==================== load_store_unit_flat
Figure 1. Placed cells, one colour a class (load_store_unit_flat).
Drawn at 2 px/µm. Fill, decap, tap and diode cells in grey.
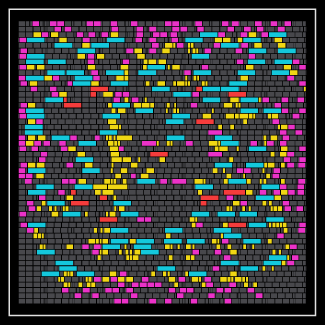
Figure 2. Clock wiring as the flow saved it (load_store_unit_flat).
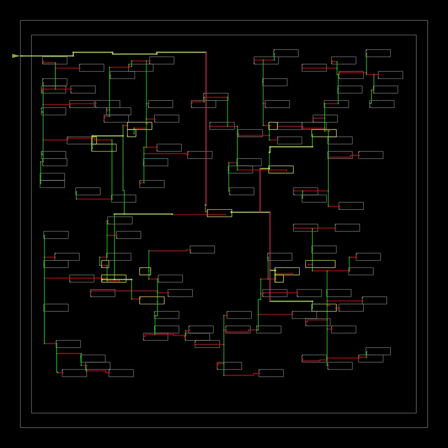
Figure 3. Clock distribution (load_store_unit_flat).
Drawn at 3 px/µm.
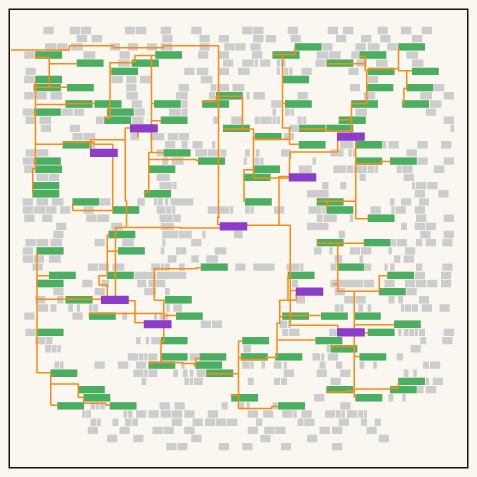
### config.mk
export PLATFORM = sky130hd
export DESIGN_NAME = load_store_unit_flat
export DESIGN_NICKNAME = d
export VERILOG_FILES = /design/src/rtl/load_store_unit_if.sv /design/src/rtl/load_store_unit.sv /design/src/flat_wrapper.sv
export SDC_FILE = /design/constraint.sdc
export NUM_CORES = 1
export LEC_CHECK = 0
export ABC_CLOCK_PERIOD_IN_PS = 3100
export CELL_PAD_IN_SITES_DETAIL_PLACEMENT = 0
export CELL_PAD_IN_SITES_GLOBAL_PLACEMENT = 2
export CORE_MARGIN = 4
export CORE_UTILIZATION = 23
export CTS_CLUSTER_DIAMETER = 60
export DETAILED_ROUTE_END_ITERATION = 10
export PLACE_DENSITY_LB_ADDON = 0.1
export SLEW_MARGIN = 10
export SYNTH_ARGS = -nofsm -noshare
export SYNTH_HDL_FRONTEND = slang
export SYNTH_SLANG_ARGS = --single-unit
export TNS_END_PERCENT = 5
### constraint.sdc
create_clock -name clock -period 3.1 [get_ports clock]
set_input_delay 0.62 -clock clock [delete_from_list [all_inputs] [get_ports clock]]
set_output_delay 0.62 -clock clock [all_outputs]
set_load 0.02 [all_outputs]
### src/rtl/load_store_unit_if.sv
// Request/response and data-memory port bundle for load_store_unit.
// slave: the LSU view (takes requests, drives the memory port).
// master: the requester/memory side (execute stage plus data memory).
interface load_store_unit_if #(
    parameter int ADDR_W = 32
);
    // request from execute stage
    logic              req_valid;
    logic              req_ready;
    logic              req_we;
    logic [1:0]        req_size;
    logic              req_unsigned;
    logic [ADDR_W-1:0] req_addr;
    logic [31:0]       req_wdata;
    // completion
    logic              resp_valid;
    logic [31:0]       resp_rdata;
    logic              resp_err;
    // data memory port
    logic [ADDR_W-1:0] mem_addr;
    logic              mem_wen;
    logic [31:0]       mem_wdata;
    logic [31:0]       mem_rdata;

    modport slave (
        input  req_valid, req_we, req_size, req_unsigned, req_addr, req_wdata,
        output req_ready,
        output resp_valid, resp_rdata, resp_err,
        output mem_addr, mem_wen, mem_wdata,
        input  mem_rdata
    );

    modport master (
        output req_valid, req_we, req_size, req_unsigned, req_addr, req_wdata,
        input  req_ready,
        input  resp_valid, resp_rdata, resp_err,
        input  mem_addr, mem_wen, mem_wdata,
        output mem_rdata
    );
endinterface

### src/rtl/load_store_unit.sv
// Load/store unit: byte/half/word accesses to a byte-addressed data memory, with load
// extension and read-modify-write for sub-word stores. Latency: load/word store 2, sub-word store 3, error 1.
// Backpressure: one request at a time, req_ready only when idle; requests while busy are not queued.
// Ports: clock, reset (async active-high), bus (load_store_unit_if.slave: req_*, resp_*, mem_*).
// Optional macro LSU_MISALIGN_TRAP_EN: misaligned half/word requests complete with resp_err=1, no memory access.
module load_store_unit #(
    parameter int ADDR_W = 32
) (
    input  logic             clock,
    input  logic             reset,
    load_store_unit_if.slave bus
);
    typedef enum logic [1:0] {IDLE, ACCESS, WRITE, RESP} state_t;

    state_t            state, state_n;
    logic              we_q;
    logic [1:0]        size_q;
    logic              uns_q;
    logic [ADDR_W-1:0] addr_q;
    logic [31:0]       data_q;     // store data, later the merged sub-word write word
    logic [31:0]       rdata_q;
    logic              err_q;

    logic              accept;
    logic              req_misaligned;
    logic [31:0]       rd_word;    // read word normalised to {b3,b2,b1,b0}
    logic [31:0]       load_ext;
    logic [31:0]       merged;
    logic              sub_word;

    assign accept = (state == IDLE) && bus.req_valid;

`ifdef LSU_MISALIGN_TRAP_EN
    assign req_misaligned = ((bus.req_size == 2'd1) && bus.req_addr[0]) ||
                            (bus.req_size[1] && (bus.req_addr[1:0] != 2'b00));
`else
    assign req_misaligned = 1'b0;
`endif

    // memory returns byte A+k in the top-down lane k; swap so b0 sits at [7:0]
    assign rd_word = {bus.mem_rdata[7:0], bus.mem_rdata[15:8],
                      bus.mem_rdata[23:16], bus.mem_rdata[31:24]};

    // size 3 is reserved and behaves as a word, so size_q[1] means "full word"
    assign sub_word = !size_q[1];

    always_comb begin
        load_ext = rd_word;
        merged   = rd_word;
        case (size_q)
            2'd0: begin
                load_ext = {{24{!uns_q && rd_word[7]}}, rd_word[7:0]};
                merged   = {rd_word[31:8], data_q[7:0]};
            end
            2'd1: begin
                load_ext = {{16{!uns_q && rd_word[15]}}, rd_word[15:0]};
                merged   = {rd_word[31:16], data_q[15:0]};
            end
            default: ;
        endcase
    end

    always_ff @(posedge clock or posedge reset) begin
        if (reset) begin
            state   <= IDLE;
            we_q    <= 1'b0;
            size_q  <= 2'd0;
            uns_q   <= 1'b0;
            addr_q  <= '0;
            data_q  <= 32'd0;
            rdata_q <= 32'd0;
            err_q   <= 1'b0;
        end else begin
            state <= state_n;
            case (state)
                IDLE: begin
                    if (accept) begin
                        we_q    <= bus.req_we;
                        size_q  <= bus.req_size;
                        uns_q   <= bus.req_unsigned;
                        addr_q  <= bus.req_addr;
                        data_q  <= bus.req_wdata;
                        rdata_q <= 32'd0;
                        err_q   <= req_misaligned;
                    end
                end
                ACCESS: begin
                    if (!we_q) begin
                        rdata_q <= load_ext;
                    end else if (sub_word) begin
                        data_q <= merged;
                    end
                end
                default: ;
            endcase
        end
    end

    always_comb begin
        state_n = state;
        case (state)
            IDLE:    if (accept) state_n = req_misaligned ? RESP : ACCESS;
            ACCESS:  state_n = (we_q && sub_word) ? WRITE : RESP;
            WRITE:   state_n = RESP;
            RESP:    state_n = IDLE;
            default: state_n = IDLE;
        endcase
    end

    // mem_wen is decoded from the state register so reset removes it without waiting for an edge
    assign bus.mem_wen    = ((state == ACCESS) && we_q && !sub_word) || (state == WRITE);
    assign bus.mem_wdata  = bus.mem_wen ? data_q : 32'd0;
    assign bus.mem_addr   = addr_q;
    assign bus.req_ready  = (state == IDLE);
    assign bus.resp_valid = (state == RESP);
    assign bus.resp_rdata = rdata_q;
`ifdef LSU_MISALIGN_TRAP_EN
    assign bus.resp_err   = err_q;
`else
    assign bus.resp_err   = 1'b0;
    logic unused_err;
    assign unused_err = err_q;
`endif
endmodule

### src/flat_wrapper.sv
// flat-port wrapper written by rule: the top's interface ports become plain ports
module load_store_unit_flat 
#(
    parameter int ADDR_W = 32
)
  (clock, reset, bus_req_valid, bus_req_we, bus_req_size, bus_req_unsigned, bus_req_addr, bus_req_wdata, bus_req_ready, bus_resp_valid, bus_resp_rdata, bus_resp_err, bus_mem_addr, bus_mem_wen, bus_mem_wdata, bus_mem_rdata);
  load_store_unit_if #(.ADDR_W(ADDR_W)) bus_i ();
  input  logic clock;
  input  logic reset;
  input wire logic [$bits(bus_i.req_valid)-1:0] bus_req_valid;
  input wire logic [$bits(bus_i.req_we)-1:0] bus_req_we;
  input wire logic [$bits(bus_i.req_size)-1:0] bus_req_size;
  input wire logic [$bits(bus_i.req_unsigned)-1:0] bus_req_unsigned;
  input wire logic [$bits(bus_i.req_addr)-1:0] bus_req_addr;
  input wire logic [$bits(bus_i.req_wdata)-1:0] bus_req_wdata;
  output wire logic [$bits(bus_i.req_ready)-1:0] bus_req_ready;
  output wire logic [$bits(bus_i.resp_valid)-1:0] bus_resp_valid;
  output wire logic [$bits(bus_i.resp_rdata)-1:0] bus_resp_rdata;
  output wire logic [$bits(bus_i.resp_err)-1:0] bus_resp_err;
  output wire logic [$bits(bus_i.mem_addr)-1:0] bus_mem_addr;
  output wire logic [$bits(bus_i.mem_wen)-1:0] bus_mem_wen;
  output wire logic [$bits(bus_i.mem_wdata)-1:0] bus_mem_wdata;
  input wire logic [$bits(bus_i.mem_rdata)-1:0] bus_mem_rdata;
  assign bus_i.req_valid = bus_req_valid;
  assign bus_i.req_we = bus_req_we;
  assign bus_i.req_size = bus_req_size;
  assign bus_i.req_unsigned = bus_req_unsigned;
  assign bus_i.req_addr = bus_req_addr;
  assign bus_i.req_wdata = bus_req_wdata;
  assign bus_req_ready = bus_i.req_ready;
  assign bus_resp_valid = bus_i.resp_valid;
  assign bus_resp_rdata = bus_i.resp_rdata;
  assign bus_resp_err = bus_i.resp_err;
  assign bus_mem_addr = bus_i.mem_addr;
  assign bus_mem_wen = bus_i.mem_wen;
  assign bus_mem_wdata = bus_i.mem_wdata;
  assign bus_i.mem_rdata = bus_mem_rdata;
  load_store_unit #(.ADDR_W(ADDR_W)) u_core (.clock(clock), .reset(reset), .bus(bus_i));
endmodule
==> design notes <==
The run finished with clean final reports. The non-clock buffer total of the final layout is 209. Largest combinational cell category by area: multiplexers. Per the OpenROAD timing report, the critical path contains 6 cells.

Per the Yosys statistics, synthesis produced 417 cells. In the final routed layout, each cell accounts on average for 16.96 µm. The register share of the cell area was 0.3434. Number of global-route vias before repair: 3994. For the worst reg-to-reg path, the endpoint reported by OpenROAD is u_core.bus.resp_rdata[18].

The analysis attributes to cell leakage a power of 3.000 nW. The power report lists the sequential group at 2.26 mW. The number of buffers and inverters on the critical path is 3.

The maximum clock frequency came out at 343.0 MHz. The run gives 0.9360 ns for the transition time of the tightest slew-check pin. The family with the most delay on the worst path is buffers and inverters. Per the detail_route log, met3 wirelength is 727 µm.

The simple-gate area share of the yosys netlist is 0.1258. The run gives 0.03635 as the met3 track utilization from global routing. The netlist uses 33 different library cells. The clock input transition at the sequential cells of the worst setup and hold paths came out at 0.07 ns. The tools report the share of total power in combinational logic as 0.564. The clock network contribution to total cell area was 0.04107; the parity-gate share of the synthesized area counting xor and xnor cells was 0. The most common cell in the synthesized netlist is sky130_fd_sc_hd__dfrtp_1.
About Figure 1:
colour	class	cells
red	clock drivers and dummy loads	16
magenta	remaining buffers and delay cells	209
cyan	sequential cells	102
yellow	remaining logic cells	287

About Figure 2:
setup skew after layout: 0.004255 ns
number of buffers inserted during clock tree synthesis: 9
number of sinks driven by the clock tree: 102
Layout clock buffers: 9
power of the clock network: 1.17 mW

About Figure 3:
[orange] clock wires | length: 1520 µm
[green] flip-flops | count: 102
[purple] clock-net drivers | count: 9
routed clock nets	10
clk latency of the worst-skew pair: 0.35 ns
clock network fraction of total power: 0.149


==================== pe_mp_v2
## src/rtl/pe_mp_v2.sv

```systemverilog
// rtl/pe_mp_v2.sv - weight/output-stationary systolic processing element with saturating signed MAC
module pe_mp_v2 #(
   parameter int DATA_WIDTH   = 8,
   parameter int WEIGHT_WIDTH = 8,
   parameter int ACC_WIDTH    = 20,
   parameter int SATURATE     = 1
) (
   input  logic                  clk,
   input  logic                  rst,
   input  logic [2:0]            mode,
   input  logic                  weight_swap,
   input  logic                  acc_clr,
   input  logic [DATA_WIDTH-1:0] data_in,
   input  logic                  data_valid_in,
   input  logic [ACC_WIDTH-1:0]  weight_sum_in,
   input  logic                  weight_sum_valid_in,
   output logic [DATA_WIDTH-1:0] data_out,
   output logic                  data_valid_out,
   output logic [ACC_WIDTH-1:0]  weight_sum_out,
   output logic                  weight_sum_valid_out,
   output logic [ACC_WIDTH-1:0]  acc_out,
   output logic                  sat_flag
);

   localparam int PW = DATA_WIDTH + WEIGHT_WIDTH;

   typedef enum logic [2:0] {
      M_IDLE       = 3'b000,
      M_WS_LOAD    = 3'b001,
      M_OS_COMPUTE = 3'b010,
      M_WS_COMPUTE = 3'b011,
      M_OS_DRAIN   = 3'b100
   } mode_t;

   mode_t cur_mode;
   mode_t prev_mode;

   logic signed [WEIGHT_WIDTH-1:0] active_w;
   logic signed [WEIGHT_WIDTH-1:0] shadow_w;
   logic signed [ACC_WIDTH-1:0]    acc;

   logic signed [PW-1:0] data_ext;
   logic signed [PW-1:0] active_ext;
   logic signed [PW-1:0] os_w_ext;
   logic signed [PW-1:0] ws_prod;
   logic signed [PW-1:0] os_prod;

   logic [ACC_WIDTH-1:0] ws_psum;
   logic [ACC_WIDTH-1:0] ws_term;
   logic [ACC_WIDTH-1:0] os_base;
   logic [ACC_WIDTH:0]   ws_res;
   logic [ACC_WIDTH:0]   os_res;

   logic ws_fire;
   logic os_fire;
   logic drain_first;
   logic sat_event;

   // Signed add with optional clamp; returns {saturated, result}
   function automatic logic [ACC_WIDTH:0] sat_add(input logic [ACC_WIDTH-1:0] a,
                                                  input logic [ACC_WIDTH-1:0] b);
      logic [ACC_WIDTH:0] wide;
      logic               ovf;
      wide = {a[ACC_WIDTH-1], a} + {b[ACC_WIDTH-1], b};
      ovf  = wide[ACC_WIDTH] ^ wide[ACC_WIDTH-1];
      if (ovf && (SATURATE != 0)) begin
         return {1'b1, wide[ACC_WIDTH], {(ACC_WIDTH-1){~wide[ACC_WIDTH]}}};
      end
      return {1'b0, wide[ACC_WIDTH-1:0]};
   endfunction

   // Reserved mode codes behave as IDLE
   always_comb begin
      cur_mode = M_IDLE;
      case (mode)
         3'b001:  cur_mode = M_WS_LOAD;
         3'b010:  cur_mode = M_OS_COMPUTE;
         3'b011:  cur_mode = M_WS_COMPUTE;
         3'b100:  cur_mode = M_OS_DRAIN;
         default: cur_mode = M_IDLE;
      endcase
   end

   // Both products are formed at full precision then sign-extended into the accumulator width
   always_comb begin
      data_ext    = PW'($signed(data_in));
      active_ext  = PW'(active_w);
      os_w_ext    = PW'($signed(weight_sum_in[WEIGHT_WIDTH-1:0]));
      ws_prod     = data_ext * active_ext;
      os_prod     = data_ext * os_w_ext;
      ws_psum     = weight_sum_valid_in ? weight_sum_in : '0;
      ws_term     = data_valid_in ? ACC_WIDTH'(ws_prod) : '0;
      ws_res      = sat_add(ws_psum, ws_term);
      os_base     = acc_clr ? '0 : acc;
      os_res      = sat_add(os_base, ACC_WIDTH'(os_prod));
      ws_fire     = (cur_mode == M_WS_COMPUTE) && (data_valid_in || weight_sum_valid_in);
      os_fire     = (cur_mode == M_OS_COMPUTE) && data_valid_in && weight_sum_valid_in;
      drain_first = (cur_mode == M_OS_DRAIN) && (prev_mode != M_OS_DRAIN);
      sat_event   = (ws_fire && ws_res[ACC_WIDTH]) || (os_fire && os_res[ACC_WIDTH]);
   end

   // Horizontal activation chain, live only in the compute modes
   always_ff @(posedge clk or posedge rst) begin
      if (rst) begin
         data_out       <= '0;
         data_valid_out <= 1'b0;
      end else if (cur_mode == M_WS_COMPUTE || cur_mode == M_OS_COMPUTE) begin
         data_out       <= data_in;
         data_valid_out <= data_valid_in;
      end else begin
         data_valid_out <= 1'b0;
      end
   end

   // Shadow weight loads through the column chain; swap promotes it, a same-cycle MAC sees the old active
   always_ff @(posedge clk or posedge rst) begin
      if (rst) begin
         shadow_w <= '0;
         active_w <= '0;
      end else begin
         if (cur_mode == M_WS_LOAD && weight_sum_valid_in) begin
            shadow_w <= $signed(weight_sum_in[WEIGHT_WIDTH-1:0]);
         end
         if (weight_swap) begin
            active_w <= shadow_w;
         end
      end
   end

   // Vertical path, accumulator and sticky saturation, sequenced by mode
   always_ff @(posedge clk or posedge rst) begin
      if (rst) begin
         prev_mode            <= M_IDLE;
         weight_sum_out       <= '0;
         weight_sum_valid_out <= 1'b0;
         acc                  <= '0;
         sat_flag             <= 1'b0;
      end else begin
         prev_mode            <= cur_mode;
         weight_sum_valid_out <= 1'b0;
         if (acc_clr) begin
            acc <= '0;
         end
         case (cur_mode)
            M_WS_LOAD: begin
               if (weight_sum_valid_in) begin
                  weight_sum_out       <= ACC_WIDTH'(shadow_w);
                  weight_sum_valid_out <= 1'b1;
               end
            end
            M_WS_COMPUTE: begin
               if (ws_fire) begin
                  weight_sum_out       <= ws_res[ACC_WIDTH-1:0];
                  weight_sum_valid_out <= 1'b1;
               end
            end
            M_OS_COMPUTE: begin
               weight_sum_out       <= weight_sum_in;
               weight_sum_valid_out <= weight_sum_valid_in;
               if (os_fire) begin
                  acc <= os_res[ACC_WIDTH-1:0];
               end
            end
            M_OS_DRAIN: begin
               if (drain_first) begin
                  weight_sum_out       <= acc;
                  weight_sum_valid_out <= 1'b1;
                  acc                  <= '0;
               end else begin
                  weight_sum_out       <= weight_sum_in;
                  weight_sum_valid_out <= weight_sum_valid_in;
               end
            end
            default: begin
            end
         endcase
         sat_flag <= acc_clr ? sat_event : (sat_flag | sat_event);
      end
   end

   assign acc_out = acc;

endmodule
```

## config.mk

```make
export PLATFORM = sky130hd
export DESIGN_NAME = pe_mp_v2
export DESIGN_NICKNAME = d
export VERILOG_FILES = /design/src/rtl/pe_mp_v2.sv
export SDC_FILE = /design/constraint.sdc
export NUM_CORES = 1
export LEC_CHECK = 0
export ABC_AREA = 1
export CELL_PAD_IN_SITES_DETAIL_PLACEMENT = 1
export CELL_PAD_IN_SITES_GLOBAL_PLACEMENT = 2
export CORE_ASPECT_RATIO = 1.4
export CORE_MARGIN = 4
export CORE_UTILIZATION = 35
export CTS_CLUSTER_SIZE = 12
export DETAILED_ROUTE_END_ITERATION = 6
export PLACE_DENSITY = 0.9
export SLEW_MARGIN = 10
export SYNTH_ARGS = -nofsm -noshare
export SYNTH_HDL_FRONTEND = slang
export SYNTH_SLANG_ARGS = --single-unit
```

## constraint.sdc

```tcl
create_clock -name clk -period 7.75 [get_ports clk]
set_input_delay 0.775 -clock clk [delete_from_list [all_inputs] [get_ports clk]]
set_output_delay 0.775 -clock clk [all_outputs]
set_load 0.03 [all_outputs]
```

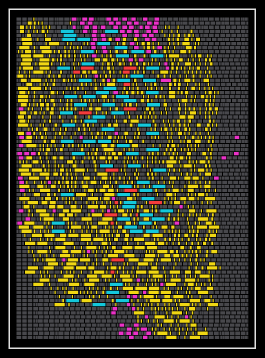
Figure 4: pe_mp_v2, placed cells, one colour a class.
Drawn at 1.5 px/µm. Fill, decap, tap and diode cells in grey.
colour	class	cells
magenta	remaining buffers and delay cells	112
yellow	remaining logic cells	1495
red	clock drivers and dummy loads	16
cyan	sequential cells	70

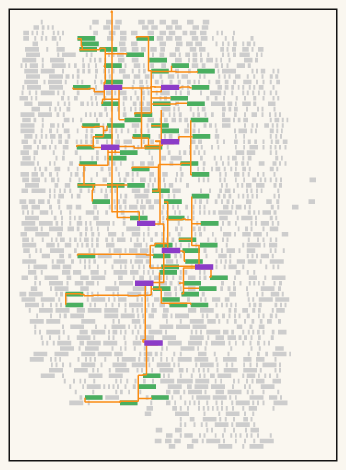
Figure 5: pe_mp_v2, clock distribution.
Drawn at 2 px/µm.
[orange] clock wires | length: 1250 µm
[green] flip-flops | count: 70
[purple] clock-net drivers | count: 9
routed clock nets	10
power of the clock network: 422 µW
setup skew after layout: 0.006994 ns
clk latency of the worst-skew pair: 0.35 ns
clock network fraction of total power: 0.069

==> design notes <==
On the final layout, the worst hold slack is 0.4703 ns. For this design, the CTS-stage hold fixing added 0 buffers. The logs give 0.3545 for the initial cell density of the core and 0 ns for the post-route setup TNS.

The wire length of the first global-routing pass was 63650 µm. The met1 usage in global routing is 0.2379. The worst-path cell with the longest stage delay is sky130_fd_sc_hd__fa_2. The tools report the startpoint type of the worst setup path as a primary input. The largest cell class by area was multi-input combinational cells.

The register-to-register setup slack was 0.99 ns. The proportion of final cell area spent on non-clock buffers works out to 0.07988. Once routing completed, OpenROAD measured the worst setup slack at 0.5658 ns. For the headroom to the max-slew limit, the log shows 0.2973.

The flow ran to the end, and the final reports show no timing, DRC or antenna violations. Data on the critical path arrives at its endpoint at 7.43 ns. The tools report the global-route usage over all layers as 0.2243.

With the share of the synthesized area in the top cell type at 0.2516, the number of synthesized flops with an enable pin is 0. Max-cap violations in this run came to 0. The run gives 7.529 nW for the leakage power of the design.

The depth of the most critical reg-to-reg path was 31; the internal power of the cells was 2.549 mW. Total power for the finished layout comes to 6.146 mW. The met2 usage is 0.4466.

Per the OpenROAD power report, switching power amounts to 3.597 mW. The classification of the worst-slack hold path was flip-flop to flip-flop. The parity-gate share of the synthesized area counting xor and xnor cells is 0.02380.

The initial antenna violation count came out at 0. The final hold violation count recorded for this run is 0. The number of global-route vias before repair is 11834, and the share of synthesized cell area in and-or and or-and compound cells is 0.08735.

Flip-flop and latch count after synthesis: 70. The met1 layer wirelength in the final routing came out at 14730 µm. The overall die area is 0.03668 mm². At the end of the flow, the number of nets in the layout was 1970.

==================== cache_refill
Figure 6. Metal 2 (cache_refill).
Drawn at 3 px/µm.
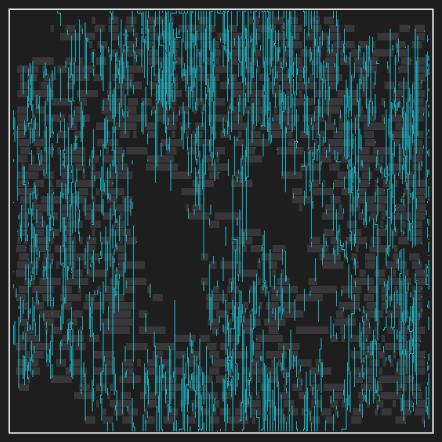
Figure 7. Placed cells, one colour a class (cache_refill).
Drawn at 3 px/µm. Fill, decap, tap and diode cells in grey.
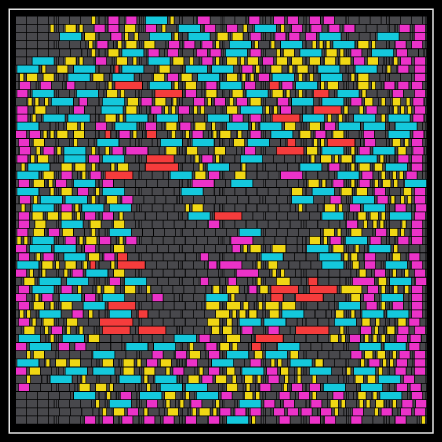
[src/rtl/cache_refill.sv]
// Instruction-cache line refill: fetches one line word-by-word starting at the
// missed word, wrapping within the line, then strobes the packed line to the store port.
module cache_refill #(
    parameter int N_CACHELINE_LENGTH = 4,
    parameter int BITSIZE            = 32,
    localparam int OFFW              = $clog2(N_CACHELINE_LENGTH)
) (
    input  logic                                  clk,
    input  logic                                  rstn_i,
    input  logic                                  miss_i,
    input  logic [BITSIZE-1:0]                    miss_addr_i,
    input  logic                                  flush_i,
    output logic                                  busy_o,
    output logic                                  mem_req_o,
    output logic [BITSIZE-1:0]                    mem_addr_o,
    input  logic                                  mem_valid_i,
    input  logic [BITSIZE-1:0]                    mem_data_i,
    output logic                                  store_o,
    output logic [BITSIZE-1:0]                    line_addr_o,
    output logic [BITSIZE*N_CACHELINE_LENGTH-1:0] line_data_o
);

    typedef enum logic [1:0] {S_IDLE, S_REQ, S_STORE} state_t;

    localparam int unsigned    LAST_I   = N_CACHELINE_LENGTH - 1;
    localparam logic [OFFW:0]  LAST_CNT = LAST_I[OFFW:0];

    state_t                                           r_state;
    state_t                                           w_next;
    logic [BITSIZE-OFFW-1:0]                          r_base;
    logic [OFFW-1:0]                                  r_off;
    logic [OFFW:0]                                    r_cnt;
    logic [N_CACHELINE_LENGTH-1:0][BITSIZE-1:0]       r_line;
    logic                                             w_accept;
    logic                                             w_beat;

    assign w_accept = (r_state == S_IDLE) && miss_i;
    // A flushed beat is discarded so an aborted line never partially commits.
    assign w_beat   = (r_state == S_REQ) && mem_valid_i && !flush_i;

    always_comb begin
        w_next = r_state;
        case (r_state)
            S_IDLE:  if (miss_i) w_next = S_REQ;
            S_REQ: begin
                if (flush_i)                             w_next = S_IDLE;
                else if (w_beat && (r_cnt == LAST_CNT))  w_next = S_STORE;
            end
            S_STORE: w_next = S_IDLE;
            default: w_next = S_IDLE;
        endcase
    end

    always_ff @(posedge clk) begin
        if (!rstn_i) begin
            r_state <= S_IDLE;
            r_base  <= '0;
            r_off   <= '0;
            r_cnt   <= '0;
            r_line  <= '0;
        end else begin
            r_state <= w_next;
            if (w_accept) begin
                r_base <= miss_addr_i[BITSIZE-1:OFFW];
                r_off  <= miss_addr_i[OFFW-1:0];
                r_cnt  <= '0;
            end else if (w_beat) begin
                r_line[r_off] <= mem_data_i;
                r_off         <= r_off + 1'b1;
                r_cnt         <= r_cnt + 1'b1;
            end
        end
    end

    assign busy_o      = (r_state != S_IDLE);
    assign mem_req_o   = (r_state == S_REQ);
    assign store_o     = (r_state == S_STORE);
    assign mem_addr_o  = {r_base, r_off};
    assign line_addr_o = {r_base, {OFFW{1'b0}}};
    assign line_data_o = r_line;

endmodule
[config.mk]
export PLATFORM = sky130hd
export DESIGN_NAME = cache_refill
export DESIGN_NICKNAME = d
export VERILOG_FILES = /design/src/rtl/cache_refill.sv
export SDC_FILE = /design/constraint.sdc
export NUM_CORES = 1
export LEC_CHECK = 0
export ABC_CLOCK_PERIOD_IN_PS = 2300
export CELL_PAD_IN_SITES_DETAIL_PLACEMENT = 1
export CELL_PAD_IN_SITES_GLOBAL_PLACEMENT = 1
export CORE_MARGIN = 1.5
export CORE_UTILIZATION = 34
export DETAILED_ROUTE_END_ITERATION = 6
export PLACE_DENSITY = 0.88
export SLEW_MARGIN = 25
export SYNTH_ARGS = -nofsm -noshare
export SYNTH_HDL_FRONTEND = slang
export SYNTH_SLANG_ARGS = --single-unit
[constraint.sdc]
create_clock -name clk -period 2.3 [get_ports clk]
set_clock_uncertainty 0.1 [all_clocks]
set_input_delay 0.345 -clock clk [delete_from_list [all_inputs] [get_ports clk]]
set_output_delay 0.345 -clock clk [all_outputs]
set_load 0.02 [all_outputs]
==> design notes <==
Classification of the worst-slack hold path: primary input to flip-flop. There are 165 flip-flops and latches. The initial cell density of the core was 0.3461.

The summed instance area of the synthesized netlist is 0.006452 mm², and the final instance area is 0.009666 mm². Largest cell class by area: registers. The via-per-instance ratio works out to 4.714. The mux cell area share after synthesis was 0.2001.

The tools report the startpoint type of the worst setup path as a flip-flop. The wire length on met3 was 1454 µm. The number of cell rows came out at 50. The run gives 2 for the critical path depth.

The first global-routing pass estimated 29660 µm of wire. The run gives 0 as the number of max-cap violations. The number of endpoints failing setup at the final stage was 0. The finished layout holds 1124 standard cells, fillers aside. With the simple-gate area share of the yosys netlist at 0.1499, the transition time of the tightest slew-check pin is 0.6601 ns.

Leaving out buffers and inverters, the combinational logic in the layout accounts for 0.002630 mm². The power report lists the combinational group at 650 µW. The kind of critical path is flip-flop to output port. The switching power as a share of total power is 0.2416, and the number of logic inverters in the finished layout is 3.

Entering global routing, the biggest net connects 55 pins. For flop-to-flop paths, the worst setup slack is 0.53 ns. The violation tally recorded at the end of detailed-routing iteration 0 is 134. With the critical-path maximum fanout at 7, the relative contribution of the clock network to total power is 0.452.

Among the non-sequential cells, multiplexers take the most area. The headroom to the max-slew limit was 0.5599; the global-route usage over all layers was 0.1925. The run gives 2 for the number of buffers on the longest clock path. The run finished with clean final reports. The number of well-tap cells placed is 234, and the initial antenna violation count is 0. Setup repair after global routing left no endpoint under its margin.

The flip-flop and latch count after synthesis is 165.
## Picture notes: Figure 6
wire length on this layer	9590 µm
nets with wire on the layer	876
main direction	vertical
longest straight run	72.4 µm
via count of the routed design: 5299
routing usage on met2: 0.3461

## Picture notes: Figure 7
colour	class	cells
magenta	remaining buffers and delay cells	276
yellow	remaining logic cells	417
cyan	sequential cells	165
red	clock drivers and dummy loads	32


==================== fp16_mul_sched
===== src/rtl/fp16_mul_sched.sv =====
`default_nettype none
// ============================================================================
//  Module   : fp16_mul_sched
//  Purpose  : Round-robin scheduler that shares one FP16 log-multiplier core
//             between up to four requesters. A request is accepted in IDLE,
//             launched on the core (ISSUE), the core result is awaited (WAIT),
//             and the product is offered on a valid/ready response port (RESP).
//  Ports    :
//    clk, rst_n             clock, asynchronous active-low reset
//    req_valid/req_ready    per-requester request handshake (ready is one-hot)
//    req_a/req_b            packed FP16 operands, slice i = [16i+15:16i]
//    core_start             one-cycle launch pulse to the shared core
//    core_a/core_b          operands to the core, held from launch to done
//    core_done/core_result  one-cycle completion pulse and product from core
//    rsp_valid/rsp_ready    response handshake
//    rsp_id/rsp_data        owner index and FP16 product of the response
//    busy                   high whenever the FSM is not in IDLE
//    op_count               completed responses, wraps 255 -> 0
//  Config   : define FP16_SCHED_ZERO_BYPASS_EN to answer multiplications with a
//             (signed) zero operand directly, without using the core.
//  Revision : 1.0 - initial release
// ============================================================================
module fp16_mul_sched #(
    parameter int NREQ         = 4,
    parameter int RR_RESET_PTR = NREQ - 1
) (
    input  logic                 clk,
    input  logic                 rst_n,
    input  logic [NREQ-1:0]      req_valid,
    input  logic [16*NREQ-1:0]   req_a,
    input  logic [16*NREQ-1:0]   req_b,
    output logic [NREQ-1:0]      req_ready,
    output logic                 core_start,
    output logic [15:0]          core_a,
    output logic [15:0]          core_b,
    input  logic                 core_done,
    input  logic [15:0]          core_result,
    output logic                 rsp_valid,
    input  logic                 rsp_ready,
    output logic [1:0]           rsp_id,
    output logic [15:0]          rsp_data,
    output logic                 busy,
    output logic [7:0]           op_count
);

    typedef enum logic [1:0] {
        IDLE  = 2'd0,
        ISSUE = 2'd1,
        WAIT  = 2'd2,
        RESP  = 2'd3
    } state_t;

    state_t            state;
    state_t            state_nxt;
    logic [1:0]        last_grant;

    logic              grant_found;
    logic [1:0]        grant_idx;
    logic [1:0]        cand;
    logic [NREQ-1:0]   grant_onehot;
    logic [15:0]       sel_a;
    logic [15:0]       sel_b;
    logic              zero_hit;

    // ------------------------------------------------------------------------
    // Round-robin search: start one past the last winner and wrap, so the
    // last winner is the lowest-priority candidate this round.
    // ------------------------------------------------------------------------
    always_comb begin
        grant_found = 1'b0;
        grant_idx   = 2'd0;
        cand        = 2'd0;
        for (int k = 1; k <= NREQ; k++) begin
            cand = 2'((int'(last_grant) + k) % NREQ);
            if (!grant_found && req_valid[cand]) begin
                grant_found = 1'b1;
                grant_idx   = cand;
            end
        end
    end

    // Operand selection and one-hot form of the winning index.
    always_comb begin
        sel_a        = 16'd0;
        sel_b        = 16'd0;
        grant_onehot = '0;
        for (int i = 0; i < NREQ; i++) begin
            if (grant_idx == 2'(i)) begin
                sel_a           = req_a[16*i +: 16];
                sel_b           = req_b[16*i +: 16];
                grant_onehot[i] = 1'b1;
            end
        end
    end

`ifdef FP16_SCHED_ZERO_BYPASS_EN
    // Magnitude bits all clear means +0 or -0; the product is then a zero
    // whose sign is the XOR of the operand signs.
    assign zero_hit = (sel_a[14:0] == 15'd0) || (sel_b[14:0] == 15'd0);
`else
    assign zero_hit = 1'b0;
`endif

    // ------------------------------------------------------------------------
    // Next-state and output decode
    // ------------------------------------------------------------------------
    always_comb begin
        state_nxt  = state;
        req_ready  = '0;
        core_start = 1'b0;
        rsp_valid  = 1'b0;
        busy       = (state != IDLE);
        case (state)
            IDLE: begin
                // Gate with rst_n so no acceptance is signalled while the
                // block is held in reset (state is IDLE during reset).
                if (grant_found && rst_n) begin
                    req_ready = grant_onehot;
                    state_nxt = zero_hit ? RESP : ISSUE;
                end
            end
            ISSUE: begin
                core_start = 1'b1;
                state_nxt  = WAIT;
            end
            WAIT: begin
                if (core_done) begin
                    state_nxt = RESP;
                end
            end
            RESP: begin
                rsp_valid = 1'b1;
                if (rsp_ready) begin
                    state_nxt = IDLE;
                end
            end
            default: state_nxt = IDLE;
        endcase
    end

    // ------------------------------------------------------------------------
    // State and datapath registers
    // ------------------------------------------------------------------------
    always_ff @(posedge clk or negedge rst_n) begin
        if (!rst_n) begin
            state      <= IDLE;
            last_grant <= 2'(RR_RESET_PTR);
            core_a     <= 16'd0;
            core_b     <= 16'd0;
            rsp_id     <= 2'd0;
            rsp_data   <= 16'd0;
            op_count   <= 8'd0;
        end else begin
            state <= state_nxt;
            case (state)
                IDLE: begin
                    if (grant_found) begin
                        last_grant <= grant_idx;
                        rsp_id     <= grant_idx;
                        core_a     <= sel_a;
                        core_b     <= sel_b;
                        if (zero_hit) begin
                            rsp_data <= {sel_a[15] ^ sel_b[15], 15'd0};
                        end
                    end
                end
                // core_done outside WAIT (including a late pulse after a
                // reset abort) is not looked at anywhere else.
                WAIT: begin
                    if (core_done) begin
                        rsp_data <= core_result;
                    end
                end
                RESP: begin
                    if (rsp_ready) begin
                        op_count <= op_count + 8'd1;
                    end
                end
                default: ;
            endcase
        end
    end

endmodule
`default_nettype wire


===== config.mk =====
export PLATFORM = sky130hd
export DESIGN_NAME = fp16_mul_sched
export DESIGN_NICKNAME = d
export VERILOG_FILES = /design/src/rtl/fp16_mul_sched.sv
export SDC_FILE = /design/constraint.sdc
export NUM_CORES = 1
export LEC_CHECK = 0
export CELL_PAD_IN_SITES_DETAIL_PLACEMENT = 1
export CELL_PAD_IN_SITES_GLOBAL_PLACEMENT = 2
export CORE_MARGIN = 2
export CORE_UTILIZATION = 24
export DETAILED_ROUTE_END_ITERATION = 8
export PLACE_DENSITY_LB_ADDON = 0.1
export SYNTH_ARGS = -nofsm -noshare
export SYNTH_HDL_FRONTEND = slang
export SYNTH_SLANG_ARGS = --single-unit

===== constraint.sdc =====
create_clock -name clk -period 4.65 [get_ports clk]
set_clock_uncertainty 0.1 [all_clocks]
set_input_delay 0.93 -clock clk [delete_from_list [all_inputs] [get_ports clk]]
set_output_delay 0.93 -clock clk [all_outputs]
set_load 0.03 [all_outputs]

==> design notes <==
Logged for this run, the post-placement worst setup slack is 0.4696 ns. The highest layer touched by signal routing is met4. The stage-log warning count works out to 29. With the final cell count without fillers at 690, the instance count of the mapped netlist is 286. In the synthesized netlist the dominant register cell turns out to be sky130_fd_sc_hd__dfrtp_1. The run gives 0 for the residual antenna-violating net count after detailed routing. The source of the worst hold timing path is op_count[7]. The vertical extent of the die was 126.0 µm; the clock network contribution to total cell area was 0.04700. The flow ran to the end, and the final reports show no timing, DRC or antenna violations. With the share of the synthesized area in the top cell type at 0.4206, the headroom to the max-slew limit is 0.4109. Among all stages on the critical path, the maximum delay recorded is 0.74 ns.

The antenna diode instance count was 0; the number of gates resized after cts was 0. The met3 track utilization from global routing came out at 0.05650. The tools report the sink count of the clock tree as 62.

After clock tree synthesis, the flow added hold-fix buffers numbering 0. Sequential share of the synthesized area: 0.4353. For the worst setup path, the data arrival time is 3.16 ns. The nature of the critical path endpoint was an output port. STA classifies the critical path startpoint as a primary input. Parity-gate share of the synthesized area counting xor and xnor cells: 0.01717. Power comes to 3.943 mW.
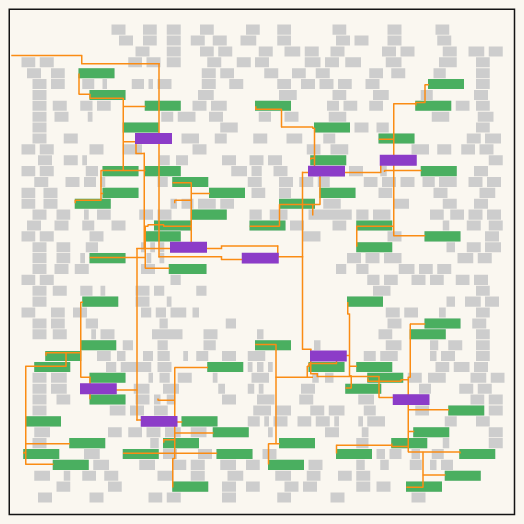
Figure 8: fp16_mul_sched, clock distribution.
Drawn at 4 px/µm.
[green] flip-flops | count: 62
[purple] clock-net drivers | count: 9
[orange] clock wires | length: 1030 µm
routed clock nets	10

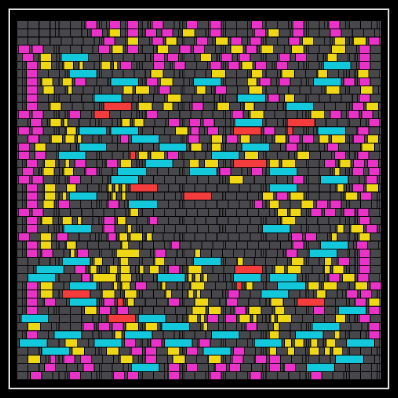
Figure 9: fp16_mul_sched, placed cells, one colour a class.
Drawn at 3 px/µm. Fill, decap, tap and diode cells in grey.
colour	class	cells
magenta	remaining buffers and delay cells	223
yellow	remaining logic cells	206
red	clock drivers and dummy loads	15
cyan	sequential cells	62
Core Region: 0.01453 mm²
final design area excluding fillers: 0.006150 mm²

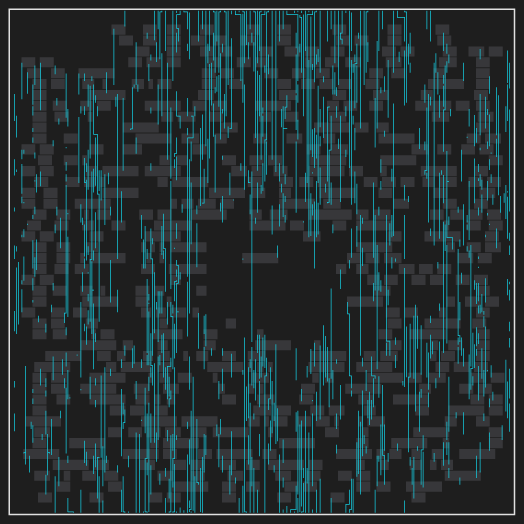
Figure 10: fp16_mul_sched, metal 2.
Drawn at 4 px/µm.
main direction	vertical
wire length on this layer	6240 µm
share of all routed wire	51%


==================== arm_mem_reader
Figure 11. Clock wiring as the flow saved it (arm_mem_reader).
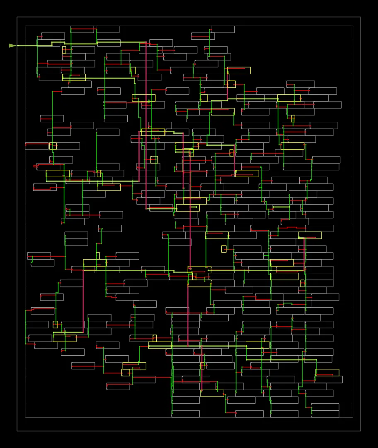
## src/rtl/arm_mem_pkg.sv

```systemverilog
// Shared types and default sizing for the arm_memory streaming blocks.
package arm_mem_pkg;

  // Reader sequencing states
  typedef enum logic [1:0] {
    IDLE   = 2'd0,
    ISSUE  = 2'd1,
    DRAIN  = 2'd2,
    FINISH = 2'd3
  } rd_state_e;

  localparam int DEF_ADDR_W     = 32;
  localparam int DEF_DATA_W     = 32;
  localparam int DEF_CNT_W      = 16;
  localparam int DEF_RD_LAT     = 1;
  localparam int DEF_FIFO_DEPTH = 4;
  localparam int DEF_ADDR_STEP  = 1;

  // Layout of one output-buffer entry at the default data width; the reader
  // packs {data, last} in the same order for any DATA_W.
  typedef struct packed {
    logic [DEF_DATA_W-1:0] data;
    logic                  last;
  } fifo_entry_t;

endpackage

```

## src/rtl/arm_stream_fifo.sv

```systemverilog
// Synchronous power-of-two FIFO with occupancy count. Output is zero while empty.
module arm_stream_fifo #(
  parameter int DEPTH = 4,
  parameter int WIDTH = 33,
  localparam int AW   = $clog2(DEPTH),
  localparam int CW   = AW + 1
) (
  input  logic             clk,
  input  logic             rst_n,
  input  logic             push,
  input  logic [WIDTH-1:0] push_data,
  input  logic             pop,
  output logic [WIDTH-1:0] pop_data,
  output logic             full,
  output logic             empty,
  output logic [CW-1:0]    count
);

  logic [WIDTH-1:0] mem_r [DEPTH];
  logic [AW-1:0]    wr_ptr_r;
  logic [AW-1:0]    rd_ptr_r;
  logic [CW-1:0]    count_r;
  logic             full_s;
  logic             empty_s;
  logic             do_push_s;
  logic             do_pop_s;

  assign full_s    = (count_r == CW'(DEPTH));
  assign empty_s   = (count_r == {CW{1'b0}});
  assign do_push_s = push & ~full_s;
  assign do_pop_s  = pop & ~empty_s;

  assign full     = full_s;
  assign empty    = empty_s;
  assign count    = count_r;
  assign pop_data = empty_s ? {WIDTH{1'b0}} : mem_r[rd_ptr_r];

  // Storage write; contents need no reset because reads are gated by empty
  always_ff @(posedge clk) begin
    if (do_push_s) begin
      mem_r[wr_ptr_r] <= push_data;
    end
  end

  // Pointer and occupancy bookkeeping; simultaneous push and pop both take effect
  always_ff @(posedge clk or negedge rst_n) begin
    if (!rst_n) begin
      wr_ptr_r <= {AW{1'b0}};
      rd_ptr_r <= {AW{1'b0}};
      count_r  <= {CW{1'b0}};
    end else begin
      if (do_push_s) wr_ptr_r <= wr_ptr_r + AW'(1);
      if (do_pop_s)  rd_ptr_r <= rd_ptr_r + AW'(1);
      case ({do_push_s, do_pop_s})
        2'b10:   count_r <= count_r + CW'(1);
        2'b01:   count_r <= count_r - CW'(1);
        default: count_r <= count_r;
      endcase
    end
  end

  arm_stream_fifo_chk u_chk (
    .clk   (clk),
    .rst_n (rst_n),
    .push  (push),
    .full  (full_s)
  );

endmodule

```

## src/rtl/arm_stream_fifo_chk.sv

```systemverilog
// Protocol checker for arm_stream_fifo: a push must never target a full buffer.
module arm_stream_fifo_chk (
  input logic clk,
  input logic rst_n,
  input logic push,
  input logic full
);

  a_no_push_full: assert property (@(posedge clk) disable iff (!rst_n) !(push && full));

endmodule

```

## src/rtl/arm_mem_reader.sv

```systemverilog
// Read-side streaming engine: sweeps a word range on memory port 1 under
// credit control and streams the returned words out on valid/ready.
module arm_mem_reader
  import arm_mem_pkg::*;
#(
  parameter int ADDR_W     = DEF_ADDR_W,
  parameter int DATA_W     = DEF_DATA_W,
  parameter int CNT_W      = DEF_CNT_W,
  parameter int RD_LAT     = DEF_RD_LAT,
  parameter int FIFO_DEPTH = DEF_FIFO_DEPTH,
  parameter int ADDR_STEP  = DEF_ADDR_STEP
) (
  input  logic              clk,
  input  logic              rst_n,
  input  logic              start,
  input  logic [ADDR_W-1:0] base_addr,
  input  logic [CNT_W-1:0]  word_count,
  output logic              busy,
  output logic              done,
  output logic              err,
  output logic [ADDR_W-1:0] err_addr,
  output logic [ADDR_W-1:0] mem_addr,
  input  logic [DATA_W-1:0] mem_data,
  input  logic              mem_excpt,
  output logic              m_valid,
  input  logic              m_ready,
  output logic [DATA_W-1:0] m_data,
  output logic              m_last
);

  localparam int CW      = $clog2(FIFO_DEPTH) + 1;
  localparam int ENTRY_W = DATA_W + 1;

  rd_state_e         state_r;
  rd_state_e         state_next_s;
  logic [ADDR_W-1:0] addr_r;
  logic [CNT_W-1:0]  remaining_r;
  logic              busy_r;
  logic              done_r;
  logic              err_r;
  logic [ADDR_W-1:0] err_addr_r;
  logic [RD_LAT-1:0] pipe_vld_r;
  logic [RD_LAT-1:0] pipe_last_r;
  logic [ADDR_W-1:0] pipe_addr_r [RD_LAT];

  logic [CW-1:0]      fifo_count_s;
  logic [CW-1:0]      inflight_s;
  logic [CW:0]        used_s;
  logic               fifo_full_s;
  logic               fifo_empty_s;
  logic               credit_s;
  logic               accept_s;
  logic               issue_s;
  logic               ret_vld_s;
  logic               ret_excpt_s;
  logic               push_s;
  logic [ENTRY_W-1:0] push_entry_s;
  logic [ENTRY_W-1:0] pop_entry_s;

  // Number of reads currently travelling through the latency pipe
  always_comb begin
    inflight_s = {CW{1'b0}};
    for (int i = 0; i < RD_LAT; i++) begin
      inflight_s = inflight_s + {{(CW-1){1'b0}}, pipe_vld_r[i]};
    end
  end

  // Credit counts both buffered and in-flight words so the FIFO can never overflow
  assign used_s      = {1'b0, fifo_count_s} + {1'b0, inflight_s};
  assign credit_s    = (used_s < (CW+1)'(FIFO_DEPTH));
  assign ret_vld_s   = pipe_vld_r[RD_LAT-1];
  assign ret_excpt_s = ret_vld_s & mem_excpt;
  assign push_s      = ret_vld_s & ~mem_excpt;
  assign accept_s    = (state_r == IDLE) & start;
  assign issue_s     = (state_r == ISSUE) & credit_s & ~fifo_full_s & ~ret_excpt_s;

  // Next-state selection
  always_comb begin
    state_next_s = state_r;
    case (state_r)
      IDLE: begin
        if (start) begin
          if (word_count == {CNT_W{1'b0}}) state_next_s = FINISH;
          else                             state_next_s = ISSUE;
        end else begin
          state_next_s = IDLE;
        end
      end
      ISSUE: begin
        if (ret_excpt_s)                                  state_next_s = DRAIN;
        else if (issue_s && (remaining_r == CNT_W'(1)))   state_next_s = DRAIN;
        else                                              state_next_s = ISSUE;
      end
      DRAIN: begin
        if ((inflight_s == {CW{1'b0}}) && fifo_empty_s) state_next_s = FINISH;
        else                                            state_next_s = DRAIN;
      end
      FINISH:  state_next_s = IDLE;
      default: state_next_s = IDLE;
    endcase
  end

  // State, address sweep, status flags and error capture
  always_ff @(posedge clk or negedge rst_n) begin
    if (!rst_n) begin
      state_r     <= IDLE;
      addr_r      <= {ADDR_W{1'b0}};
      remaining_r <= {CNT_W{1'b0}};
      busy_r      <= 1'b0;
      done_r      <= 1'b0;
      err_r       <= 1'b0;
      err_addr_r  <= {ADDR_W{1'b0}};
    end else begin
      state_r <= state_next_s;
      busy_r  <= (state_next_s == ISSUE) || (state_next_s == DRAIN);
      done_r  <= (state_next_s == FINISH);
      if (accept_s) begin
        addr_r      <= base_addr;
        remaining_r <= word_count;
      end else if (issue_s) begin
        addr_r      <= addr_r + ADDR_W'(ADDR_STEP);
        remaining_r <= remaining_r - CNT_W'(1);
      end
      if (accept_s) begin
        err_r <= 1'b0;
      end else if (ret_excpt_s) begin
        err_r      <= 1'b1;
        err_addr_r <= pipe_addr_r[RD_LAT-1];
      end
    end
  end

  // Latency pipe tracking valid/last/address of each outstanding read; an
  // exception flushes it so later returns of the aborted sweep are dropped
  always_ff @(posedge clk or negedge rst_n) begin
    if (!rst_n) begin
      pipe_vld_r  <= {RD_LAT{1'b0}};
      pipe_last_r <= {RD_LAT{1'b0}};
      for (int i = 0; i < RD_LAT; i++) pipe_addr_r[i] <= {ADDR_W{1'b0}};
    end else begin
      for (int i = RD_LAT-1; i > 0; i--) begin
        pipe_vld_r[i]  <= pipe_vld_r[i-1] & ~ret_excpt_s;
        pipe_last_r[i] <= pipe_last_r[i-1];
        pipe_addr_r[i] <= pipe_addr_r[i-1];
      end
      pipe_vld_r[0]  <= issue_s;
      pipe_last_r[0] <= (remaining_r == CNT_W'(1));
      pipe_addr_r[0] <= addr_r;
    end
  end

  assign push_entry_s = {mem_data, pipe_last_r[RD_LAT-1]};

  arm_stream_fifo #(
    .DEPTH (FIFO_DEPTH),
    .WIDTH (ENTRY_W)
  ) u_fifo (
    .clk       (clk),
    .rst_n     (rst_n),
    .push      (push_s),
    .push_data (push_entry_s),
    .pop       (m_ready),
    .pop_data  (pop_entry_s),
    .full      (fifo_full_s),
    .empty     (fifo_empty_s),
    .count     (fifo_count_s)
  );

  assign busy     = busy_r;
  assign done     = done_r;
  assign err      = err_r;
  assign err_addr = err_addr_r;
  assign mem_addr = addr_r;
  assign m_valid  = ~fifo_empty_s;
  assign m_data   = pop_entry_s[ENTRY_W-1:1];
  assign m_last   = pop_entry_s[0];

endmodule

```

## config.mk

```make
export PLATFORM = sky130hd
export DESIGN_NAME = arm_mem_reader
export DESIGN_NICKNAME = d
export VERILOG_FILES = /design/src/rtl/arm_mem_pkg.sv /design/src/rtl/arm_stream_fifo.sv /design/src/rtl/arm_stream_fifo_chk.sv /design/src/rtl/arm_mem_reader.sv
export SDC_FILE = /design/constraint.sdc
export NUM_CORES = 1
export LEC_CHECK = 0
export CAP_MARGIN = 5
export CORE_AREA = 3 3 133 161
export CTS_CLUSTER_DIAMETER = 80
export DETAILED_ROUTE_END_ITERATION = 7
export DIE_AREA = 0 0 136 164
export PLACE_DENSITY = 0.8
export SLEW_MARGIN = 15
export SYNTH_ARGS = -nofsm -noshare
export SYNTH_HDL_FRONTEND = slang
export SYNTH_SLANG_ARGS = --single-unit
```

## constraint.sdc

```tcl
create_clock -name clk -period 2.85 [get_ports clk]
set_input_delay 0.285 -clock clk [delete_from_list [all_inputs] [get_ports clk]]
set_output_delay 0.285 -clock clk [all_outputs]
set_load 0.02 [all_outputs]
```

==> design notes <==
After detailed routing, the met3 layer carries 1740 µm of wire. The die boundary width works out to 136 µm. The cell count after synthesis came out at 700. Setup slack on the critical path of the routed design comes to 0.1202 ns. According to the dpl log, the detail-placed design has an HPWL of 15600 µm. The run gives 1 as the hold buffer count at CTS.

The share of the synthesized area in the top cell type came out at 0.3778. With the initial DRC count at 472, the relative contribution of the clock network to total power is 0.207. The sequential share of the synthesized area was 0.6784.

The layout-stage area growth over the synthesis result is 29.34%, and the number of logic gates is 398. The total number of H-tree levels is 1. The share of the core filled with cells in the final layout is 0.6747.

The tools report the net load switching power as 5.149 mW. Largest power group: combinational cells. The met1 usage in global routing was 0.2946. The run finished with clean final reports. The share of flip-flops with an asynchronous set or reset was 0.4884.

With the worst ir drop on vdd at 721.2 µV, the initial antenna violation count is 0. According to the floorplan log, the row count is 57.
## Picture notes: Figure 11
power of the clock network: 3.02 mW
number of flip-flops and latches: 258
Layout clock buffers: 27
number of sinks driven by the clock tree: 258
number of buffers inserted during clock tree synthesis: 25


==================== bus_controller
Figure 12. Clock wiring as the flow saved it (bus_controller).
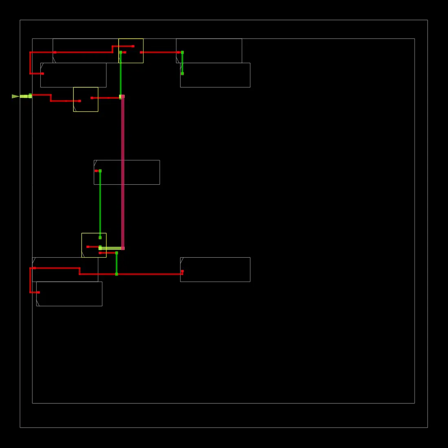
[config.mk]
export PLATFORM = sky130hd
export DESIGN_NAME = bus_controller
export DESIGN_NICKNAME = d
export VERILOG_FILES = /design/src/rtl/bus_controller.sv
export SDC_FILE = /design/constraint.sdc
export NUM_CORES = 1
export LEC_CHECK = 0
export ABC_AREA = 1
export CAP_MARGIN = 20
export CORE_MARGIN = 1
export CORE_UTILIZATION = 40
export CTS_CLUSTER_DIAMETER = 150
export DETAILED_ROUTE_END_ITERATION = 6
export PLACE_DENSITY = 0.82
export SLEW_MARGIN = 40
export SYNTH_ARGS = -nofsm -noshare
export SYNTH_HDL_FRONTEND = slang
export SYNTH_SLANG_ARGS = --single-unit
[constraint.sdc]
create_clock -name clk -period 2.6 [get_ports clk]
set_input_delay 0.52 -clock clk [delete_from_list [all_inputs] [get_ports clk]]
set_output_delay 0.52 -clock clk [all_outputs]
set_load 0.005 [all_outputs]
[src/rtl/bus_controller.sv]
// Hardwired control unit for the 16-bit basic computer: a sequence counter
// (T0..T6) decoded with the latched opcode/indirect bit into bus and register strobes.
module bus_controller #(
  parameter int W = 16
) (
  input  logic         clk,
  input  logic         rst_n,
  input  logic         run,
  input  logic [W-1:0] ir,
  input  logic         dr_zero,
  output logic [2:0]   bus_sel,
  output logic         ar_ld,
  output logic         ar_inc,
  output logic         pc_ld,
  output logic         pc_inc,
  output logic         dr_ld,
  output logic         dr_inc,
  output logic         ac_ld,
  output logic         ac_clr,
  output logic         ac_inc,
  output logic         ir_ld,
  output logic         tr_ld,
  output logic         mem_rd,
  output logic         mem_wr,
  output logic [2:0]   alu_op,
  output logic [3:0]   sc,
  output logic         halted
);

  typedef enum logic [3:0] {
    T0 = 4'd0, T1 = 4'd1, T2 = 4'd2, T3 = 4'd3,
    T4 = 4'd4, T5 = 4'd5, T6 = 4'd6
  } step_t;

  localparam logic [2:0] BUS_NONE = 3'b000;
  localparam logic [2:0] BUS_AR   = 3'b001;
  localparam logic [2:0] BUS_PC   = 3'b010;
  localparam logic [2:0] BUS_DR   = 3'b011;
  localparam logic [2:0] BUS_AC   = 3'b100;
  localparam logic [2:0] BUS_IR   = 3'b101;
  localparam logic [2:0] BUS_MEM  = 3'b111;

  step_t      step_q, step_d;
  logic [2:0] d_q, d_d;
  logic       i_q, i_d;
  logic       halted_q, halted_d;

  // Address-field bits that never steer control; folded here so they read as used.
  logic unused_ir_bits;
  assign unused_ir_bits = ^{ir[10], ir[8:6], ir[4:1]};

  always_ff @(posedge clk) begin
    if (!rst_n) begin
      step_q   <= T0;
      d_q      <= 3'd0;
      i_q      <= 1'b0;
      halted_q <= 1'b0;
    end else begin
      step_q   <= step_d;
      d_q      <= d_d;
      i_q      <= i_d;
      halted_q <= halted_d;
    end
  end

  // run is a level request, not a handshake: it is only looked at in T0, and
  // once a fetch has started the instruction always runs to its final step.
  always_comb begin
    step_d   = step_q;
    d_d      = d_q;
    i_d      = i_q;
    halted_d = halted_q;
    bus_sel  = BUS_NONE;
    ar_ld    = 1'b0;
    ar_inc   = 1'b0;
    pc_ld    = 1'b0;
    pc_inc   = 1'b0;
    dr_ld    = 1'b0;
    dr_inc   = 1'b0;
    ac_ld    = 1'b0;
    ac_clr   = 1'b0;
    ac_inc   = 1'b0;
    ir_ld    = 1'b0;
    tr_ld    = 1'b0;
    mem_rd   = 1'b0;
    mem_wr   = 1'b0;
    alu_op   = 3'b000;

    if (halted_q) begin
      step_d = T0;
    end else begin
      case (step_q)
        T0: begin
          if (run) begin
            bus_sel = BUS_PC;
            ar_ld   = 1'b1;
            step_d  = T1;
          end
        end
        T1: begin
          bus_sel = BUS_MEM;
          mem_rd  = 1'b1;
          ir_ld   = 1'b1;
          pc_inc  = 1'b1;
          step_d  = T2;
        end
        T2: begin
          bus_sel = BUS_IR;
          ar_ld   = 1'b1;
          d_d     = ir[14:12];
          i_d     = ir[15];
          step_d  = T3;
        end
        T3: begin
          if (d_q == 3'd7) begin
            step_d = T0;
            if (!i_q) begin
              if (ir[11]) begin
                ac_clr = 1'b1;
              end else if (ir[9]) begin
                alu_op = 3'b100;
                ac_ld  = 1'b1;
              end else if (ir[5]) begin
                ac_inc = 1'b1;
              end
              if (ir[0]) halted_d = 1'b1;
            end
          end else begin
            step_d = T4;
            if (i_q) begin
              bus_sel = BUS_MEM;
              mem_rd  = 1'b1;
              ar_ld   = 1'b1;
            end
          end
        end
        T4: begin
          step_d = T0;
          case (d_q)
            3'd0, 3'd1, 3'd2, 3'd6: begin
              bus_sel = BUS_MEM;
              mem_rd  = 1'b1;
              dr_ld   = 1'b1;
              step_d  = T5;
            end
            3'd3: begin
              bus_sel = BUS_AC;
              mem_wr  = 1'b1;
            end
            3'd4: begin
              bus_sel = BUS_AR;
              pc_ld   = 1'b1;
            end
            3'd5: begin
              bus_sel = BUS_PC;
              mem_wr  = 1'b1;
              ar_inc  = 1'b1;
              step_d  = T5;
            end
            default: step_d = T0;
          endcase
        end
        T5: begin
          step_d = T0;
          case (d_q)
            3'd0: begin alu_op = 3'b001; ac_ld = 1'b1; end
            3'd1: begin alu_op = 3'b010; ac_ld = 1'b1; end
            3'd2: begin alu_op = 3'b011; ac_ld = 1'b1; end
            3'd5: begin bus_sel = BUS_AR; pc_ld = 1'b1; end
            3'd6: begin dr_inc = 1'b1; step_d = T6; end
            default: step_d = T0;
          endcase
        end
        T6: begin
          // dr_zero already reflects the T5 increment here.
          bus_sel = BUS_DR;
          mem_wr  = 1'b1;
          pc_inc  = dr_zero;
          step_d  = T0;
        end
        default: step_d = T0;
      endcase
    end

    if (!rst_n) begin
      bus_sel = BUS_NONE;
      ar_ld   = 1'b0;
      ar_inc  = 1'b0;
      pc_ld   = 1'b0;
      pc_inc  = 1'b0;
      dr_ld   = 1'b0;
      dr_inc  = 1'b0;
      ac_ld   = 1'b0;
      ac_clr  = 1'b0;
      ac_inc  = 1'b0;
      ir_ld   = 1'b0;
      tr_ld   = 1'b0;
      mem_rd  = 1'b0;
      mem_wr  = 1'b0;
      alu_op  = 3'b000;
    end
  end

  assign sc     = step_q;
  assign halted = halted_q;

endmodule

==> design notes <==
Clock tree synthesis selected as its root buffer the cell sky130_fd_sc_hd__clkbuf_4. The run finished with clean final reports. Largest combinational cell category by area: simple AND/OR/NAND/NOR gates.

The classification of the worst-slack hold path was flip-flop to flip-flop. The final instance area was 0.001187 mm². For the overall die area, the log shows 0.002080 mm². The flow measured a signed area growth from synthesis to layout of 56.09%. The run gives 0 for the initial antenna violation count.

After clock tree synthesis, the clock-pin slew on the worst setup and hold paths is 0.05 ns. The number of buffers and inverters on the critical path is 2, and the relative contribution of the clock network to total power is 0.209. Busiest layer in global routing: met2. The floorplan report lists the tap cell count as 25. The simple-gate area share of the yosys netlist works out to 0.3947. The tools report the met1 usage in global routing as 0.2656.

In the post-synthesis netlist, the biggest area contributors are sky130_fd_sc_hd__dfxtp_1 21%, sky130_fd_sc_hd__nand2_1 12%, sky130_fd_sc_hd__inv_1 9.4%, sky130_fd_sc_hd__nand3_1 7.9%, sky130_fd_sc_hd__nor2_1 7.4%. Per the OpenROAD timing report, the critical path contains 9 cells. Total of clock buffers placed in the layout: 3. With the footprint of the flip-flops and latches at 162.7 µm², the register-to-register setup slack is 1.26 ns. The share of the synthesized area in the top cell type works out to 0.2105.

After detailed routing, the wire length on met1 is 933 µm. The final antenna diode tally reported by the flow is 0. The source of the worst hold timing path is i_q. Among logic cells in the layout, the one with the most instances is sky130_fd_sc_hd__nand2_1. Family with the most delay on the worst path: buffers and inverters. Number of cell rows: 15.
Notes on Figure 12 above:
number of sinks driven by the clock tree: 8
clk latency of the worst-skew pair: 0.25 ns
number of buffers inserted during clock tree synthesis: 3
setup skew after layout: 0.006129 ns


==================== dmac_ch0_ctrl
Figure 13. Port wiring (dmac_ch0_ctrl).
Drawn at 1.5 px/µm.
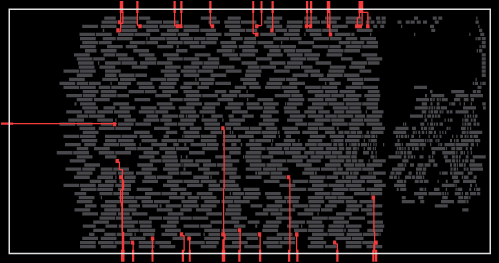
Figure 14. Clock wiring as the flow saved it (dmac_ch0_ctrl).
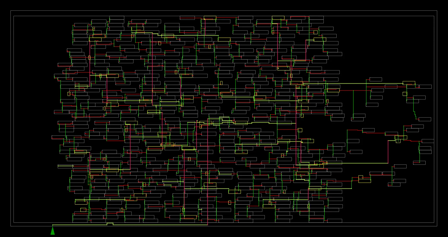
[src/rtl/dmac_ch0_ctrl.sv]
// DMA channel 0 master sequencer: moves data in AHB INCR bursts through a local
// word buffer (read burst in, write burst out) and strobes the register bank.
module dmac_ch0_ctrl #(
  parameter int unsigned BUF_DEPTH = 16,
  parameter int unsigned IDX_W     = 4
) (
  input  logic        r_HCLK,
  input  logic        r_HRESETn,
  input  logic        CHANNEL_enable,
  input  logic        DMACINTR_mask,
  input  logic [11:0] TS,
  input  logic [2:0]  BS,
  input  logic [31:0] DMAC_C0_SrcAddr_Master,
  input  logic [31:0] DMAC_C0_DestAddr_Master,
  input  logic        sync_grant,
  input  logic        m_HREADY,
  input  logic [31:0] m_HRDATA,
  output logic        m_HBUSREQ,
  output logic [1:0]  m_HTRANS,
  output logic        m_HWRITE,
  output logic [31:0] m_HADDR,
  output logic [2:0]  m_HSIZE,
  output logic [2:0]  m_HBURST,
  output logic [31:0] m_HWDATA,
  output logic        load_DMAC_C0_Addr,
  output logic        buffer_zero_flag,
  output logic        buffer_idx_inc,
  output logic        src_burst_zero_flag,
  output logic        dest_burst_zero_flag,
  output logic        src_addr_inc,
  output logic        dest_addr_inc,
  output logic        TransferSize_dec_flag,
  output logic        CHANNEL_dis_flag,
  output logic        set_DMACINTR_status,
  output logic        DMACINTR
);

  localparam int unsigned WCNT_W = 10;
  localparam int unsigned BEAT_W = IDX_W + 1;
  localparam logic [1:0] HTRANS_IDLE   = 2'b00;
  localparam logic [1:0] HTRANS_NONSEQ = 2'b10;
  localparam logic [1:0] HTRANS_SEQ    = 2'b11;

  typedef enum logic [2:0] {
    S_IDLE, S_LOAD, S_RD_REQ, S_RD_BURST, S_WR_REQ, S_WR_BURST, S_NEXT, S_DONE
  } state_e;

  state_e              state_q, state_d;
  logic                en_q;
  logic                pending_q, pending_d;
  logic [WCNT_W-1:0]   words_q, words_d;
  logic [BEAT_W-1:0]   beats_q, beats_d;
  logic [BEAT_W-1:0]   addr_cnt_q, addr_cnt_d;
  logic [IDX_W-1:0]    idx_q, idx_d;
  logic                dpend_q, dpend_d;
  logic                first_q, first_d;
  logic [31:0]         buf_q [BUF_DEPTH];

  logic                en_rise, wr_side, addr_left, last_beat;
  logic                addr_go, addr_acc, data_done, buf_we;
  logic [BEAT_W-1:0]   burst_len, beats_c;
  logic                ts_unused;

  assign ts_unused = ^TS[1:0];
  assign en_rise   = CHANNEL_enable && !en_q;
  assign wr_side   = (state_q == S_WR_REQ) || (state_q == S_WR_BURST);
  assign addr_left = addr_cnt_q < beats_q;
  assign last_beat = BEAT_W'(idx_q) == (beats_q - BEAT_W'(1));
  assign m_HSIZE   = 3'b010;
  assign m_HBURST  = 3'b001;
  assign DMACINTR  = pending_q && !DMACINTR_mask;

  // Burst length from BS, clipped to the words still to move.
  always_comb begin
    case (BS)
      3'd1:    burst_len = BEAT_W'(4);
      3'd2:    burst_len = BEAT_W'(8);
      3'd3:    burst_len = BEAT_W'(16);
      default: burst_len = BEAT_W'(1);
    endcase
    beats_c = (words_q < WCNT_W'(burst_len)) ? BEAT_W'(words_q) : burst_len;
  end

  always_ff @(posedge r_HCLK or negedge r_HRESETn) begin
    if (!r_HRESETn) begin
      state_q    <= S_IDLE;
      en_q       <= 1'b0;
      pending_q  <= 1'b0;
      words_q    <= '0;
      beats_q    <= '0;
      addr_cnt_q <= '0;
      idx_q      <= '0;
      dpend_q    <= 1'b0;
      first_q    <= 1'b1;
    end else begin
      state_q    <= state_d;
      en_q       <= CHANNEL_enable;
      pending_q  <= pending_d;
      words_q    <= words_d;
      beats_q    <= beats_d;
      addr_cnt_q <= addr_cnt_d;
      idx_q      <= idx_d;
      dpend_q    <= dpend_d;
      first_q    <= first_d;
    end
  end

  // Buffer contents need no reset; every word is written before it is read out.
  always_ff @(posedge r_HCLK) begin
    if (buf_we) buf_q[idx_q] <= m_HRDATA;
  end

  always_comb begin
    state_d               = state_q;
    pending_d             = pending_q;
    words_d               = words_q;
    beats_d               = beats_q;
    addr_cnt_d            = addr_cnt_q;
    idx_d                 = idx_q;
    dpend_d               = dpend_q;
    first_d               = first_q;
    m_HBUSREQ             = 1'b0;
    m_HTRANS              = HTRANS_IDLE;
    m_HWRITE              = 1'b0;
    m_HADDR               = '0;
    m_HWDATA              = '0;
    load_DMAC_C0_Addr     = 1'b0;
    buffer_zero_flag      = 1'b0;
    buffer_idx_inc        = 1'b0;
    src_burst_zero_flag   = 1'b0;
    dest_burst_zero_flag  = 1'b0;
    src_addr_inc          = 1'b0;
    dest_addr_inc         = 1'b0;
    TransferSize_dec_flag = 1'b0;
    CHANNEL_dis_flag      = 1'b0;
    set_DMACINTR_status   = 1'b0;
    addr_go               = 1'b0;
    addr_acc              = 1'b0;
    data_done             = 1'b0;
    buf_we                = 1'b0;
    case (state_q)
      S_IDLE: begin
        if (en_rise) begin
          load_DMAC_C0_Addr    = 1'b1;
          buffer_zero_flag     = 1'b1;
          src_burst_zero_flag  = 1'b1;
          dest_burst_zero_flag = 1'b1;
          words_d    = TS[11:2];
          pending_d  = 1'b0;
          addr_cnt_d = '0;
          idx_d      = '0;
          dpend_d    = 1'b0;
          first_d    = 1'b1;
          state_d    = (TS[11:2] == '0) ? S_DONE : S_LOAD;
        end
      end
      S_LOAD: state_d = CHANNEL_enable ? S_RD_REQ : S_IDLE;
      S_RD_REQ, S_WR_REQ: begin
        m_HWRITE  = wr_side;
        m_HADDR   = wr_side ? DMAC_C0_DestAddr_Master : DMAC_C0_SrcAddr_Master;
        m_HBUSREQ = CHANNEL_enable;
        // A restart after grant loss keeps the burst size already in flight.
        if (!wr_side && addr_cnt_q == '0) beats_d = beats_c;
        if (!CHANNEL_enable) state_d = S_IDLE;
        else if (sync_grant && m_HREADY) state_d = wr_side ? S_WR_BURST : S_RD_BURST;
      end
      S_RD_BURST, S_WR_BURST: begin
        m_HWRITE  = wr_side;
        m_HADDR   = wr_side ? DMAC_C0_DestAddr_Master : DMAC_C0_SrcAddr_Master;
        addr_go   = addr_left && sync_grant && CHANNEL_enable;
        addr_acc  = addr_go && m_HREADY;
        data_done = dpend_q && m_HREADY;
        if (addr_go) m_HTRANS = first_q ? HTRANS_NONSEQ : HTRANS_SEQ;
        m_HBUSREQ     = CHANNEL_enable && ((addr_cnt_q + BEAT_W'(addr_acc)) < beats_q);
        src_addr_inc  = addr_acc && !wr_side;
        dest_addr_inc = addr_acc && wr_side;
        if (wr_side && dpend_q) m_HWDATA = buf_q[idx_q];
        dpend_d = addr_acc || (dpend_q && !m_HREADY);
        if (addr_acc) begin
          addr_cnt_d = addr_cnt_q + BEAT_W'(1);
          first_d    = 1'b0;
        end
        if (data_done) begin
          buffer_idx_inc        = 1'b1;
          idx_d                 = idx_q + IDX_W'(1);
          buf_we                = !wr_side;
          TransferSize_dec_flag = wr_side;
        end
        // Exits wait for the outstanding data phase to finish.
        if (!CHANNEL_enable && (!dpend_q || m_HREADY)) begin
          state_d = S_IDLE;
        end else if (data_done && last_beat) begin
          buffer_zero_flag     = 1'b1;
          src_burst_zero_flag  = !wr_side;
          dest_burst_zero_flag = wr_side;
          idx_d      = '0;
          addr_cnt_d = '0;
          first_d    = 1'b1;
          state_d    = wr_side ? S_NEXT : S_WR_REQ;
        end else if (addr_left && !sync_grant && (!dpend_q || m_HREADY)) begin
          first_d = 1'b1;
          state_d = wr_side ? S_WR_REQ : S_RD_REQ;
        end
      end
      S_NEXT: begin
        words_d = words_q - WCNT_W'(beats_q);
        if (!CHANNEL_enable) state_d = S_IDLE;
        else if (words_q == WCNT_W'(beats_q)) state_d = S_DONE;
        else state_d = S_RD_REQ;
      end
      S_DONE: begin
        CHANNEL_dis_flag    = 1'b1;
        set_DMACINTR_status = 1'b1;
        pending_d           = 1'b1;
        state_d             = S_IDLE;
      end
      default: state_d = S_IDLE;
    endcase
  end

endmodule

[config.mk]
export PLATFORM = sky130hd
export DESIGN_NAME = dmac_ch0_ctrl
export DESIGN_NICKNAME = d
export VERILOG_FILES = /design/src/rtl/dmac_ch0_ctrl.sv
export SDC_FILE = /design/constraint.sdc
export NUM_CORES = 1
export LEC_CHECK = 0
export ABC_CLOCK_PERIOD_IN_PS = 5400
export CORE_ASPECT_RATIO = 0.5
export CORE_MARGIN = 2
export CORE_UTILIZATION = 45
export DETAILED_ROUTE_END_ITERATION = 8
export DONT_BUFFER_PORTS = 1
export GPL_TIMING_DRIVEN = 0
export PLACE_DENSITY = 0.63
export SYNTH_ARGS = -nofsm -noshare
export SYNTH_HDL_FRONTEND = slang
export SYNTH_SLANG_ARGS = --single-unit
export TNS_END_PERCENT = 100
[constraint.sdc]
create_clock -name r_HCLK -period 5.4 [get_ports r_HCLK]
set_input_delay 0.54 -clock r_HCLK [delete_from_list [all_inputs] [get_ports r_HCLK]]
set_output_delay 0.54 -clock r_HCLK [all_outputs]
set_load 0.03 [all_outputs]
==> design notes <==
In the detailed route, the total length drawn on met3 is 4703 µm. The highest routed metal layer was met4. The parity-gate share of the synthesized area counting xor and xnor cells was 0.006084.

The critical-path maximum fanout is 10. The most common logic cells in the final layout are 512 x sky130_fd_sc_hd__edfxtp_1, 160 x sky130_fd_sc_hd__mux4_2, 48 x sky130_fd_sc_hd__clkbuf_16. The per-instance average area after synthesis was 20.16 µm²; the number of global-route vias before repair was 11490. The commonest register cell is sky130_fd_sc_hd__edfxtp_1. Wires add up to 52950 µm.

The leakage power of the design is 7.824 nW. The met1 usage in global routing is 0.3047, and the layout-stage area growth over the synthesis result is 12.89%. According to the Yosys statistics, the synthesized design has a chip area of 0.02242 mm². The launch point of the critical path was reported as beats_q[1]. The global router reports that the layer with the highest usage is met2. The multi-input combinational area share works out to 0.2361. The power dissipated in combinational cells is 1.43 mW, and the latest clock arrival within the worst-skew pair is 0.59 ns. The number of search-and-repair iterations in the first detailed-routing pass was 5; the final-report hold violation count was 0.

Summed over all nets, the switching power comes to 2.411 mW. The internal power of the cells is 7.025 mW, and the register-to-register setup slack is 1.64 ns. With the global-route usage over all layers at 0.2053, the largest incremental delay on the critical path is 0.64 ns.

The vertical extent of the die was 161.8 µm. The cell that appears most often on the critical path is sky130_fd_sc_hd__ha_1. The flow inserted 649 tap cells. The flow ran to the end, and the final reports show no timing, DRC or antenna violations. For the total number of H-tree levels, the log shows 2.

Family with the most delay on the worst path: AND-OR/OR-AND gates. For the arrival time of data at the critical path endpoint, the log shows 4.42 ns. The largest combinational cell category by area was multiplexers.
Notes on Figure 13 above:
colour	port	direction	edge	end cells	buffers	wire
red	m_HWDATA	output	16 north, 15 south, 1 west	32	0	681 µm
top-level port count: 202
Port Buffer Count: 0

Notes on Figure 14 above:
number of buffers inserted during clock tree synthesis: 47
Layout clock buffers: 63
power of the clock network: 3.25 mW


==================== mem_port_arbiter
Figure 15. Placed cells, one colour a class (mem_port_arbiter).
Drawn at 3 px/µm. Fill, decap, tap and diode cells in grey.
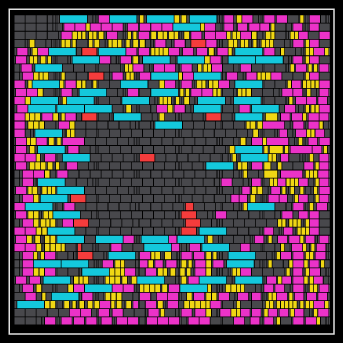
`config.mk`:
```
export PLATFORM = sky130hd
export DESIGN_NAME = mem_port_arbiter
export DESIGN_NICKNAME = d
export VERILOG_FILES = /design/src/rtl/mem_arb_pkg.sv /design/src/rtl/mem_arb_starve_cnt.sv /design/src/rtl/mem_port_arbiter.sv
export SDC_FILE = /design/constraint.sdc
export NUM_CORES = 1
export LEC_CHECK = 0
export ABC_AREA = 1
export CAP_MARGIN = 20
export CORE_UTILIZATION = 30
export DETAILED_ROUTE_END_ITERATION = 8
export PLACE_DENSITY = 0.86
export SLEW_MARGIN = 5
export SYNTH_ARGS = -nofsm -noshare
export SYNTH_HDL_FRONTEND = slang
export SYNTH_HIERARCHICAL = 1
export SYNTH_SLANG_ARGS = --single-unit
```
`constraint.sdc`:
```
create_clock -name iClk -period 2.2 [get_ports iClk]
set_clock_uncertainty 0.05 [all_clocks]
set_input_delay 0.33 -clock iClk [delete_from_list [all_inputs] [get_ports iClk]]
set_output_delay 0.33 -clock iClk [all_outputs]
set_load 0.02 [all_outputs]
```
`src/rtl/mem_arb_pkg.sv`:
```
// Shared types for the unified memory port arbiter: FSM encoding, requester IDs,
// default widths and the priority pick used at every arbitration point.
package mem_arb_pkg;

  localparam int unsigned DEF_ADDR_W       = 32;
  localparam int unsigned DEF_DATA_W       = 32;
  localparam int unsigned DEF_STARVE_LIMIT = 4;

  localparam int unsigned STATE_W = 2;
  localparam logic [1:0]  ST_IDLE  = 2'd0;
  localparam logic [1:0]  ST_IBUSY = 2'd1;
  localparam logic [1:0]  ST_DBUSY = 2'd2;

  typedef enum logic {
    REQ_INSTR = 1'b0,
    REQ_DATA  = 1'b1
  } reqId_t;

  // Data wins unless the starvation limit has been reached with fetch waiting.
  function automatic reqId_t pickWinner(input logic dataValid,
                                        input logic instrValid,
                                        input logic favorInstr);
    return (dataValid && !(favorInstr && instrValid)) ? REQ_DATA : REQ_INSTR;
  endfunction

endpackage

```
`src/rtl/mem_arb_starve_cnt.sv`:
```
// Saturating count of data grants made while a fetch request waits.
// Built into the arbiter only when ARB_FAIRNESS_EN is defined.
module mem_arb_starve_cnt
  import mem_arb_pkg::*;
#(
  parameter int unsigned STARVE_LIMIT = DEF_STARVE_LIMIT
) (
  input  logic iClk,
  input  logic iRst,
  input  logic iInstrValid,
  input  logic iDataGrant,
  input  logic iInstrGrant,
  output logic oLimitHit
);

  localparam int unsigned CNT_W = $clog2(STARVE_LIMIT + 1);
  localparam logic [CNT_W-1:0] LIMIT = CNT_W'(STARVE_LIMIT);

  logic [CNT_W-1:0] cnt;

  always_ff @(posedge iClk or posedge iRst) begin
    if (iRst) begin
      cnt <= '0;
    end else if (iInstrGrant || !iInstrValid) begin
      cnt <= '0;
    end else if (iDataGrant && (cnt != LIMIT)) begin
      cnt <= cnt + CNT_W'(1);
    end
  end

  assign oLimitHit = (cnt == LIMIT);

endmodule

```
`src/rtl/mem_port_arbiter.sv`:
```
// Shares one memory port between instruction fetch and data access, data first.
// Define ARB_FAIRNESS_EN to bound fetch starvation at STARVE_LIMIT data grants.
module mem_port_arbiter
  import mem_arb_pkg::*;
#(
  parameter int unsigned ADDR_W       = DEF_ADDR_W,
  parameter int unsigned DATA_W       = DEF_DATA_W,
  parameter int unsigned STARVE_LIMIT = DEF_STARVE_LIMIT
) (
  input  logic              iClk,
  input  logic              iRst,
  input  logic              iInstrValid,
  input  logic [ADDR_W-1:0] iInstrAddr,
  output logic              oInstrReady,
  output logic [DATA_W-1:0] oInstrData,
  output logic              oFetchStall,
  input  logic              iDataValid,
  input  logic              iDataWrite,
  input  logic [ADDR_W-1:0] iDataAddr,
  input  logic [DATA_W-1:0] iDataWrData,
  output logic              oDataReady,
  output logic [DATA_W-1:0] oDataRdData,
  output logic              oMemValid,
  output logic              oMemWrite,
  output logic [ADDR_W-1:0] oMemAddr,
  output logic [DATA_W-1:0] oMemWrData,
  input  logic              iMemReady,
  input  logic [DATA_W-1:0] iMemData
);

  logic [STATE_W-1:0] state;
  logic [STATE_W-1:0] nextState;
  logic               arbPoint;
  logic               grantData;
  logic               grantInstr;
  logic               favorInstr;
  reqId_t             winner;

  always_ff @(posedge iClk or posedge iRst) begin
    if (iRst) begin
      state <= ST_IDLE;
    end else begin
      state <= nextState;
    end
  end

  // Arbitrate in IDLE and on every completion cycle so transfers chain without a bubble.
  always_comb begin
    nextState  = state;
    grantData  = 1'b0;
    grantInstr = 1'b0;
    winner     = REQ_DATA;
    arbPoint   = ((state == ST_IBUSY) || (state == ST_DBUSY)) ? iMemReady : 1'b1;
    if (arbPoint) begin
      nextState = ST_IDLE;
      if (iDataValid || iInstrValid) begin
        winner     = pickWinner(iDataValid, iInstrValid, favorInstr);
        grantData  = (winner == REQ_DATA);
        grantInstr = (winner == REQ_INSTR);
        nextState  = grantData ? ST_DBUSY : ST_IBUSY;
      end
    end
  end

  // The memory side sees only the operands captured at grant time.
  always_ff @(posedge iClk or posedge iRst) begin
    if (iRst) begin
      oMemValid  <= 1'b0;
      oMemWrite  <= 1'b0;
      oMemAddr   <= '0;
      oMemWrData <= '0;
    end else if (grantData) begin
      oMemValid  <= 1'b1;
      oMemWrite  <= iDataWrite;
      oMemAddr   <= iDataAddr;
      oMemWrData <= iDataWrData;
    end else if (grantInstr) begin
      oMemValid  <= 1'b1;
      oMemWrite  <= 1'b0;
      oMemAddr   <= iInstrAddr;
      oMemWrData <= '0;
    end else if (arbPoint) begin
      oMemValid  <= 1'b0;
      oMemWrite  <= 1'b0;
      oMemAddr   <= '0;
      oMemWrData <= '0;
    end
  end

  assign oInstrReady = (state == ST_IBUSY) && iMemReady;
  assign oDataReady  = (state == ST_DBUSY) && iMemReady;
  assign oInstrData  = oInstrReady ? iMemData : '0;
  assign oDataRdData = oDataReady ? iMemData : '0;
  assign oFetchStall = iInstrValid && !oInstrReady;

`ifdef ARB_FAIRNESS_EN
  mem_arb_starve_cnt #(
    .STARVE_LIMIT(STARVE_LIMIT)
  ) uStarveCnt (
    .iClk       (iClk),
    .iRst       (iRst),
    .iInstrValid(iInstrValid),
    .iDataGrant (grantData),
    .iInstrGrant(grantInstr),
    .oLimitHit  (favorInstr)
  );
`else
  logic unusedLimit;
  assign favorInstr  = 1'b0;
  assign unusedLimit = ^STARVE_LIMIT;
`endif

endmodule

```
==> design notes <==
Per the synth stats, the flop cell with the highest instance count is sky130_fd_sc_hd__dfrtp_1. The critical path endpoint is oFetchStall. The flow ran to the end, and the final reports show no timing, DRC or antenna violations. For the worst slack on hold paths, the log shows 0.3382 ns.

The end-of-flow timing check tallies setup violations at 0. Proportion of final cell area spent on non-clock buffers: 0.4343. Counting the fill cells in the layout gives 990. The routed layout has 4039 vias. Setup repair after global routing left no endpoint under its margin.

The registers of the reported paths see a clock transition of 0.07 ns. In the final layout, the multi-input gates occupy 0.001340 mm². Once routing completed, OpenROAD measured the worst setup slack at 0.1471 ns. Traced cell by cell, the critical path runs through inv_1 -> ha_1 -> nand2_1 -> buf_12 -> inv_1 -> nor2_1 -> clkdlybuf4s15_1. The final cell count without fillers was 846. The classification of the worst-slack hold path is primary input to asynchronous set/reset pin. The run gives 0.001702 mm² for the footprint of the flip-flops and latches. The congestion estimate from routability-driven global placement came to 0.7902. The worst register-to-register path depth is 7. Sorting the synthesized cells by area gives the leading types as sky130_fd_sc_hd__dfrtp_1 51%, sky130_fd_sc_hd__nand3_1 19%, sky130_fd_sc_hd__nand2_1 12%, sky130_fd_sc_hd__nor2_1 7.4%, sky130_fd_sc_hd__inv_1 4.4%.

Post-route setup TNS: 0 ns.
## Picture notes: Figure 15
colour	class	cells
yellow	remaining logic cells	345
cyan	sequential cells	68
red	clock drivers and dummy loads	14
magenta	remaining buffers and delay cells	278
final design area excluding fillers: 0.006269 mm²
total number of placement rows: 38
sequential cell area share: 0.2715
Core Region: 0.01089 mm²


==================== mp_g_aetcam_array_flat
$ cat src/rtl/mp_g_aetcam_array_if.sv
// Bus bundle for the multi-port ternary CAM array: write ports, flush, search requests and results.
// The master drives writes and searches; the slave (the array) returns per-port results.
interface mp_g_aetcam_array_if #(
  parameter int WIDTH = 8,
  parameter int DEPTH = 16,
  parameter int NWP   = 3,
  parameter int NSP   = 3
);
  localparam int IDXW = $clog2(DEPTH);

  logic                  flush;
  logic [NWP-1:0]        wen;
  logic [NWP*IDXW-1:0]   waddr;
  logic [NWP*WIDTH-1:0]  wdata;
  logic [NWP*WIDTH-1:0]  wmask;
  logic [NWP-1:0]        wvalid;
  logic [NSP-1:0]        s_req;
  logic [NSP*WIDTH-1:0]  s_key;
  logic [NSP-1:0]        r_vld;
  logic [NSP-1:0]        r_hit;
  logic [NSP*IDXW-1:0]   r_idx;
  logic [NSP-1:0]        r_multi;

  modport master (
    output flush, wen, waddr, wdata, wmask, wvalid, s_req, s_key,
    input  r_vld, r_hit, r_idx, r_multi
  );

  modport slave (
    input  flush, wen, waddr, wdata, wmask, wvalid, s_req, s_key,
    output r_vld, r_hit, r_idx, r_multi
  );
endinterface

$ cat src/rtl/mp_g_aetcam_array.sv
// Flip-flop ternary CAM: NWP fixed-priority write ports, NSP independent searches
// through a 2-stage pipeline (match vector, then priority encode / multi-hit).
module mp_g_aetcam_array #(
  parameter int WIDTH = 8,
  parameter int DEPTH = 16,
  parameter int NWP   = 3,
  parameter int NSP   = 3
) (
  input  logic                 clk,
  input  logic                 rst_n,
  mp_g_aetcam_array_if.slave   bus
);
  localparam int IDXW = $clog2(DEPTH);

  logic [DEPTH-1:0][WIDTH-1:0] state_q, state_d;
  logic [DEPTH-1:0][WIDTH-1:0] mask_q, mask_d;
  logic [DEPTH-1:0]            valid_q, valid_d;
  logic [NSP-1:0][DEPTH-1:0]   s1_vec_q, s1_vec_d;
  logic [NSP-1:0]              s1_req_q, s1_req_d;
  logic [NSP-1:0]              r_vld_q, r_vld_d;
  logic [NSP-1:0]              r_hit_q, r_hit_d;
  logic [NSP-1:0]              r_multi_q, r_multi_d;
  logic [NSP-1:0][IDXW-1:0]    r_idx_q, r_idx_d;

  // Flush first, then writes; scanning ports high-to-low lets the lowest port win a collision.
  // Out-of-range addresses never equal any entry index, so they are dropped.
  always_comb begin
    state_d = state_q;
    mask_d  = mask_q;
    valid_d = bus.flush ? '0 : valid_q;
    for (int e = 0; e < DEPTH; e++) begin
      for (int p = NWP - 1; p >= 0; p--) begin
        if (bus.wen[p] && (bus.waddr[p*IDXW +: IDXW] == IDXW'(e))) begin
          state_d[e] = bus.wdata[p*WIDTH +: WIDTH];
          mask_d[e]  = bus.wmask[p*WIDTH +: WIDTH];
          valid_d[e] = bus.wvalid[p];
        end
      end
    end
  end

  always_comb begin
    s1_vec_d = '0;
    s1_req_d = bus.s_req;
    for (int s = 0; s < NSP; s++) begin
      for (int e = 0; e < DEPTH; e++) begin
        s1_vec_d[s][e] = valid_q[e] &
          (&((~(bus.s_key[s*WIDTH +: WIDTH] ^ state_q[e])) | mask_q[e]));
      end
    end
  end

  // Result fields only change when a request completes; otherwise they hold.
  always_comb begin
    r_vld_d   = s1_req_q;
    r_hit_d   = r_hit_q;
    r_multi_d = r_multi_q;
    r_idx_d   = r_idx_q;
    for (int s = 0; s < NSP; s++) begin
      if (s1_req_q[s]) begin
        r_hit_d[s]   = 1'b0;
        r_multi_d[s] = 1'b0;
        r_idx_d[s]   = '0;
        for (int e = 0; e < DEPTH; e++) begin
          if (s1_vec_q[s][e]) begin
            if (r_hit_d[s]) begin
              r_multi_d[s] = 1'b1;
            end else begin
              r_idx_d[s] = IDXW'(e);
            end
            r_hit_d[s] = 1'b1;
          end
        end
      end
    end
  end

  always_ff @(posedge clk or negedge rst_n) begin
    if (!rst_n) begin
      state_q   <= '0;
      mask_q    <= '0;
      valid_q   <= '0;
      s1_vec_q  <= '0;
      s1_req_q  <= '0;
      r_vld_q   <= '0;
      r_hit_q   <= '0;
      r_multi_q <= '0;
      r_idx_q   <= '0;
    end else begin
      state_q   <= state_d;
      mask_q    <= mask_d;
      valid_q   <= valid_d;
      s1_vec_q  <= s1_vec_d;
      s1_req_q  <= s1_req_d;
      r_vld_q   <= r_vld_d;
      r_hit_q   <= r_hit_d;
      r_multi_q <= r_multi_d;
      r_idx_q   <= r_idx_d;
    end
  end

  assign bus.r_vld   = r_vld_q;
  assign bus.r_hit   = r_hit_q;
  assign bus.r_multi = r_multi_q;
  assign bus.r_idx   = r_idx_q;

endmodule

$ cat src/flat_wrapper.sv
// flat-port wrapper written by rule: the top's interface ports become plain ports
module mp_g_aetcam_array_flat 
#(
  parameter int WIDTH = 8,
  parameter int DEPTH = 16,
  parameter int NWP   = 3,
  parameter int NSP   = 3
)
  (clk, rst_n, bus_flush, bus_wen, bus_waddr, bus_wdata, bus_wmask, bus_wvalid, bus_s_req, bus_s_key, bus_r_vld, bus_r_hit, bus_r_idx, bus_r_multi);
  mp_g_aetcam_array_if #(.WIDTH(WIDTH), .DEPTH(DEPTH), .NWP(NWP), .NSP(NSP)) bus_i ();
  input  logic clk;
  input  logic rst_n;
  input wire logic [$bits(bus_i.flush)-1:0] bus_flush;
  input wire logic [$bits(bus_i.wen)-1:0] bus_wen;
  input wire logic [$bits(bus_i.waddr)-1:0] bus_waddr;
  input wire logic [$bits(bus_i.wdata)-1:0] bus_wdata;
  input wire logic [$bits(bus_i.wmask)-1:0] bus_wmask;
  input wire logic [$bits(bus_i.wvalid)-1:0] bus_wvalid;
  input wire logic [$bits(bus_i.s_req)-1:0] bus_s_req;
  input wire logic [$bits(bus_i.s_key)-1:0] bus_s_key;
  output wire logic [$bits(bus_i.r_vld)-1:0] bus_r_vld;
  output wire logic [$bits(bus_i.r_hit)-1:0] bus_r_hit;
  output wire logic [$bits(bus_i.r_idx)-1:0] bus_r_idx;
  output wire logic [$bits(bus_i.r_multi)-1:0] bus_r_multi;
  assign bus_i.flush = bus_flush;
  assign bus_i.wen = bus_wen;
  assign bus_i.waddr = bus_waddr;
  assign bus_i.wdata = bus_wdata;
  assign bus_i.wmask = bus_wmask;
  assign bus_i.wvalid = bus_wvalid;
  assign bus_i.s_req = bus_s_req;
  assign bus_i.s_key = bus_s_key;
  assign bus_r_vld = bus_i.r_vld;
  assign bus_r_hit = bus_i.r_hit;
  assign bus_r_idx = bus_i.r_idx;
  assign bus_r_multi = bus_i.r_multi;
  mp_g_aetcam_array #(.WIDTH(WIDTH), .DEPTH(DEPTH), .NWP(NWP), .NSP(NSP)) u_core (.clk(clk), .rst_n(rst_n), .bus(bus_i));
endmodule
$ cat config.mk
export PLATFORM = sky130hd
export DESIGN_NAME = mp_g_aetcam_array_flat
export DESIGN_NICKNAME = d
export VERILOG_FILES = /design/src/rtl/mp_g_aetcam_array_if.sv /design/src/rtl/mp_g_aetcam_array.sv /design/src/flat_wrapper.sv
export SDC_FILE = /design/constraint.sdc
export NUM_CORES = 2
export LEC_CHECK = 0
export CELL_PAD_IN_SITES_DETAIL_PLACEMENT = 1
export CELL_PAD_IN_SITES_GLOBAL_PLACEMENT = 2
export CORE_ASPECT_RATIO = 1.2
export CORE_MARGIN = 5
export CORE_UTILIZATION = 26
export CTS_CLUSTER_DIAMETER = 150
export DETAILED_ROUTE_END_ITERATION = 7
export HOLD_SLACK_MARGIN = 0.12
export PLACE_DENSITY = 0.62
export SLEW_MARGIN = 10
export SYNTH_ARGS = -nofsm -noshare
export SYNTH_HDL_FRONTEND = slang
export SYNTH_SLANG_ARGS = --single-unit
$ cat constraint.sdc
create_clock -name clk -period 2.1 [get_ports clk]
set_input_delay 0.525 -clock clk [delete_from_list [all_inputs] [get_ports clk]]
set_output_delay 0.525 -clock clk [all_outputs]
set_load 0.01 [all_outputs]
==> design notes <==
The run finished with clean final reports. Sorting the synthesized cells by how often they occur yields 405 x sky130_fd_sc_hd__nor2_1, 384 x sky130_fd_sc_hd__xnor2_1, 344 x sky130_fd_sc_hd__dfrtp_1. The share of synthesized cell area in and-or and or-and compound cells is 0.2353. The run gives 0.02450 mm² for the summed instance area of the synthesized netlist. The source of the worst hold timing path was bus_s_req[0]. The tools report the met2 usage as 0.3920. The number of standard cells reported by yosys came out at 2687. The tools report the clock buffer count from CTS as 46.

The worst setup path is captured at a flip-flop. Count of cells along the worst hold path: 1. The largest registers in the layout are u_core.mask_q: 128 flops, u_core.state_q: 128 flops, u_core.s1_vec_q: 48 flops. The clock period minus worst slack is 2.064 ns. The run gives 0.339 as the relative contribution of the clock network to total power. Warnings reported by Yosys during synthesis add up to 0. The script logs the mean routed wire length per placed instance as 28.43 µm. The number of global-route vias before repair was 24563. The final instance area is 0.03190 mm². The largest power group was registers.

The logs give 2 for the total number of H-tree levels and 0 ns for the post-route setup TNS. The run gives 0.2905 as the met1 usage in global routing. Largest combinational cell category by area: AND-OR/OR-AND gates. The power consumed by sequential cells was 9.74 mW.

For this run, design rule violations remaining after detail routing come to 0. The antenna diode instance count is 0. The finished layout holds 4202 standard cells, fillers aside. The depth of the most critical reg-to-reg path was 6; the residual antenna-violating net count after detailed routing was 0. The report lists the cells along the critical path as clkdlybuf4s50_1 -> buf_12 -> xnor2_1 -> o21ai_0 -> nor2_1 -> o221ai_1 -> nor3_1 -> buf_4. The most common logic cells in the final layout are 405 x sky130_fd_sc_hd__nor2_1, 384 x sky130_fd_sc_hd__xnor2_1, 344 x sky130_fd_sc_hd__dfrtp_1. The top logic cell by instance count in the layout was sky130_fd_sc_hd__nor2_1.
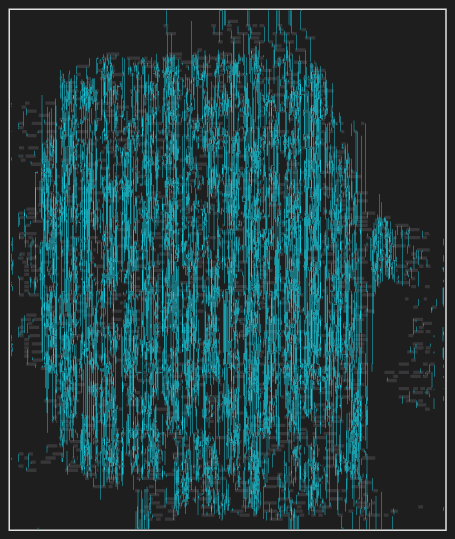
Figure 16: mp_g_aetcam_array_flat, metal 2.
Drawn at 1.5 px/µm.
main direction	vertical
share of all routed wire	48%
wire length on this layer	57.2 mm
nets with wire on the layer	2660
longest straight run	152 µm

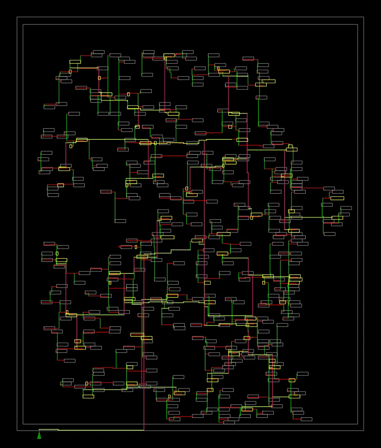
Figure 17: mp_g_aetcam_array_flat, clock wiring as the flow saved it.
Layout clock buffers: 65
clk latency of the worst-skew pair: 0.61 ns
setup skew after layout: 0.01926 ns
number of sinks driven by the clock tree: 344


==================== alu_sequencer
File: config.mk
export PLATFORM = sky130hd
export DESIGN_NAME = alu_sequencer
export DESIGN_NICKNAME = d
export VERILOG_FILES = /design/src/rtl/alu_sequencer.sv
export SDC_FILE = /design/constraint.sdc
export NUM_CORES = 1
export LEC_CHECK = 0
export CORE_MARGIN = 2
export CORE_UTILIZATION = 50
export DETAILED_ROUTE_END_ITERATION = 10
export PLACE_DENSITY = 0.86
export SLEW_MARGIN = 25
export SYNTH_ARGS = -nofsm -noshare
export SYNTH_HDL_FRONTEND = slang
export SYNTH_SLANG_ARGS = --single-unit
File: constraint.sdc
create_clock -name clk -period 4.2 [get_ports clk]
set_input_delay 0.84 -clock clk [delete_from_list [all_inputs] [get_ports clk]]
set_output_delay 0.84 -clock clk [all_outputs]
set_load 0.02 [all_outputs]
File: src/rtl/alu_sequencer.sv
// rtl/alu_sequencer.sv - multi-cycle execute controller: ALU ops via external alu, shifts done serially (ALU_SEQ_SHIFT4_EN enables 4-bit shift steps)
module alu_sequencer #(
    parameter int XLEN  = 32,
    parameter int TAG_W = 4
) (
    input  logic             clk,
    input  logic             rst,
    input  logic             reqValid,
    output logic             reqReady,
    input  logic [XLEN-1:0]  reqOpA,
    input  logic [XLEN-1:0]  reqOpB,
    input  logic [3:0]       reqSel,
    input  logic [TAG_W-1:0] reqTag,
    output logic             rspValid,
    input  logic             rspReady,
    output logic [XLEN-1:0]  rspResult,
    output logic [TAG_W-1:0] rspTag,
    output logic             rspErr,
    output logic             busy,
    output logic [XLEN-1:0]  aluOpA,
    output logic [XLEN-1:0]  aluOpB,
    output logic [3:0]       aluOutSel,
    input  logic [XLEN-1:0]  aluOut
);

    typedef enum logic [1:0] {
        IDLE,
        EXEC,
        SHIFT,
        RESP
    } state_t;

    localparam logic [3:0] SEL_SLTU = 4'b0110;
    localparam logic [3:0] SEL_SLL  = 4'b0111;
    localparam logic [3:0] SEL_SRL  = 4'b1000;
    localparam logic [3:0] SEL_SRA  = 4'b1001;
    localparam logic [3:0] SEL_PASS = 4'b1111;

    state_t            state_q, state_d;
    logic [XLEN-1:0]   opa_q, opa_d;
    logic [XLEN-1:0]   opb_q, opb_d;
    logic [3:0]        sel_q, sel_d;
    logic [TAG_W-1:0]  tag_q, tag_d;
    logic [XLEN-1:0]   result_q, result_d;
    logic              err_q, err_d;
    logic [XLEN-1:0]   shreg_q, shreg_d;
    logic [4:0]        cnt_q, cnt_d;

    logic              req_is_alu;
    logic              req_is_shift;
    logic [4:0]        req_shamt;
    logic [4:0]        step;
    logic [XLEN-1:0]   shifted;

    assign req_is_alu   = (reqSel <= SEL_SLTU) || (reqSel == SEL_PASS);
    assign req_is_shift = (reqSel == SEL_SLL) || (reqSel == SEL_SRL) || (reqSel == SEL_SRA);
    assign req_shamt    = reqOpB[4:0];

    // Distance moved by one SHIFT cycle and the resulting shift-register value
    always_comb begin
        step    = 5'd1;
        shifted = shreg_q;
`ifdef ALU_SEQ_SHIFT4_EN
        if (cnt_q >= 5'd4) begin
            step = 5'd4;
        end
`else
        step = 5'd1;
`endif
        case (sel_q)
            SEL_SLL: shifted = shreg_q << step;
            SEL_SRA: shifted = $unsigned($signed(shreg_q) >>> step);
            default: shifted = shreg_q >> step;
        endcase
    end

    // Next-state and datapath-register update logic
    always_comb begin
        state_d  = state_q;
        opa_d    = opa_q;
        opb_d    = opb_q;
        sel_d    = sel_q;
        tag_d    = tag_q;
        result_d = result_q;
        err_d    = err_q;
        shreg_d  = shreg_q;
        cnt_d    = cnt_q;
        case (state_q)
            IDLE: begin
                if (reqValid) begin
                    opa_d = reqOpA;
                    opb_d = reqOpB;
                    sel_d = reqSel;
                    tag_d = reqTag;
                    err_d = 1'b0;
                    if (req_is_alu) begin
                        state_d = EXEC;
                    end else if (req_is_shift) begin
                        if (req_shamt == 5'd0) begin
                            result_d = reqOpA;
                            state_d  = RESP;
                        end else begin
                            shreg_d = reqOpA;
                            cnt_d   = req_shamt;
                            state_d = SHIFT;
                        end
                    end else begin
                        result_d = '0;
                        err_d    = 1'b1;
                        state_d  = RESP;
                    end
                end
            end
            EXEC: begin
                result_d = aluOut;
                state_d  = RESP;
            end
            SHIFT: begin
                shreg_d = shifted;
                cnt_d   = cnt_q - step;
                if (cnt_q == step) begin
                    result_d = shifted;
                    state_d  = RESP;
                end
            end
            RESP: begin
                if (rspReady) begin
                    state_d = IDLE;
                end
            end
            default: state_d = IDLE;
        endcase
    end

    // State and holding registers; reset drops any in-flight operation
    always_ff @(posedge clk) begin
        if (rst) begin
            state_q  <= IDLE;
            opa_q    <= '0;
            opb_q    <= '0;
            sel_q    <= '0;
            tag_q    <= '0;
            result_q <= '0;
            err_q    <= 1'b0;
            shreg_q  <= '0;
            cnt_q    <= '0;
        end else begin
            state_q  <= state_d;
            opa_q    <= opa_d;
            opb_q    <= opb_d;
            sel_q    <= sel_d;
            tag_q    <= tag_d;
            result_q <= result_d;
            err_q    <= err_d;
            shreg_q  <= shreg_d;
            cnt_q    <= cnt_d;
        end
    end

    assign reqReady  = (state_q == IDLE);
    assign busy      = (state_q != IDLE);
    assign rspValid  = (state_q == RESP);
    assign rspResult = result_q;
    assign rspTag    = tag_q;
    assign rspErr    = err_q;
    assign aluOpA    = opa_q;
    assign aluOpB    = opb_q;
    assign aluOutSel = sel_q;

endmodule

==> design notes <==
The run finished with clean final reports. The critical path is of the primary input to flip-flop type. Detailed placement reports a standard cell area of 0.008710 mm².

Timing would allow up to 334.2 MHz. Synthesis produced a netlist with a net count of 912. Counting instances, the worst hold path has a depth of 2. The run gives 0 as the number of warnings printed during yosys synthesis. Among logic cells in the layout, the one with the most instances is sky130_fd_sc_hd__clkdlybuf4s50_1. Footprint of the flip-flops and latches: 0.002883 mm². The cell type contributing the most total cell area after synthesis was sky130_fd_sc_hd__dfxtp_1. The routed layout has 6489 vias. The tools report the post-route setup TNS as 0 ns. The path with the worst hold slack has its endpoint at aluOpA[25].

Setup repair after global routing left no endpoint under its margin. The proportion of final cell area spent on non-clock buffers came out at 0.2398. The run gives 0.06950 for the met3 track utilization from global routing.

The number of endpoints failing setup at the final stage was 0; the clock period minus worst slack was 2.992 ns. In this run the worst setup path terminates at rspResult[11]. After layout, the inverter instance count without clock inverters stands at 8. Per the TritonCTS log, the buffer count is 17. After routing the design area is 0.009360 mm². Counting flops with a built-in enable in the synthesized netlist gives 0. Per the placement report, the placed cell count is 1131. For this run the aggregate overflow at the end of global routing stands at 0.

The run gives 0.06 ns for the clock input transition at the sequential cells of the worst setup and hold paths. In this run the critical path is formed by clkdlybuf4s50_1 -> or4_4 -> o22a_1 -> o32ai_4 -> buf_4 -> nor2_1 -> a211oi_2. Looking at the clock tree report, the root buffer type is sky130_fd_sc_hd__clkbuf_16. Arrival time of data at the critical path endpoint: 3.34 ns. Per the GRT log, the top usage layer is met2. A synthesized cell averages 8.172 µm². The first TritonRoute pass finished after 5 iterations. The internal portion of the total power is 3.982 mW. By area the synthesized netlist is led by sky130_fd_sc_hd__dfxtp_1 44%, sky130_fd_sc_hd__nand2_1 11%, sky130_fd_sc_hd__a21oi_1 9.0%, sky130_fd_sc_hd__a211oi_2 5.4%, sky130_fd_sc_hd__nor2_1 4.8%. With the leakage power of the design at 3.377 nW, the switching power as a share of total power is 0.3868.

The final weighted congestion in routability-driven placement was 0.8535. The run gives 1.64 mW for the power of the clock network. The simple-gate area share of the yosys netlist came out at 0.2114.

The largest cell class by area was multi-input combinational cells. The logs give 0.296 for the sequential cell fraction of total power and 0.451 for the share of total power in combinational logic.
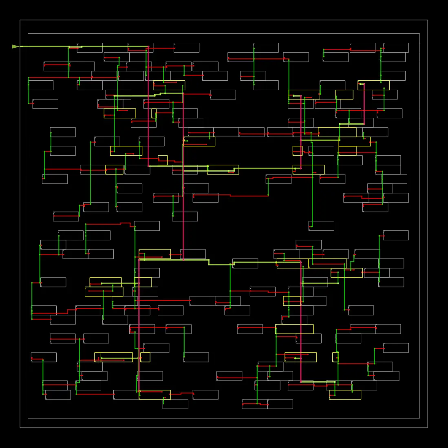
Figure 18: alu_sequencer, clock wiring as the flow saved it.
clk latency of the worst-skew pair: 0.43 ns
Layout clock buffers: 23
setup skew after layout: 0.005417 ns
number of flip-flops and latches: 144

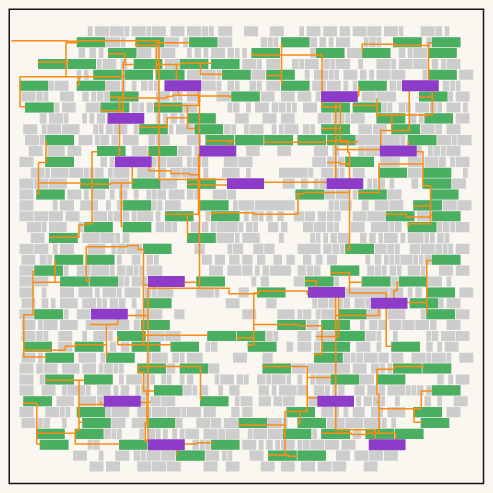
Figure 19: alu_sequencer, clock distribution.
Drawn at 4 px/µm.
[green] flip-flops | count: 144
[orange] clock wires | length: 1750 µm
[purple] clock-net drivers | count: 17
routed clock nets	18


==================== dp_sequencer
`src/rtl/dp_sequencer.sv`:
```
// dp_sequencer: multi-cycle controller for the 4-register shift/merge datapath.
// Accepts one command at a time and sequences rsel/w/Rw/Rr/loadA/aluop/loadN,
// reporting completion with done, err (illegal op) and flag (datapath N).
// Optional feature macro: DP_SEQ_REPEAT_EN (repeat ALU ops up to rpt+1 times).
module dp_sequencer (
  input  logic       clk,
  input  logic       rst_n,
  input  logic       start,
  input  logic [2:0] op,
  input  logic [1:0] rd,
  input  logic [1:0] ra,
  input  logic [1:0] rb,
  input  logic [3:0] rpt,
  input  logic       N,
  output logic       ready,
  output logic       done,
  output logic       err,
  output logic       flag,
  output logic       rsel,
  output logic       w,
  output logic       loadA,
  output logic       loadN,
  output logic [1:0] Rw,
  output logic [1:0] Rr,
  output logic [1:0] aluop
);

  typedef enum logic [2:0] {
    S_IDLE, S_WRIN, S_FETCHA, S_EXEC, S_CHK, S_DONE
  } state_e;

  typedef enum logic [2:0] {
    OP_LOAD  = 3'b000,
    OP_SHL   = 3'b001,
    OP_SHL1  = 3'b010,
    OP_MERGE = 3'b011,
    OP_SUBHI = 3'b100
  } op_e;

  state_e     state_q, state_d;
  logic [2:0] op_q, op_d;
  logic [1:0] rd_q, rd_d;
  logic [1:0] ra_q, ra_d;
  logic [1:0] rb_q, rb_d;
  logic       err_q, err_d;
  logic       flag_q, flag_d;
  logic       first_iter;

  // Registered control outputs
  logic       ready_q, ready_d;
  logic       done_q, done_d;
  logic       err_o_q, err_o_d;
  logic       flag_o_q, flag_o_d;
  logic       rsel_q, rsel_d;
  logic       w_q, w_d;
  logic       loadA_q, loadA_d;
  logic       loadN_q, loadN_d;
  logic [1:0] Rw_q, Rw_d;
  logic [1:0] Rr_q, Rr_d;
  logic [1:0] aluop_q, aluop_d;

  logic       shl_d;

`ifdef DP_SEQ_REPEAT_EN
  logic [3:0] cnt_q, cnt_d;
  logic       first_q, first_d;
  assign first_iter = first_d;
`else
  logic       rpt_unused;
  assign rpt_unused = ^rpt;
  assign first_iter = 1'b1;
`endif

  // Next-state logic and command capture
  always_comb begin
    state_d = state_q;
    op_d    = op_q;
    rd_d    = rd_q;
    ra_d    = ra_q;
    rb_d    = rb_q;
    err_d   = err_q;
    flag_d  = flag_q;
`ifdef DP_SEQ_REPEAT_EN
    cnt_d   = cnt_q;
    first_d = first_q;
`endif
    case (state_q)
      S_IDLE: begin
        if (start) begin
          op_d   = op;
          rd_d   = rd;
          ra_d   = ra;
          rb_d   = rb;
          err_d  = 1'b0;
          flag_d = 1'b0;
`ifdef DP_SEQ_REPEAT_EN
          cnt_d   = rpt;
          first_d = 1'b1;
`endif
          case (op)
            OP_LOAD:            state_d = S_WRIN;
            OP_SHL, OP_SHL1:    state_d = S_EXEC;
            OP_MERGE, OP_SUBHI: state_d = S_FETCHA;
            default: begin
              state_d = S_DONE;
              err_d   = 1'b1;
            end
          endcase
        end
      end
      S_WRIN:   state_d = S_DONE;
      S_FETCHA: state_d = S_EXEC;
      S_EXEC:   state_d = S_CHK;
      S_CHK: begin
`ifdef DP_SEQ_REPEAT_EN
        if (!N || cnt_q == 4'd0) begin
          state_d = S_DONE;
          flag_d  = N;
        end else begin
          cnt_d   = cnt_q - 4'd1;
          first_d = 1'b0;
          state_d = ((op_q == OP_SHL) || (op_q == OP_SHL1)) ? S_EXEC : S_FETCHA;
        end
`else
        state_d = S_DONE;
        flag_d  = N;
`endif
      end
      S_DONE:   state_d = S_IDLE;
      default:  state_d = S_IDLE;
    endcase
  end

  // Decode controls from the upcoming state so they register in step with it
  always_comb begin
    shl_d    = (op_d == OP_SHL) || (op_d == OP_SHL1);
    ready_d  = (state_d == S_IDLE);
    done_d   = (state_d == S_DONE);
    err_o_d  = done_d & err_d;
    flag_o_d = done_d & flag_d;
    rsel_d   = (state_d == S_EXEC);
    w_d      = (state_d == S_WRIN) || (state_d == S_EXEC);
    loadA_d  = (state_d == S_FETCHA);
    loadN_d  = (state_d == S_EXEC);
    Rw_d     = w_d ? rd_d : '0;
    Rr_d     = '0;
    aluop_d  = '0;
    if (state_d == S_FETCHA) begin
      Rr_d = ra_d;
    end else if (state_d == S_EXEC) begin
      // Later iterations feed the previous result (rd) back as the varying operand
      if (shl_d) Rr_d = first_iter ? ra_d : rd_d;
      else       Rr_d = first_iter ? rb_d : rd_d;
      // Op codes 1..4 map onto aluop 0..3 (the 2-bit subtract wraps 4 to 3)
      aluop_d = op_d[1:0] - 2'd1;
    end
  end

  // State, captured command and registered outputs
  always_ff @(posedge clk or negedge rst_n) begin
    if (!rst_n) begin
      state_q  <= S_IDLE;
      op_q     <= '0;
      rd_q     <= '0;
      ra_q     <= '0;
      rb_q     <= '0;
      err_q    <= 1'b0;
      flag_q   <= 1'b0;
`ifdef DP_SEQ_REPEAT_EN
      cnt_q    <= '0;
      first_q  <= 1'b0;
`endif
      ready_q  <= 1'b1;
      done_q   <= 1'b0;
      err_o_q  <= 1'b0;
      flag_o_q <= 1'b0;
      rsel_q   <= 1'b0;
      w_q      <= 1'b0;
      loadA_q  <= 1'b0;
      loadN_q  <= 1'b0;
      Rw_q     <= '0;
      Rr_q     <= '0;
      aluop_q  <= '0;
    end else begin
      state_q  <= state_d;
      op_q     <= op_d;
      rd_q     <= rd_d;
      ra_q     <= ra_d;
      rb_q     <= rb_d;
      err_q    <= err_d;
      flag_q   <= flag_d;
`ifdef DP_SEQ_REPEAT_EN
      cnt_q    <= cnt_d;
      first_q  <= first_d;
`endif
      ready_q  <= ready_d;
      done_q   <= done_d;
      err_o_q  <= err_o_d;
      flag_o_q <= flag_o_d;
      rsel_q   <= rsel_d;
      w_q      <= w_d;
      loadA_q  <= loadA_d;
      loadN_q  <= loadN_d;
      Rw_q     <= Rw_d;
      Rr_q     <= Rr_d;
      aluop_q  <= aluop_d;
    end
  end

  assign ready = ready_q;
  assign done  = done_q;
  assign err   = err_o_q;
  assign flag  = flag_o_q;
  assign rsel  = rsel_q;
  assign w     = w_q;
  assign loadA = loadA_q;
  assign loadN = loadN_q;
  assign Rw    = Rw_q;
  assign Rr    = Rr_q;
  assign aluop = aluop_q;

endmodule

```
`config.mk`:
```
export PLATFORM = sky130hd
export DESIGN_NAME = dp_sequencer
export DESIGN_NICKNAME = d
export VERILOG_FILES = /design/src/rtl/dp_sequencer.sv
export SDC_FILE = /design/constraint.sdc
export NUM_CORES = 1
export LEC_CHECK = 0
export CORE_UTILIZATION = 47
export CTS_BUF_LIST = sky130_fd_sc_hd__clkbuf_4 sky130_fd_sc_hd__clkbuf_8 sky130_fd_sc_hd__clkbuf_16
export DETAILED_ROUTE_END_ITERATION = 16
export GPL_TIMING_DRIVEN = 0
export PLACE_DENSITY = 0.77
export SYNTH_ARGS = -nofsm -noshare
export SYNTH_HDL_FRONTEND = slang
export SYNTH_SLANG_ARGS = --single-unit
export TNS_END_PERCENT = 10
```
`constraint.sdc`:
```
create_clock -name clk -period 3.05 [get_ports clk]
set_input_delay 0.61 -clock clk [delete_from_list [all_inputs] [get_ports clk]]
set_output_delay 0.61 -clock clk [all_outputs]
set_load 0.02 [all_outputs]
```
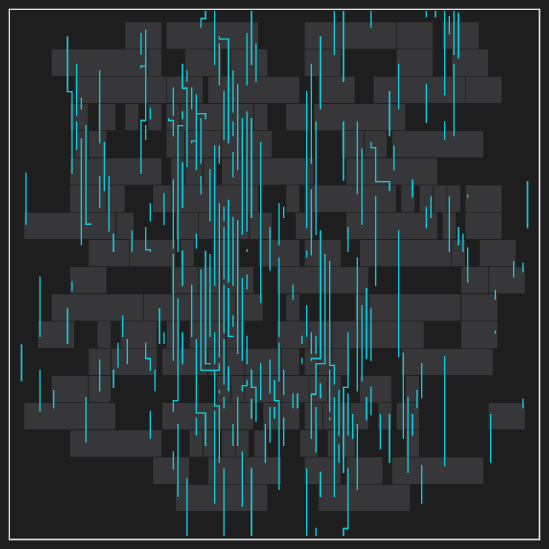
Figure 20: dp_sequencer, metal 2.
Drawn at 10 px/µm.
share of all routed wire	45%
wire length on this layer	1020 µm

==> design notes <==
For this run, the detailed router reports a per-instance via density of 5.257. The share of the core filled with cells in the final layout came out at 0.6279. The power report lists the sequential group at 548 µW. The fraction of final layout cells sized beyond drive strength 1 was 0.1172. The run gives 2 for the number of buffers and inverters on the critical path. For the power dissipated in combinational cells, the log shows 611 µW. The final net count is 165, and the instance count of the mapped netlist is 115. In this run the mean area of a mapped cell was 10.58 µm². The summed instance area of the synthesized netlist is 0.001216 mm². The launch point of the worst register-to-register path is recorded as state_q[0]. The analysis attributes to cell leakage a power of 0.7150 nW.

For this run, the script counts the antenna cells in the layout as 0. The run finished with clean final reports. In the final layout, the registers with the most flip-flops are op_q: 3 flops, state_q: 3 flops. The worst ir drop on vdd is 514.3 µV. The library cells used most frequently in the layout, excluding fill and tap cells, are 26 x sky130_fd_sc_hd__dfrtp_1, 26 x sky130_fd_sc_hd__clkdlybuf4s50_1, 22 x sky130_fd_sc_hd__nand2_1. The synthesized netlist has a Yosys-reported chip area of 0.001216 mm². Among all stages on the critical path, the largest delay is contributed by sky130_fd_sc_hd__clkdlybuf4s50_1.

The tools report the number of standard cells reported by yosys as 115. The critical path is of the primary input to flip-flop type. 31 I/O pins were placed. The run gives 0 as the final max-slew violation count. The run gives 1 for the total number of H-tree levels.
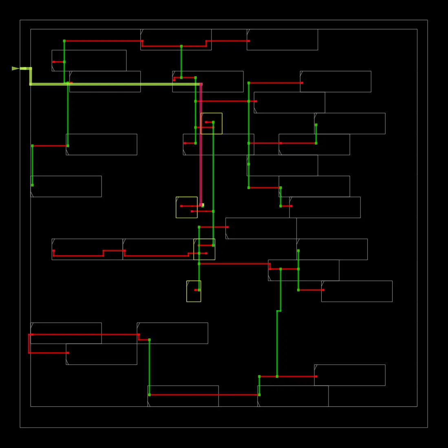
Figure 21: dp_sequencer, clock wiring as the flow saved it.
number of buffers inserted during clock tree synthesis: 3
clk latency of the worst-skew pair: 0.32 ns


==================== ps2_host_tx
[config.mk]
export PLATFORM = sky130hd
export DESIGN_NAME = ps2_host_tx
export DESIGN_NICKNAME = d
export VERILOG_FILES = /design/src/rtl/ps2_pkg.sv /design/src/rtl/ps2_sync_edge.sv /design/src/rtl/ps2_host_tx.sv
export SDC_FILE = /design/constraint.sdc
export NUM_CORES = 1
export LEC_CHECK = 0
export CAP_MARGIN = 5
export CORE_AREA = 3 3 66 68
export CTS_CLUSTER_DIAMETER = 50
export DETAILED_ROUTE_END_ITERATION = 12
export DIE_AREA = 0 0 69 71
export GPL_TIMING_DRIVEN = 1
export PLACE_DENSITY = 0.84
export SYNTH_ARGS = -nofsm -noshare
export SYNTH_HDL_FRONTEND = slang
export SYNTH_SLANG_ARGS = --single-unit
[constraint.sdc]
create_clock -name clk -period 5.9 [get_ports clk]
set_input_delay 1.18 -clock clk [delete_from_list [all_inputs] [get_ports clk]]
set_output_delay 1.18 -clock clk [all_outputs]
set_load 0.03 [all_outputs]
[src/rtl/ps2_pkg.sv]
// Shared types and constants for the PS/2 host-to-device transmitter.
// FSM encoding, common keyboard command bytes and the odd-parity helper.
package ps2_pkg;

  typedef enum logic [2:0] {
    ST_IDLE,
    ST_INHIBIT,
    ST_START,
    ST_SHIFT,
    ST_ACK,
    ST_WAIT_IDLE,
    ST_DONE
  } ps2_state_e;

  localparam logic [7:0] PS2_CMD_SET_LED = 8'hED;
  localparam logic [7:0] PS2_CMD_ECHO    = 8'hEE;
  localparam logic [7:0] PS2_CMD_ENABLE  = 8'hF4;
  localparam logic [7:0] PS2_CMD_RESET   = 8'hFF;

  function automatic logic odd_parity(input logic [7:0] d);
    return ~^d;
  endfunction

endpackage

[src/rtl/ps2_sync_edge.sv]
// 2-FF synchronizer for one raw PS/2 line plus a falling-edge pulse.
// Flops reset to 1 (idle line level) so reset release never fakes an edge.
module ps2_sync_edge (
  input  logic clk,
  input  logic rst,
  input  logic line_i,
  output logic sync_o,
  output logic fall_o
);

  logic [2:0] sh_q;

  always_ff @(posedge clk or posedge rst) begin
    if (rst) sh_q <= 3'b111;
    else     sh_q <= {sh_q[1:0], line_i};
  end

  // sh_q[1] is the synced level, sh_q[2] its previous value
  assign sync_o = sh_q[1];
  assign fall_o = sh_q[2] & ~sh_q[1];

endmodule

[src/rtl/ps2_host_tx.sv]
// PS/2 host-to-device transmitter: inhibit, start, 8 data, odd parity, stop, ACK.
// Optional watchdog from clock release to ACK sample: define PS2_TX_TIMEOUT_EN.
module ps2_host_tx
  import ps2_pkg::*;
#(
  parameter int INHIBIT_CYCLES = 5000,
  parameter int START_CYCLES   = 50,
  parameter int TIMEOUT_CYCLES = 750000
) (
  input  logic       clk,
  input  logic       rst,
  input  logic [7:0] tx_data,
  input  logic       tx_valid,
  output logic       tx_ready,
  input  logic       ps2_clk_i,
  input  logic       ps2_data_i,
  output logic       ps2_clk_oe,
  output logic       ps2_data_oe,
  output logic       busy,
  output logic       done,
  output logic       err
);

  localparam int CNT_MAX = (INHIBIT_CYCLES > START_CYCLES) ? INHIBIT_CYCLES : START_CYCLES;
  localparam int CW      = $clog2(CNT_MAX + 1);

  ps2_state_e    state_q, state_d;
  logic [CW-1:0] cnt_q, cnt_d;
  logic [3:0]    bit_q, bit_d;
  logic [7:0]    data_q, data_d;
  logic          par_q, par_d;
  logic          err_flag_q, err_flag_d;
  logic          ready_q, ready_d;
  logic          clk_oe_q, clk_oe_d;
  logic          data_oe_q, data_oe_d;

  logic clk_s, clk_fall, data_s, unused_data_fall;

  ps2_sync_edge u_sync_clk (
    .clk    (clk),
    .rst    (rst),
    .line_i (ps2_clk_i),
    .sync_o (clk_s),
    .fall_o (clk_fall)
  );

  ps2_sync_edge u_sync_data (
    .clk    (clk),
    .rst    (rst),
    .line_i (ps2_data_i),
    .sync_o (data_s),
    .fall_o (unused_data_fall)
  );

`ifdef PS2_TX_TIMEOUT_EN
  localparam int WW = $clog2(TIMEOUT_CYCLES + 1);
  logic [WW-1:0] wd_q, wd_d;
`else
  wire [31:0] unused_timeout = TIMEOUT_CYCLES;
`endif

  always_comb begin
    state_d    = state_q;
    cnt_d      = cnt_q;
    bit_d      = bit_q;
    data_d     = data_q;
    par_d      = par_q;
    err_flag_d = err_flag_q;
    data_oe_d  = data_oe_q;
`ifdef PS2_TX_TIMEOUT_EN
    wd_d       = wd_q;
`endif
    case (state_q)
      ST_IDLE: begin
        if (tx_valid && ready_q) begin
          data_d     = tx_data;
          par_d      = odd_parity(tx_data);
          err_flag_d = 1'b0;
          cnt_d      = '0;
          state_d    = ST_INHIBIT;
        end
      end
      ST_INHIBIT: begin
        if (cnt_q == CW'(INHIBIT_CYCLES - 1)) begin
          cnt_d   = '0;
          state_d = ST_START;
        end else begin
          cnt_d = cnt_q + CW'(1);
        end
      end
      ST_START: begin
        if (cnt_q == CW'(START_CYCLES - 1)) begin
          cnt_d   = '0;
          bit_d   = '0;
          state_d = ST_SHIFT;
`ifdef PS2_TX_TIMEOUT_EN
          wd_d    = '0;
`endif
        end else begin
          cnt_d = cnt_q + CW'(1);
        end
      end
      ST_SHIFT: begin
        // Device clock falls: present the next bit; the device samples on the rise
        if (clk_fall) begin
          if (bit_q < 4'd8) begin
            data_oe_d = ~data_q[bit_q[2:0]];
            bit_d     = bit_q + 4'd1;
          end else if (bit_q == 4'd8) begin
            data_oe_d = ~par_q;
            bit_d     = 4'd9;
          end else begin
            bit_d   = 4'd10;
            state_d = ST_ACK;
          end
        end
      end
      ST_ACK: begin
        if (clk_fall) begin
          err_flag_d = data_s;
          state_d    = ST_WAIT_IDLE;
        end
      end
      ST_WAIT_IDLE: begin
        if (clk_s && data_s) state_d = ST_DONE;
      end
      ST_DONE: state_d = ST_IDLE;
      default: state_d = ST_IDLE;
    endcase

`ifdef PS2_TX_TIMEOUT_EN
    if (state_q == ST_SHIFT || state_q == ST_ACK) begin
      if (wd_q == WW'(TIMEOUT_CYCLES - 1)) begin
        state_d    = ST_DONE;
        err_flag_d = 1'b1;
      end else begin
        wd_d = wd_q + WW'(1);
      end
    end
`endif

    // Line drivers are registered from the next state so they change with it
    clk_oe_d = (state_d == ST_INHIBIT) || (state_d == ST_START);
    if (state_d != ST_SHIFT) data_oe_d = (state_d == ST_START);
    ready_d = (state_d == ST_IDLE);
  end

  always_ff @(posedge clk or posedge rst) begin
    if (rst) begin
      state_q    <= ST_IDLE;
      cnt_q      <= '0;
      bit_q      <= '0;
      data_q     <= '0;
      par_q      <= 1'b0;
      err_flag_q <= 1'b0;
      ready_q    <= 1'b0;
      clk_oe_q   <= 1'b0;
      data_oe_q  <= 1'b0;
    end else begin
      state_q    <= state_d;
      cnt_q      <= cnt_d;
      bit_q      <= bit_d;
      data_q     <= data_d;
      par_q      <= par_d;
      err_flag_q <= err_flag_d;
      ready_q    <= ready_d;
      clk_oe_q   <= clk_oe_d;
      data_oe_q  <= data_oe_d;
    end
  end

`ifdef PS2_TX_TIMEOUT_EN
  always_ff @(posedge clk or posedge rst) begin
    if (rst) wd_q <= '0;
    else     wd_q <= wd_d;
  end
`endif

  assign tx_ready    = ready_q;
  assign ps2_clk_oe  = clk_oe_q;
  assign ps2_data_oe = data_oe_q;
  assign busy        = (state_q != ST_IDLE);
  assign done        = (state_q == ST_DONE);
  assign err         = done & err_flag_q;

endmodule

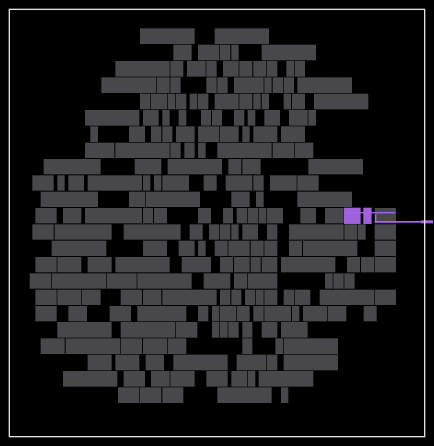
Figure 22: ps2_host_tx, port wiring.
Drawn at 6 px/µm.
colour	port	direction	edge	end cells	buffers	wire
purple	tx_valid	input	east	2	1	17.4 µm
top-level port count: 19
Port Buffer Count: 18

==> design notes <==
Yosys reports that the most numerous cell types are 33 x sky130_fd_sc_hd__dfrtp_1, 15 x sky130_fd_sc_hd__nand2_1, 12 x sky130_fd_sc_hd__nand3_1. Wire length of the first global-routing pass: 6541 µm. Summed over all layers, the routed wires come to 3771 µm. The tools report the share of the core filled with cells in the final layout as 0.6058.

The internal power of the cells came out at 371.2 µW. The final weighted congestion in routability-driven placement was 0.8287. The flow ran to the end, and the final reports show no timing, DRC or antenna violations. The iteration count recorded for the first detailed-route pass is 4. The initial DRC count was 126.

Across all layers, the routed design uses 1569 vias. The run gives 2 as the number of buffers on the longest clock path. The area growth from synthesis to layout is 14.92%.

The launching point of the worst reg2reg path was state_q[0]. The power report puts the leakage power at 0.9499 nW. Startpoint of the most critical setup path: state_q[0]. Highest routed metal layer: met4. Max-cap violations in this run came to 0. The layout report lists the combined flip-flop and latch area as 957.2 µm².

Clock network contribution to total cell area: 0.03852.
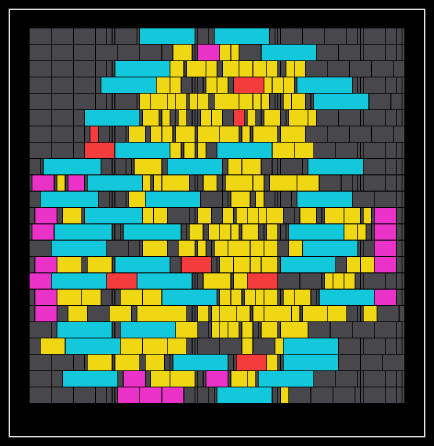
Figure 23: ps2_host_tx, placed cells, one colour a class.
Drawn at 6 px/µm. Fill, decap, tap and diode cells in grey.
colour	class	cells
red	clock drivers and dummy loads	8
magenta	remaining buffers and delay cells	19
yellow	remaining logic cells	157
cyan	sequential cells	38



==> gallery <==
Clock wiring as the flow saved it.
(a)
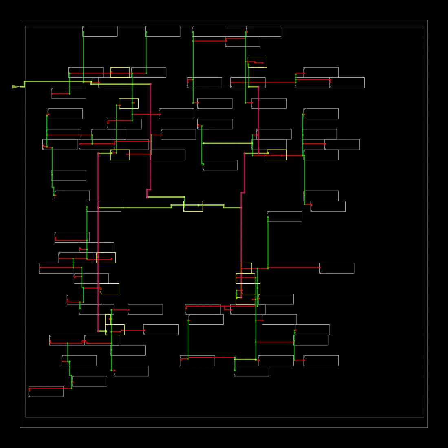
(b)
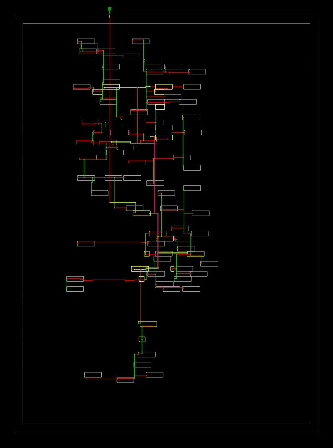
(c)
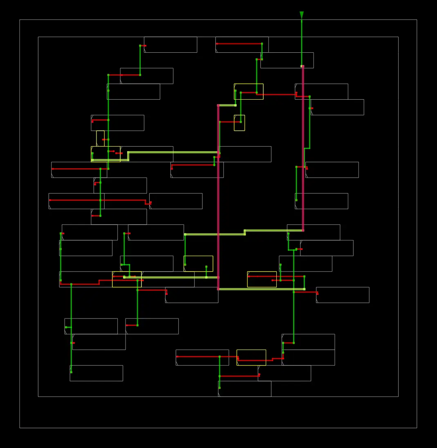
(d)
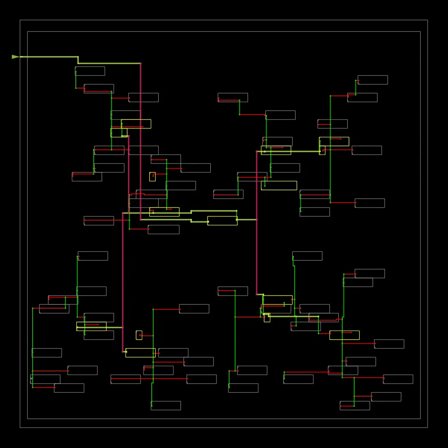
(e)
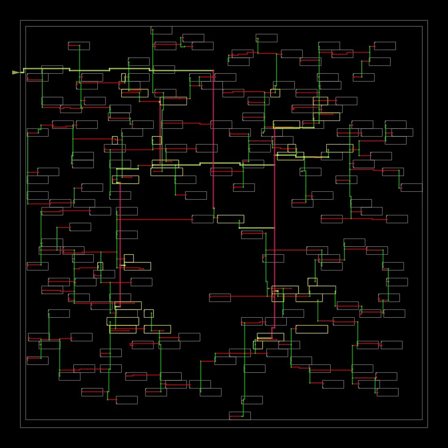
- pe_mp_v2 = (b)
- fp16_mul_sched = (d)
- ps2_host_tx = (c)
- cache_refill = (e)
- mem_port_arbiter = (a)
- fewest sequential cells: (c)


==> layout pictures side by side <==
Port wiring.
picture 1
Drawn at 3 px/µm.
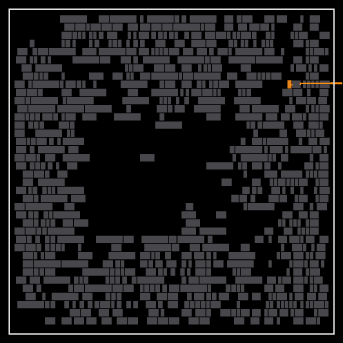
picture 2
Drawn at 1.5 px/µm.
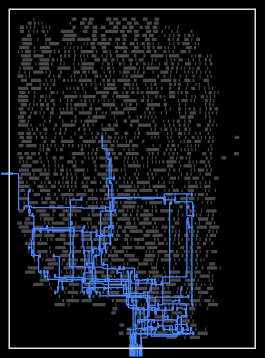
picture 3
Drawn at 2 px/µm.
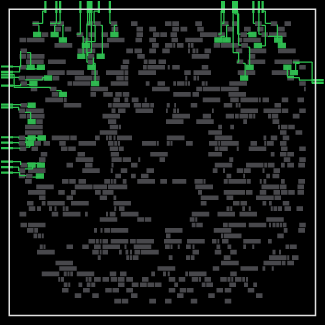
picture 4
Drawn at 1 px/µm.
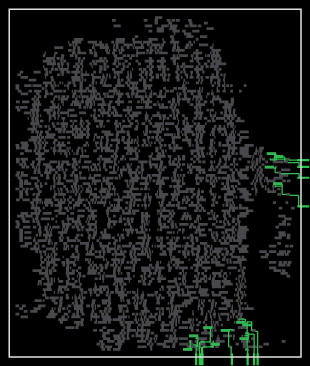
picture 5
Drawn at 3 px/µm.
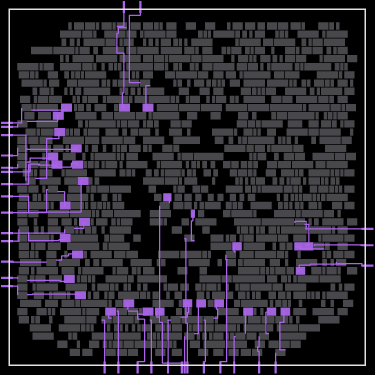
picture 6
Drawn at 2 px/µm.
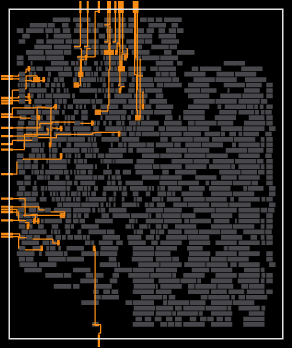
picture 5 -> alu_sequencer
picture 6 -> arm_mem_reader
picture 2 -> pe_mp_v2
picture 1 -> mem_port_arbiter
picture 4 -> mp_g_aetcam_array_flat
picture 3 -> load_store_unit_flat
- most cells: picture 4
- smallest die: picture 1

Key to picture 2:
colour	port	direction	edge	end cells	buffers	wire
blue	data_in	input	7 south, 1 west	127	17	2300 µm

Power figures rest on the tool's default switching activity, not on a simulated workload.
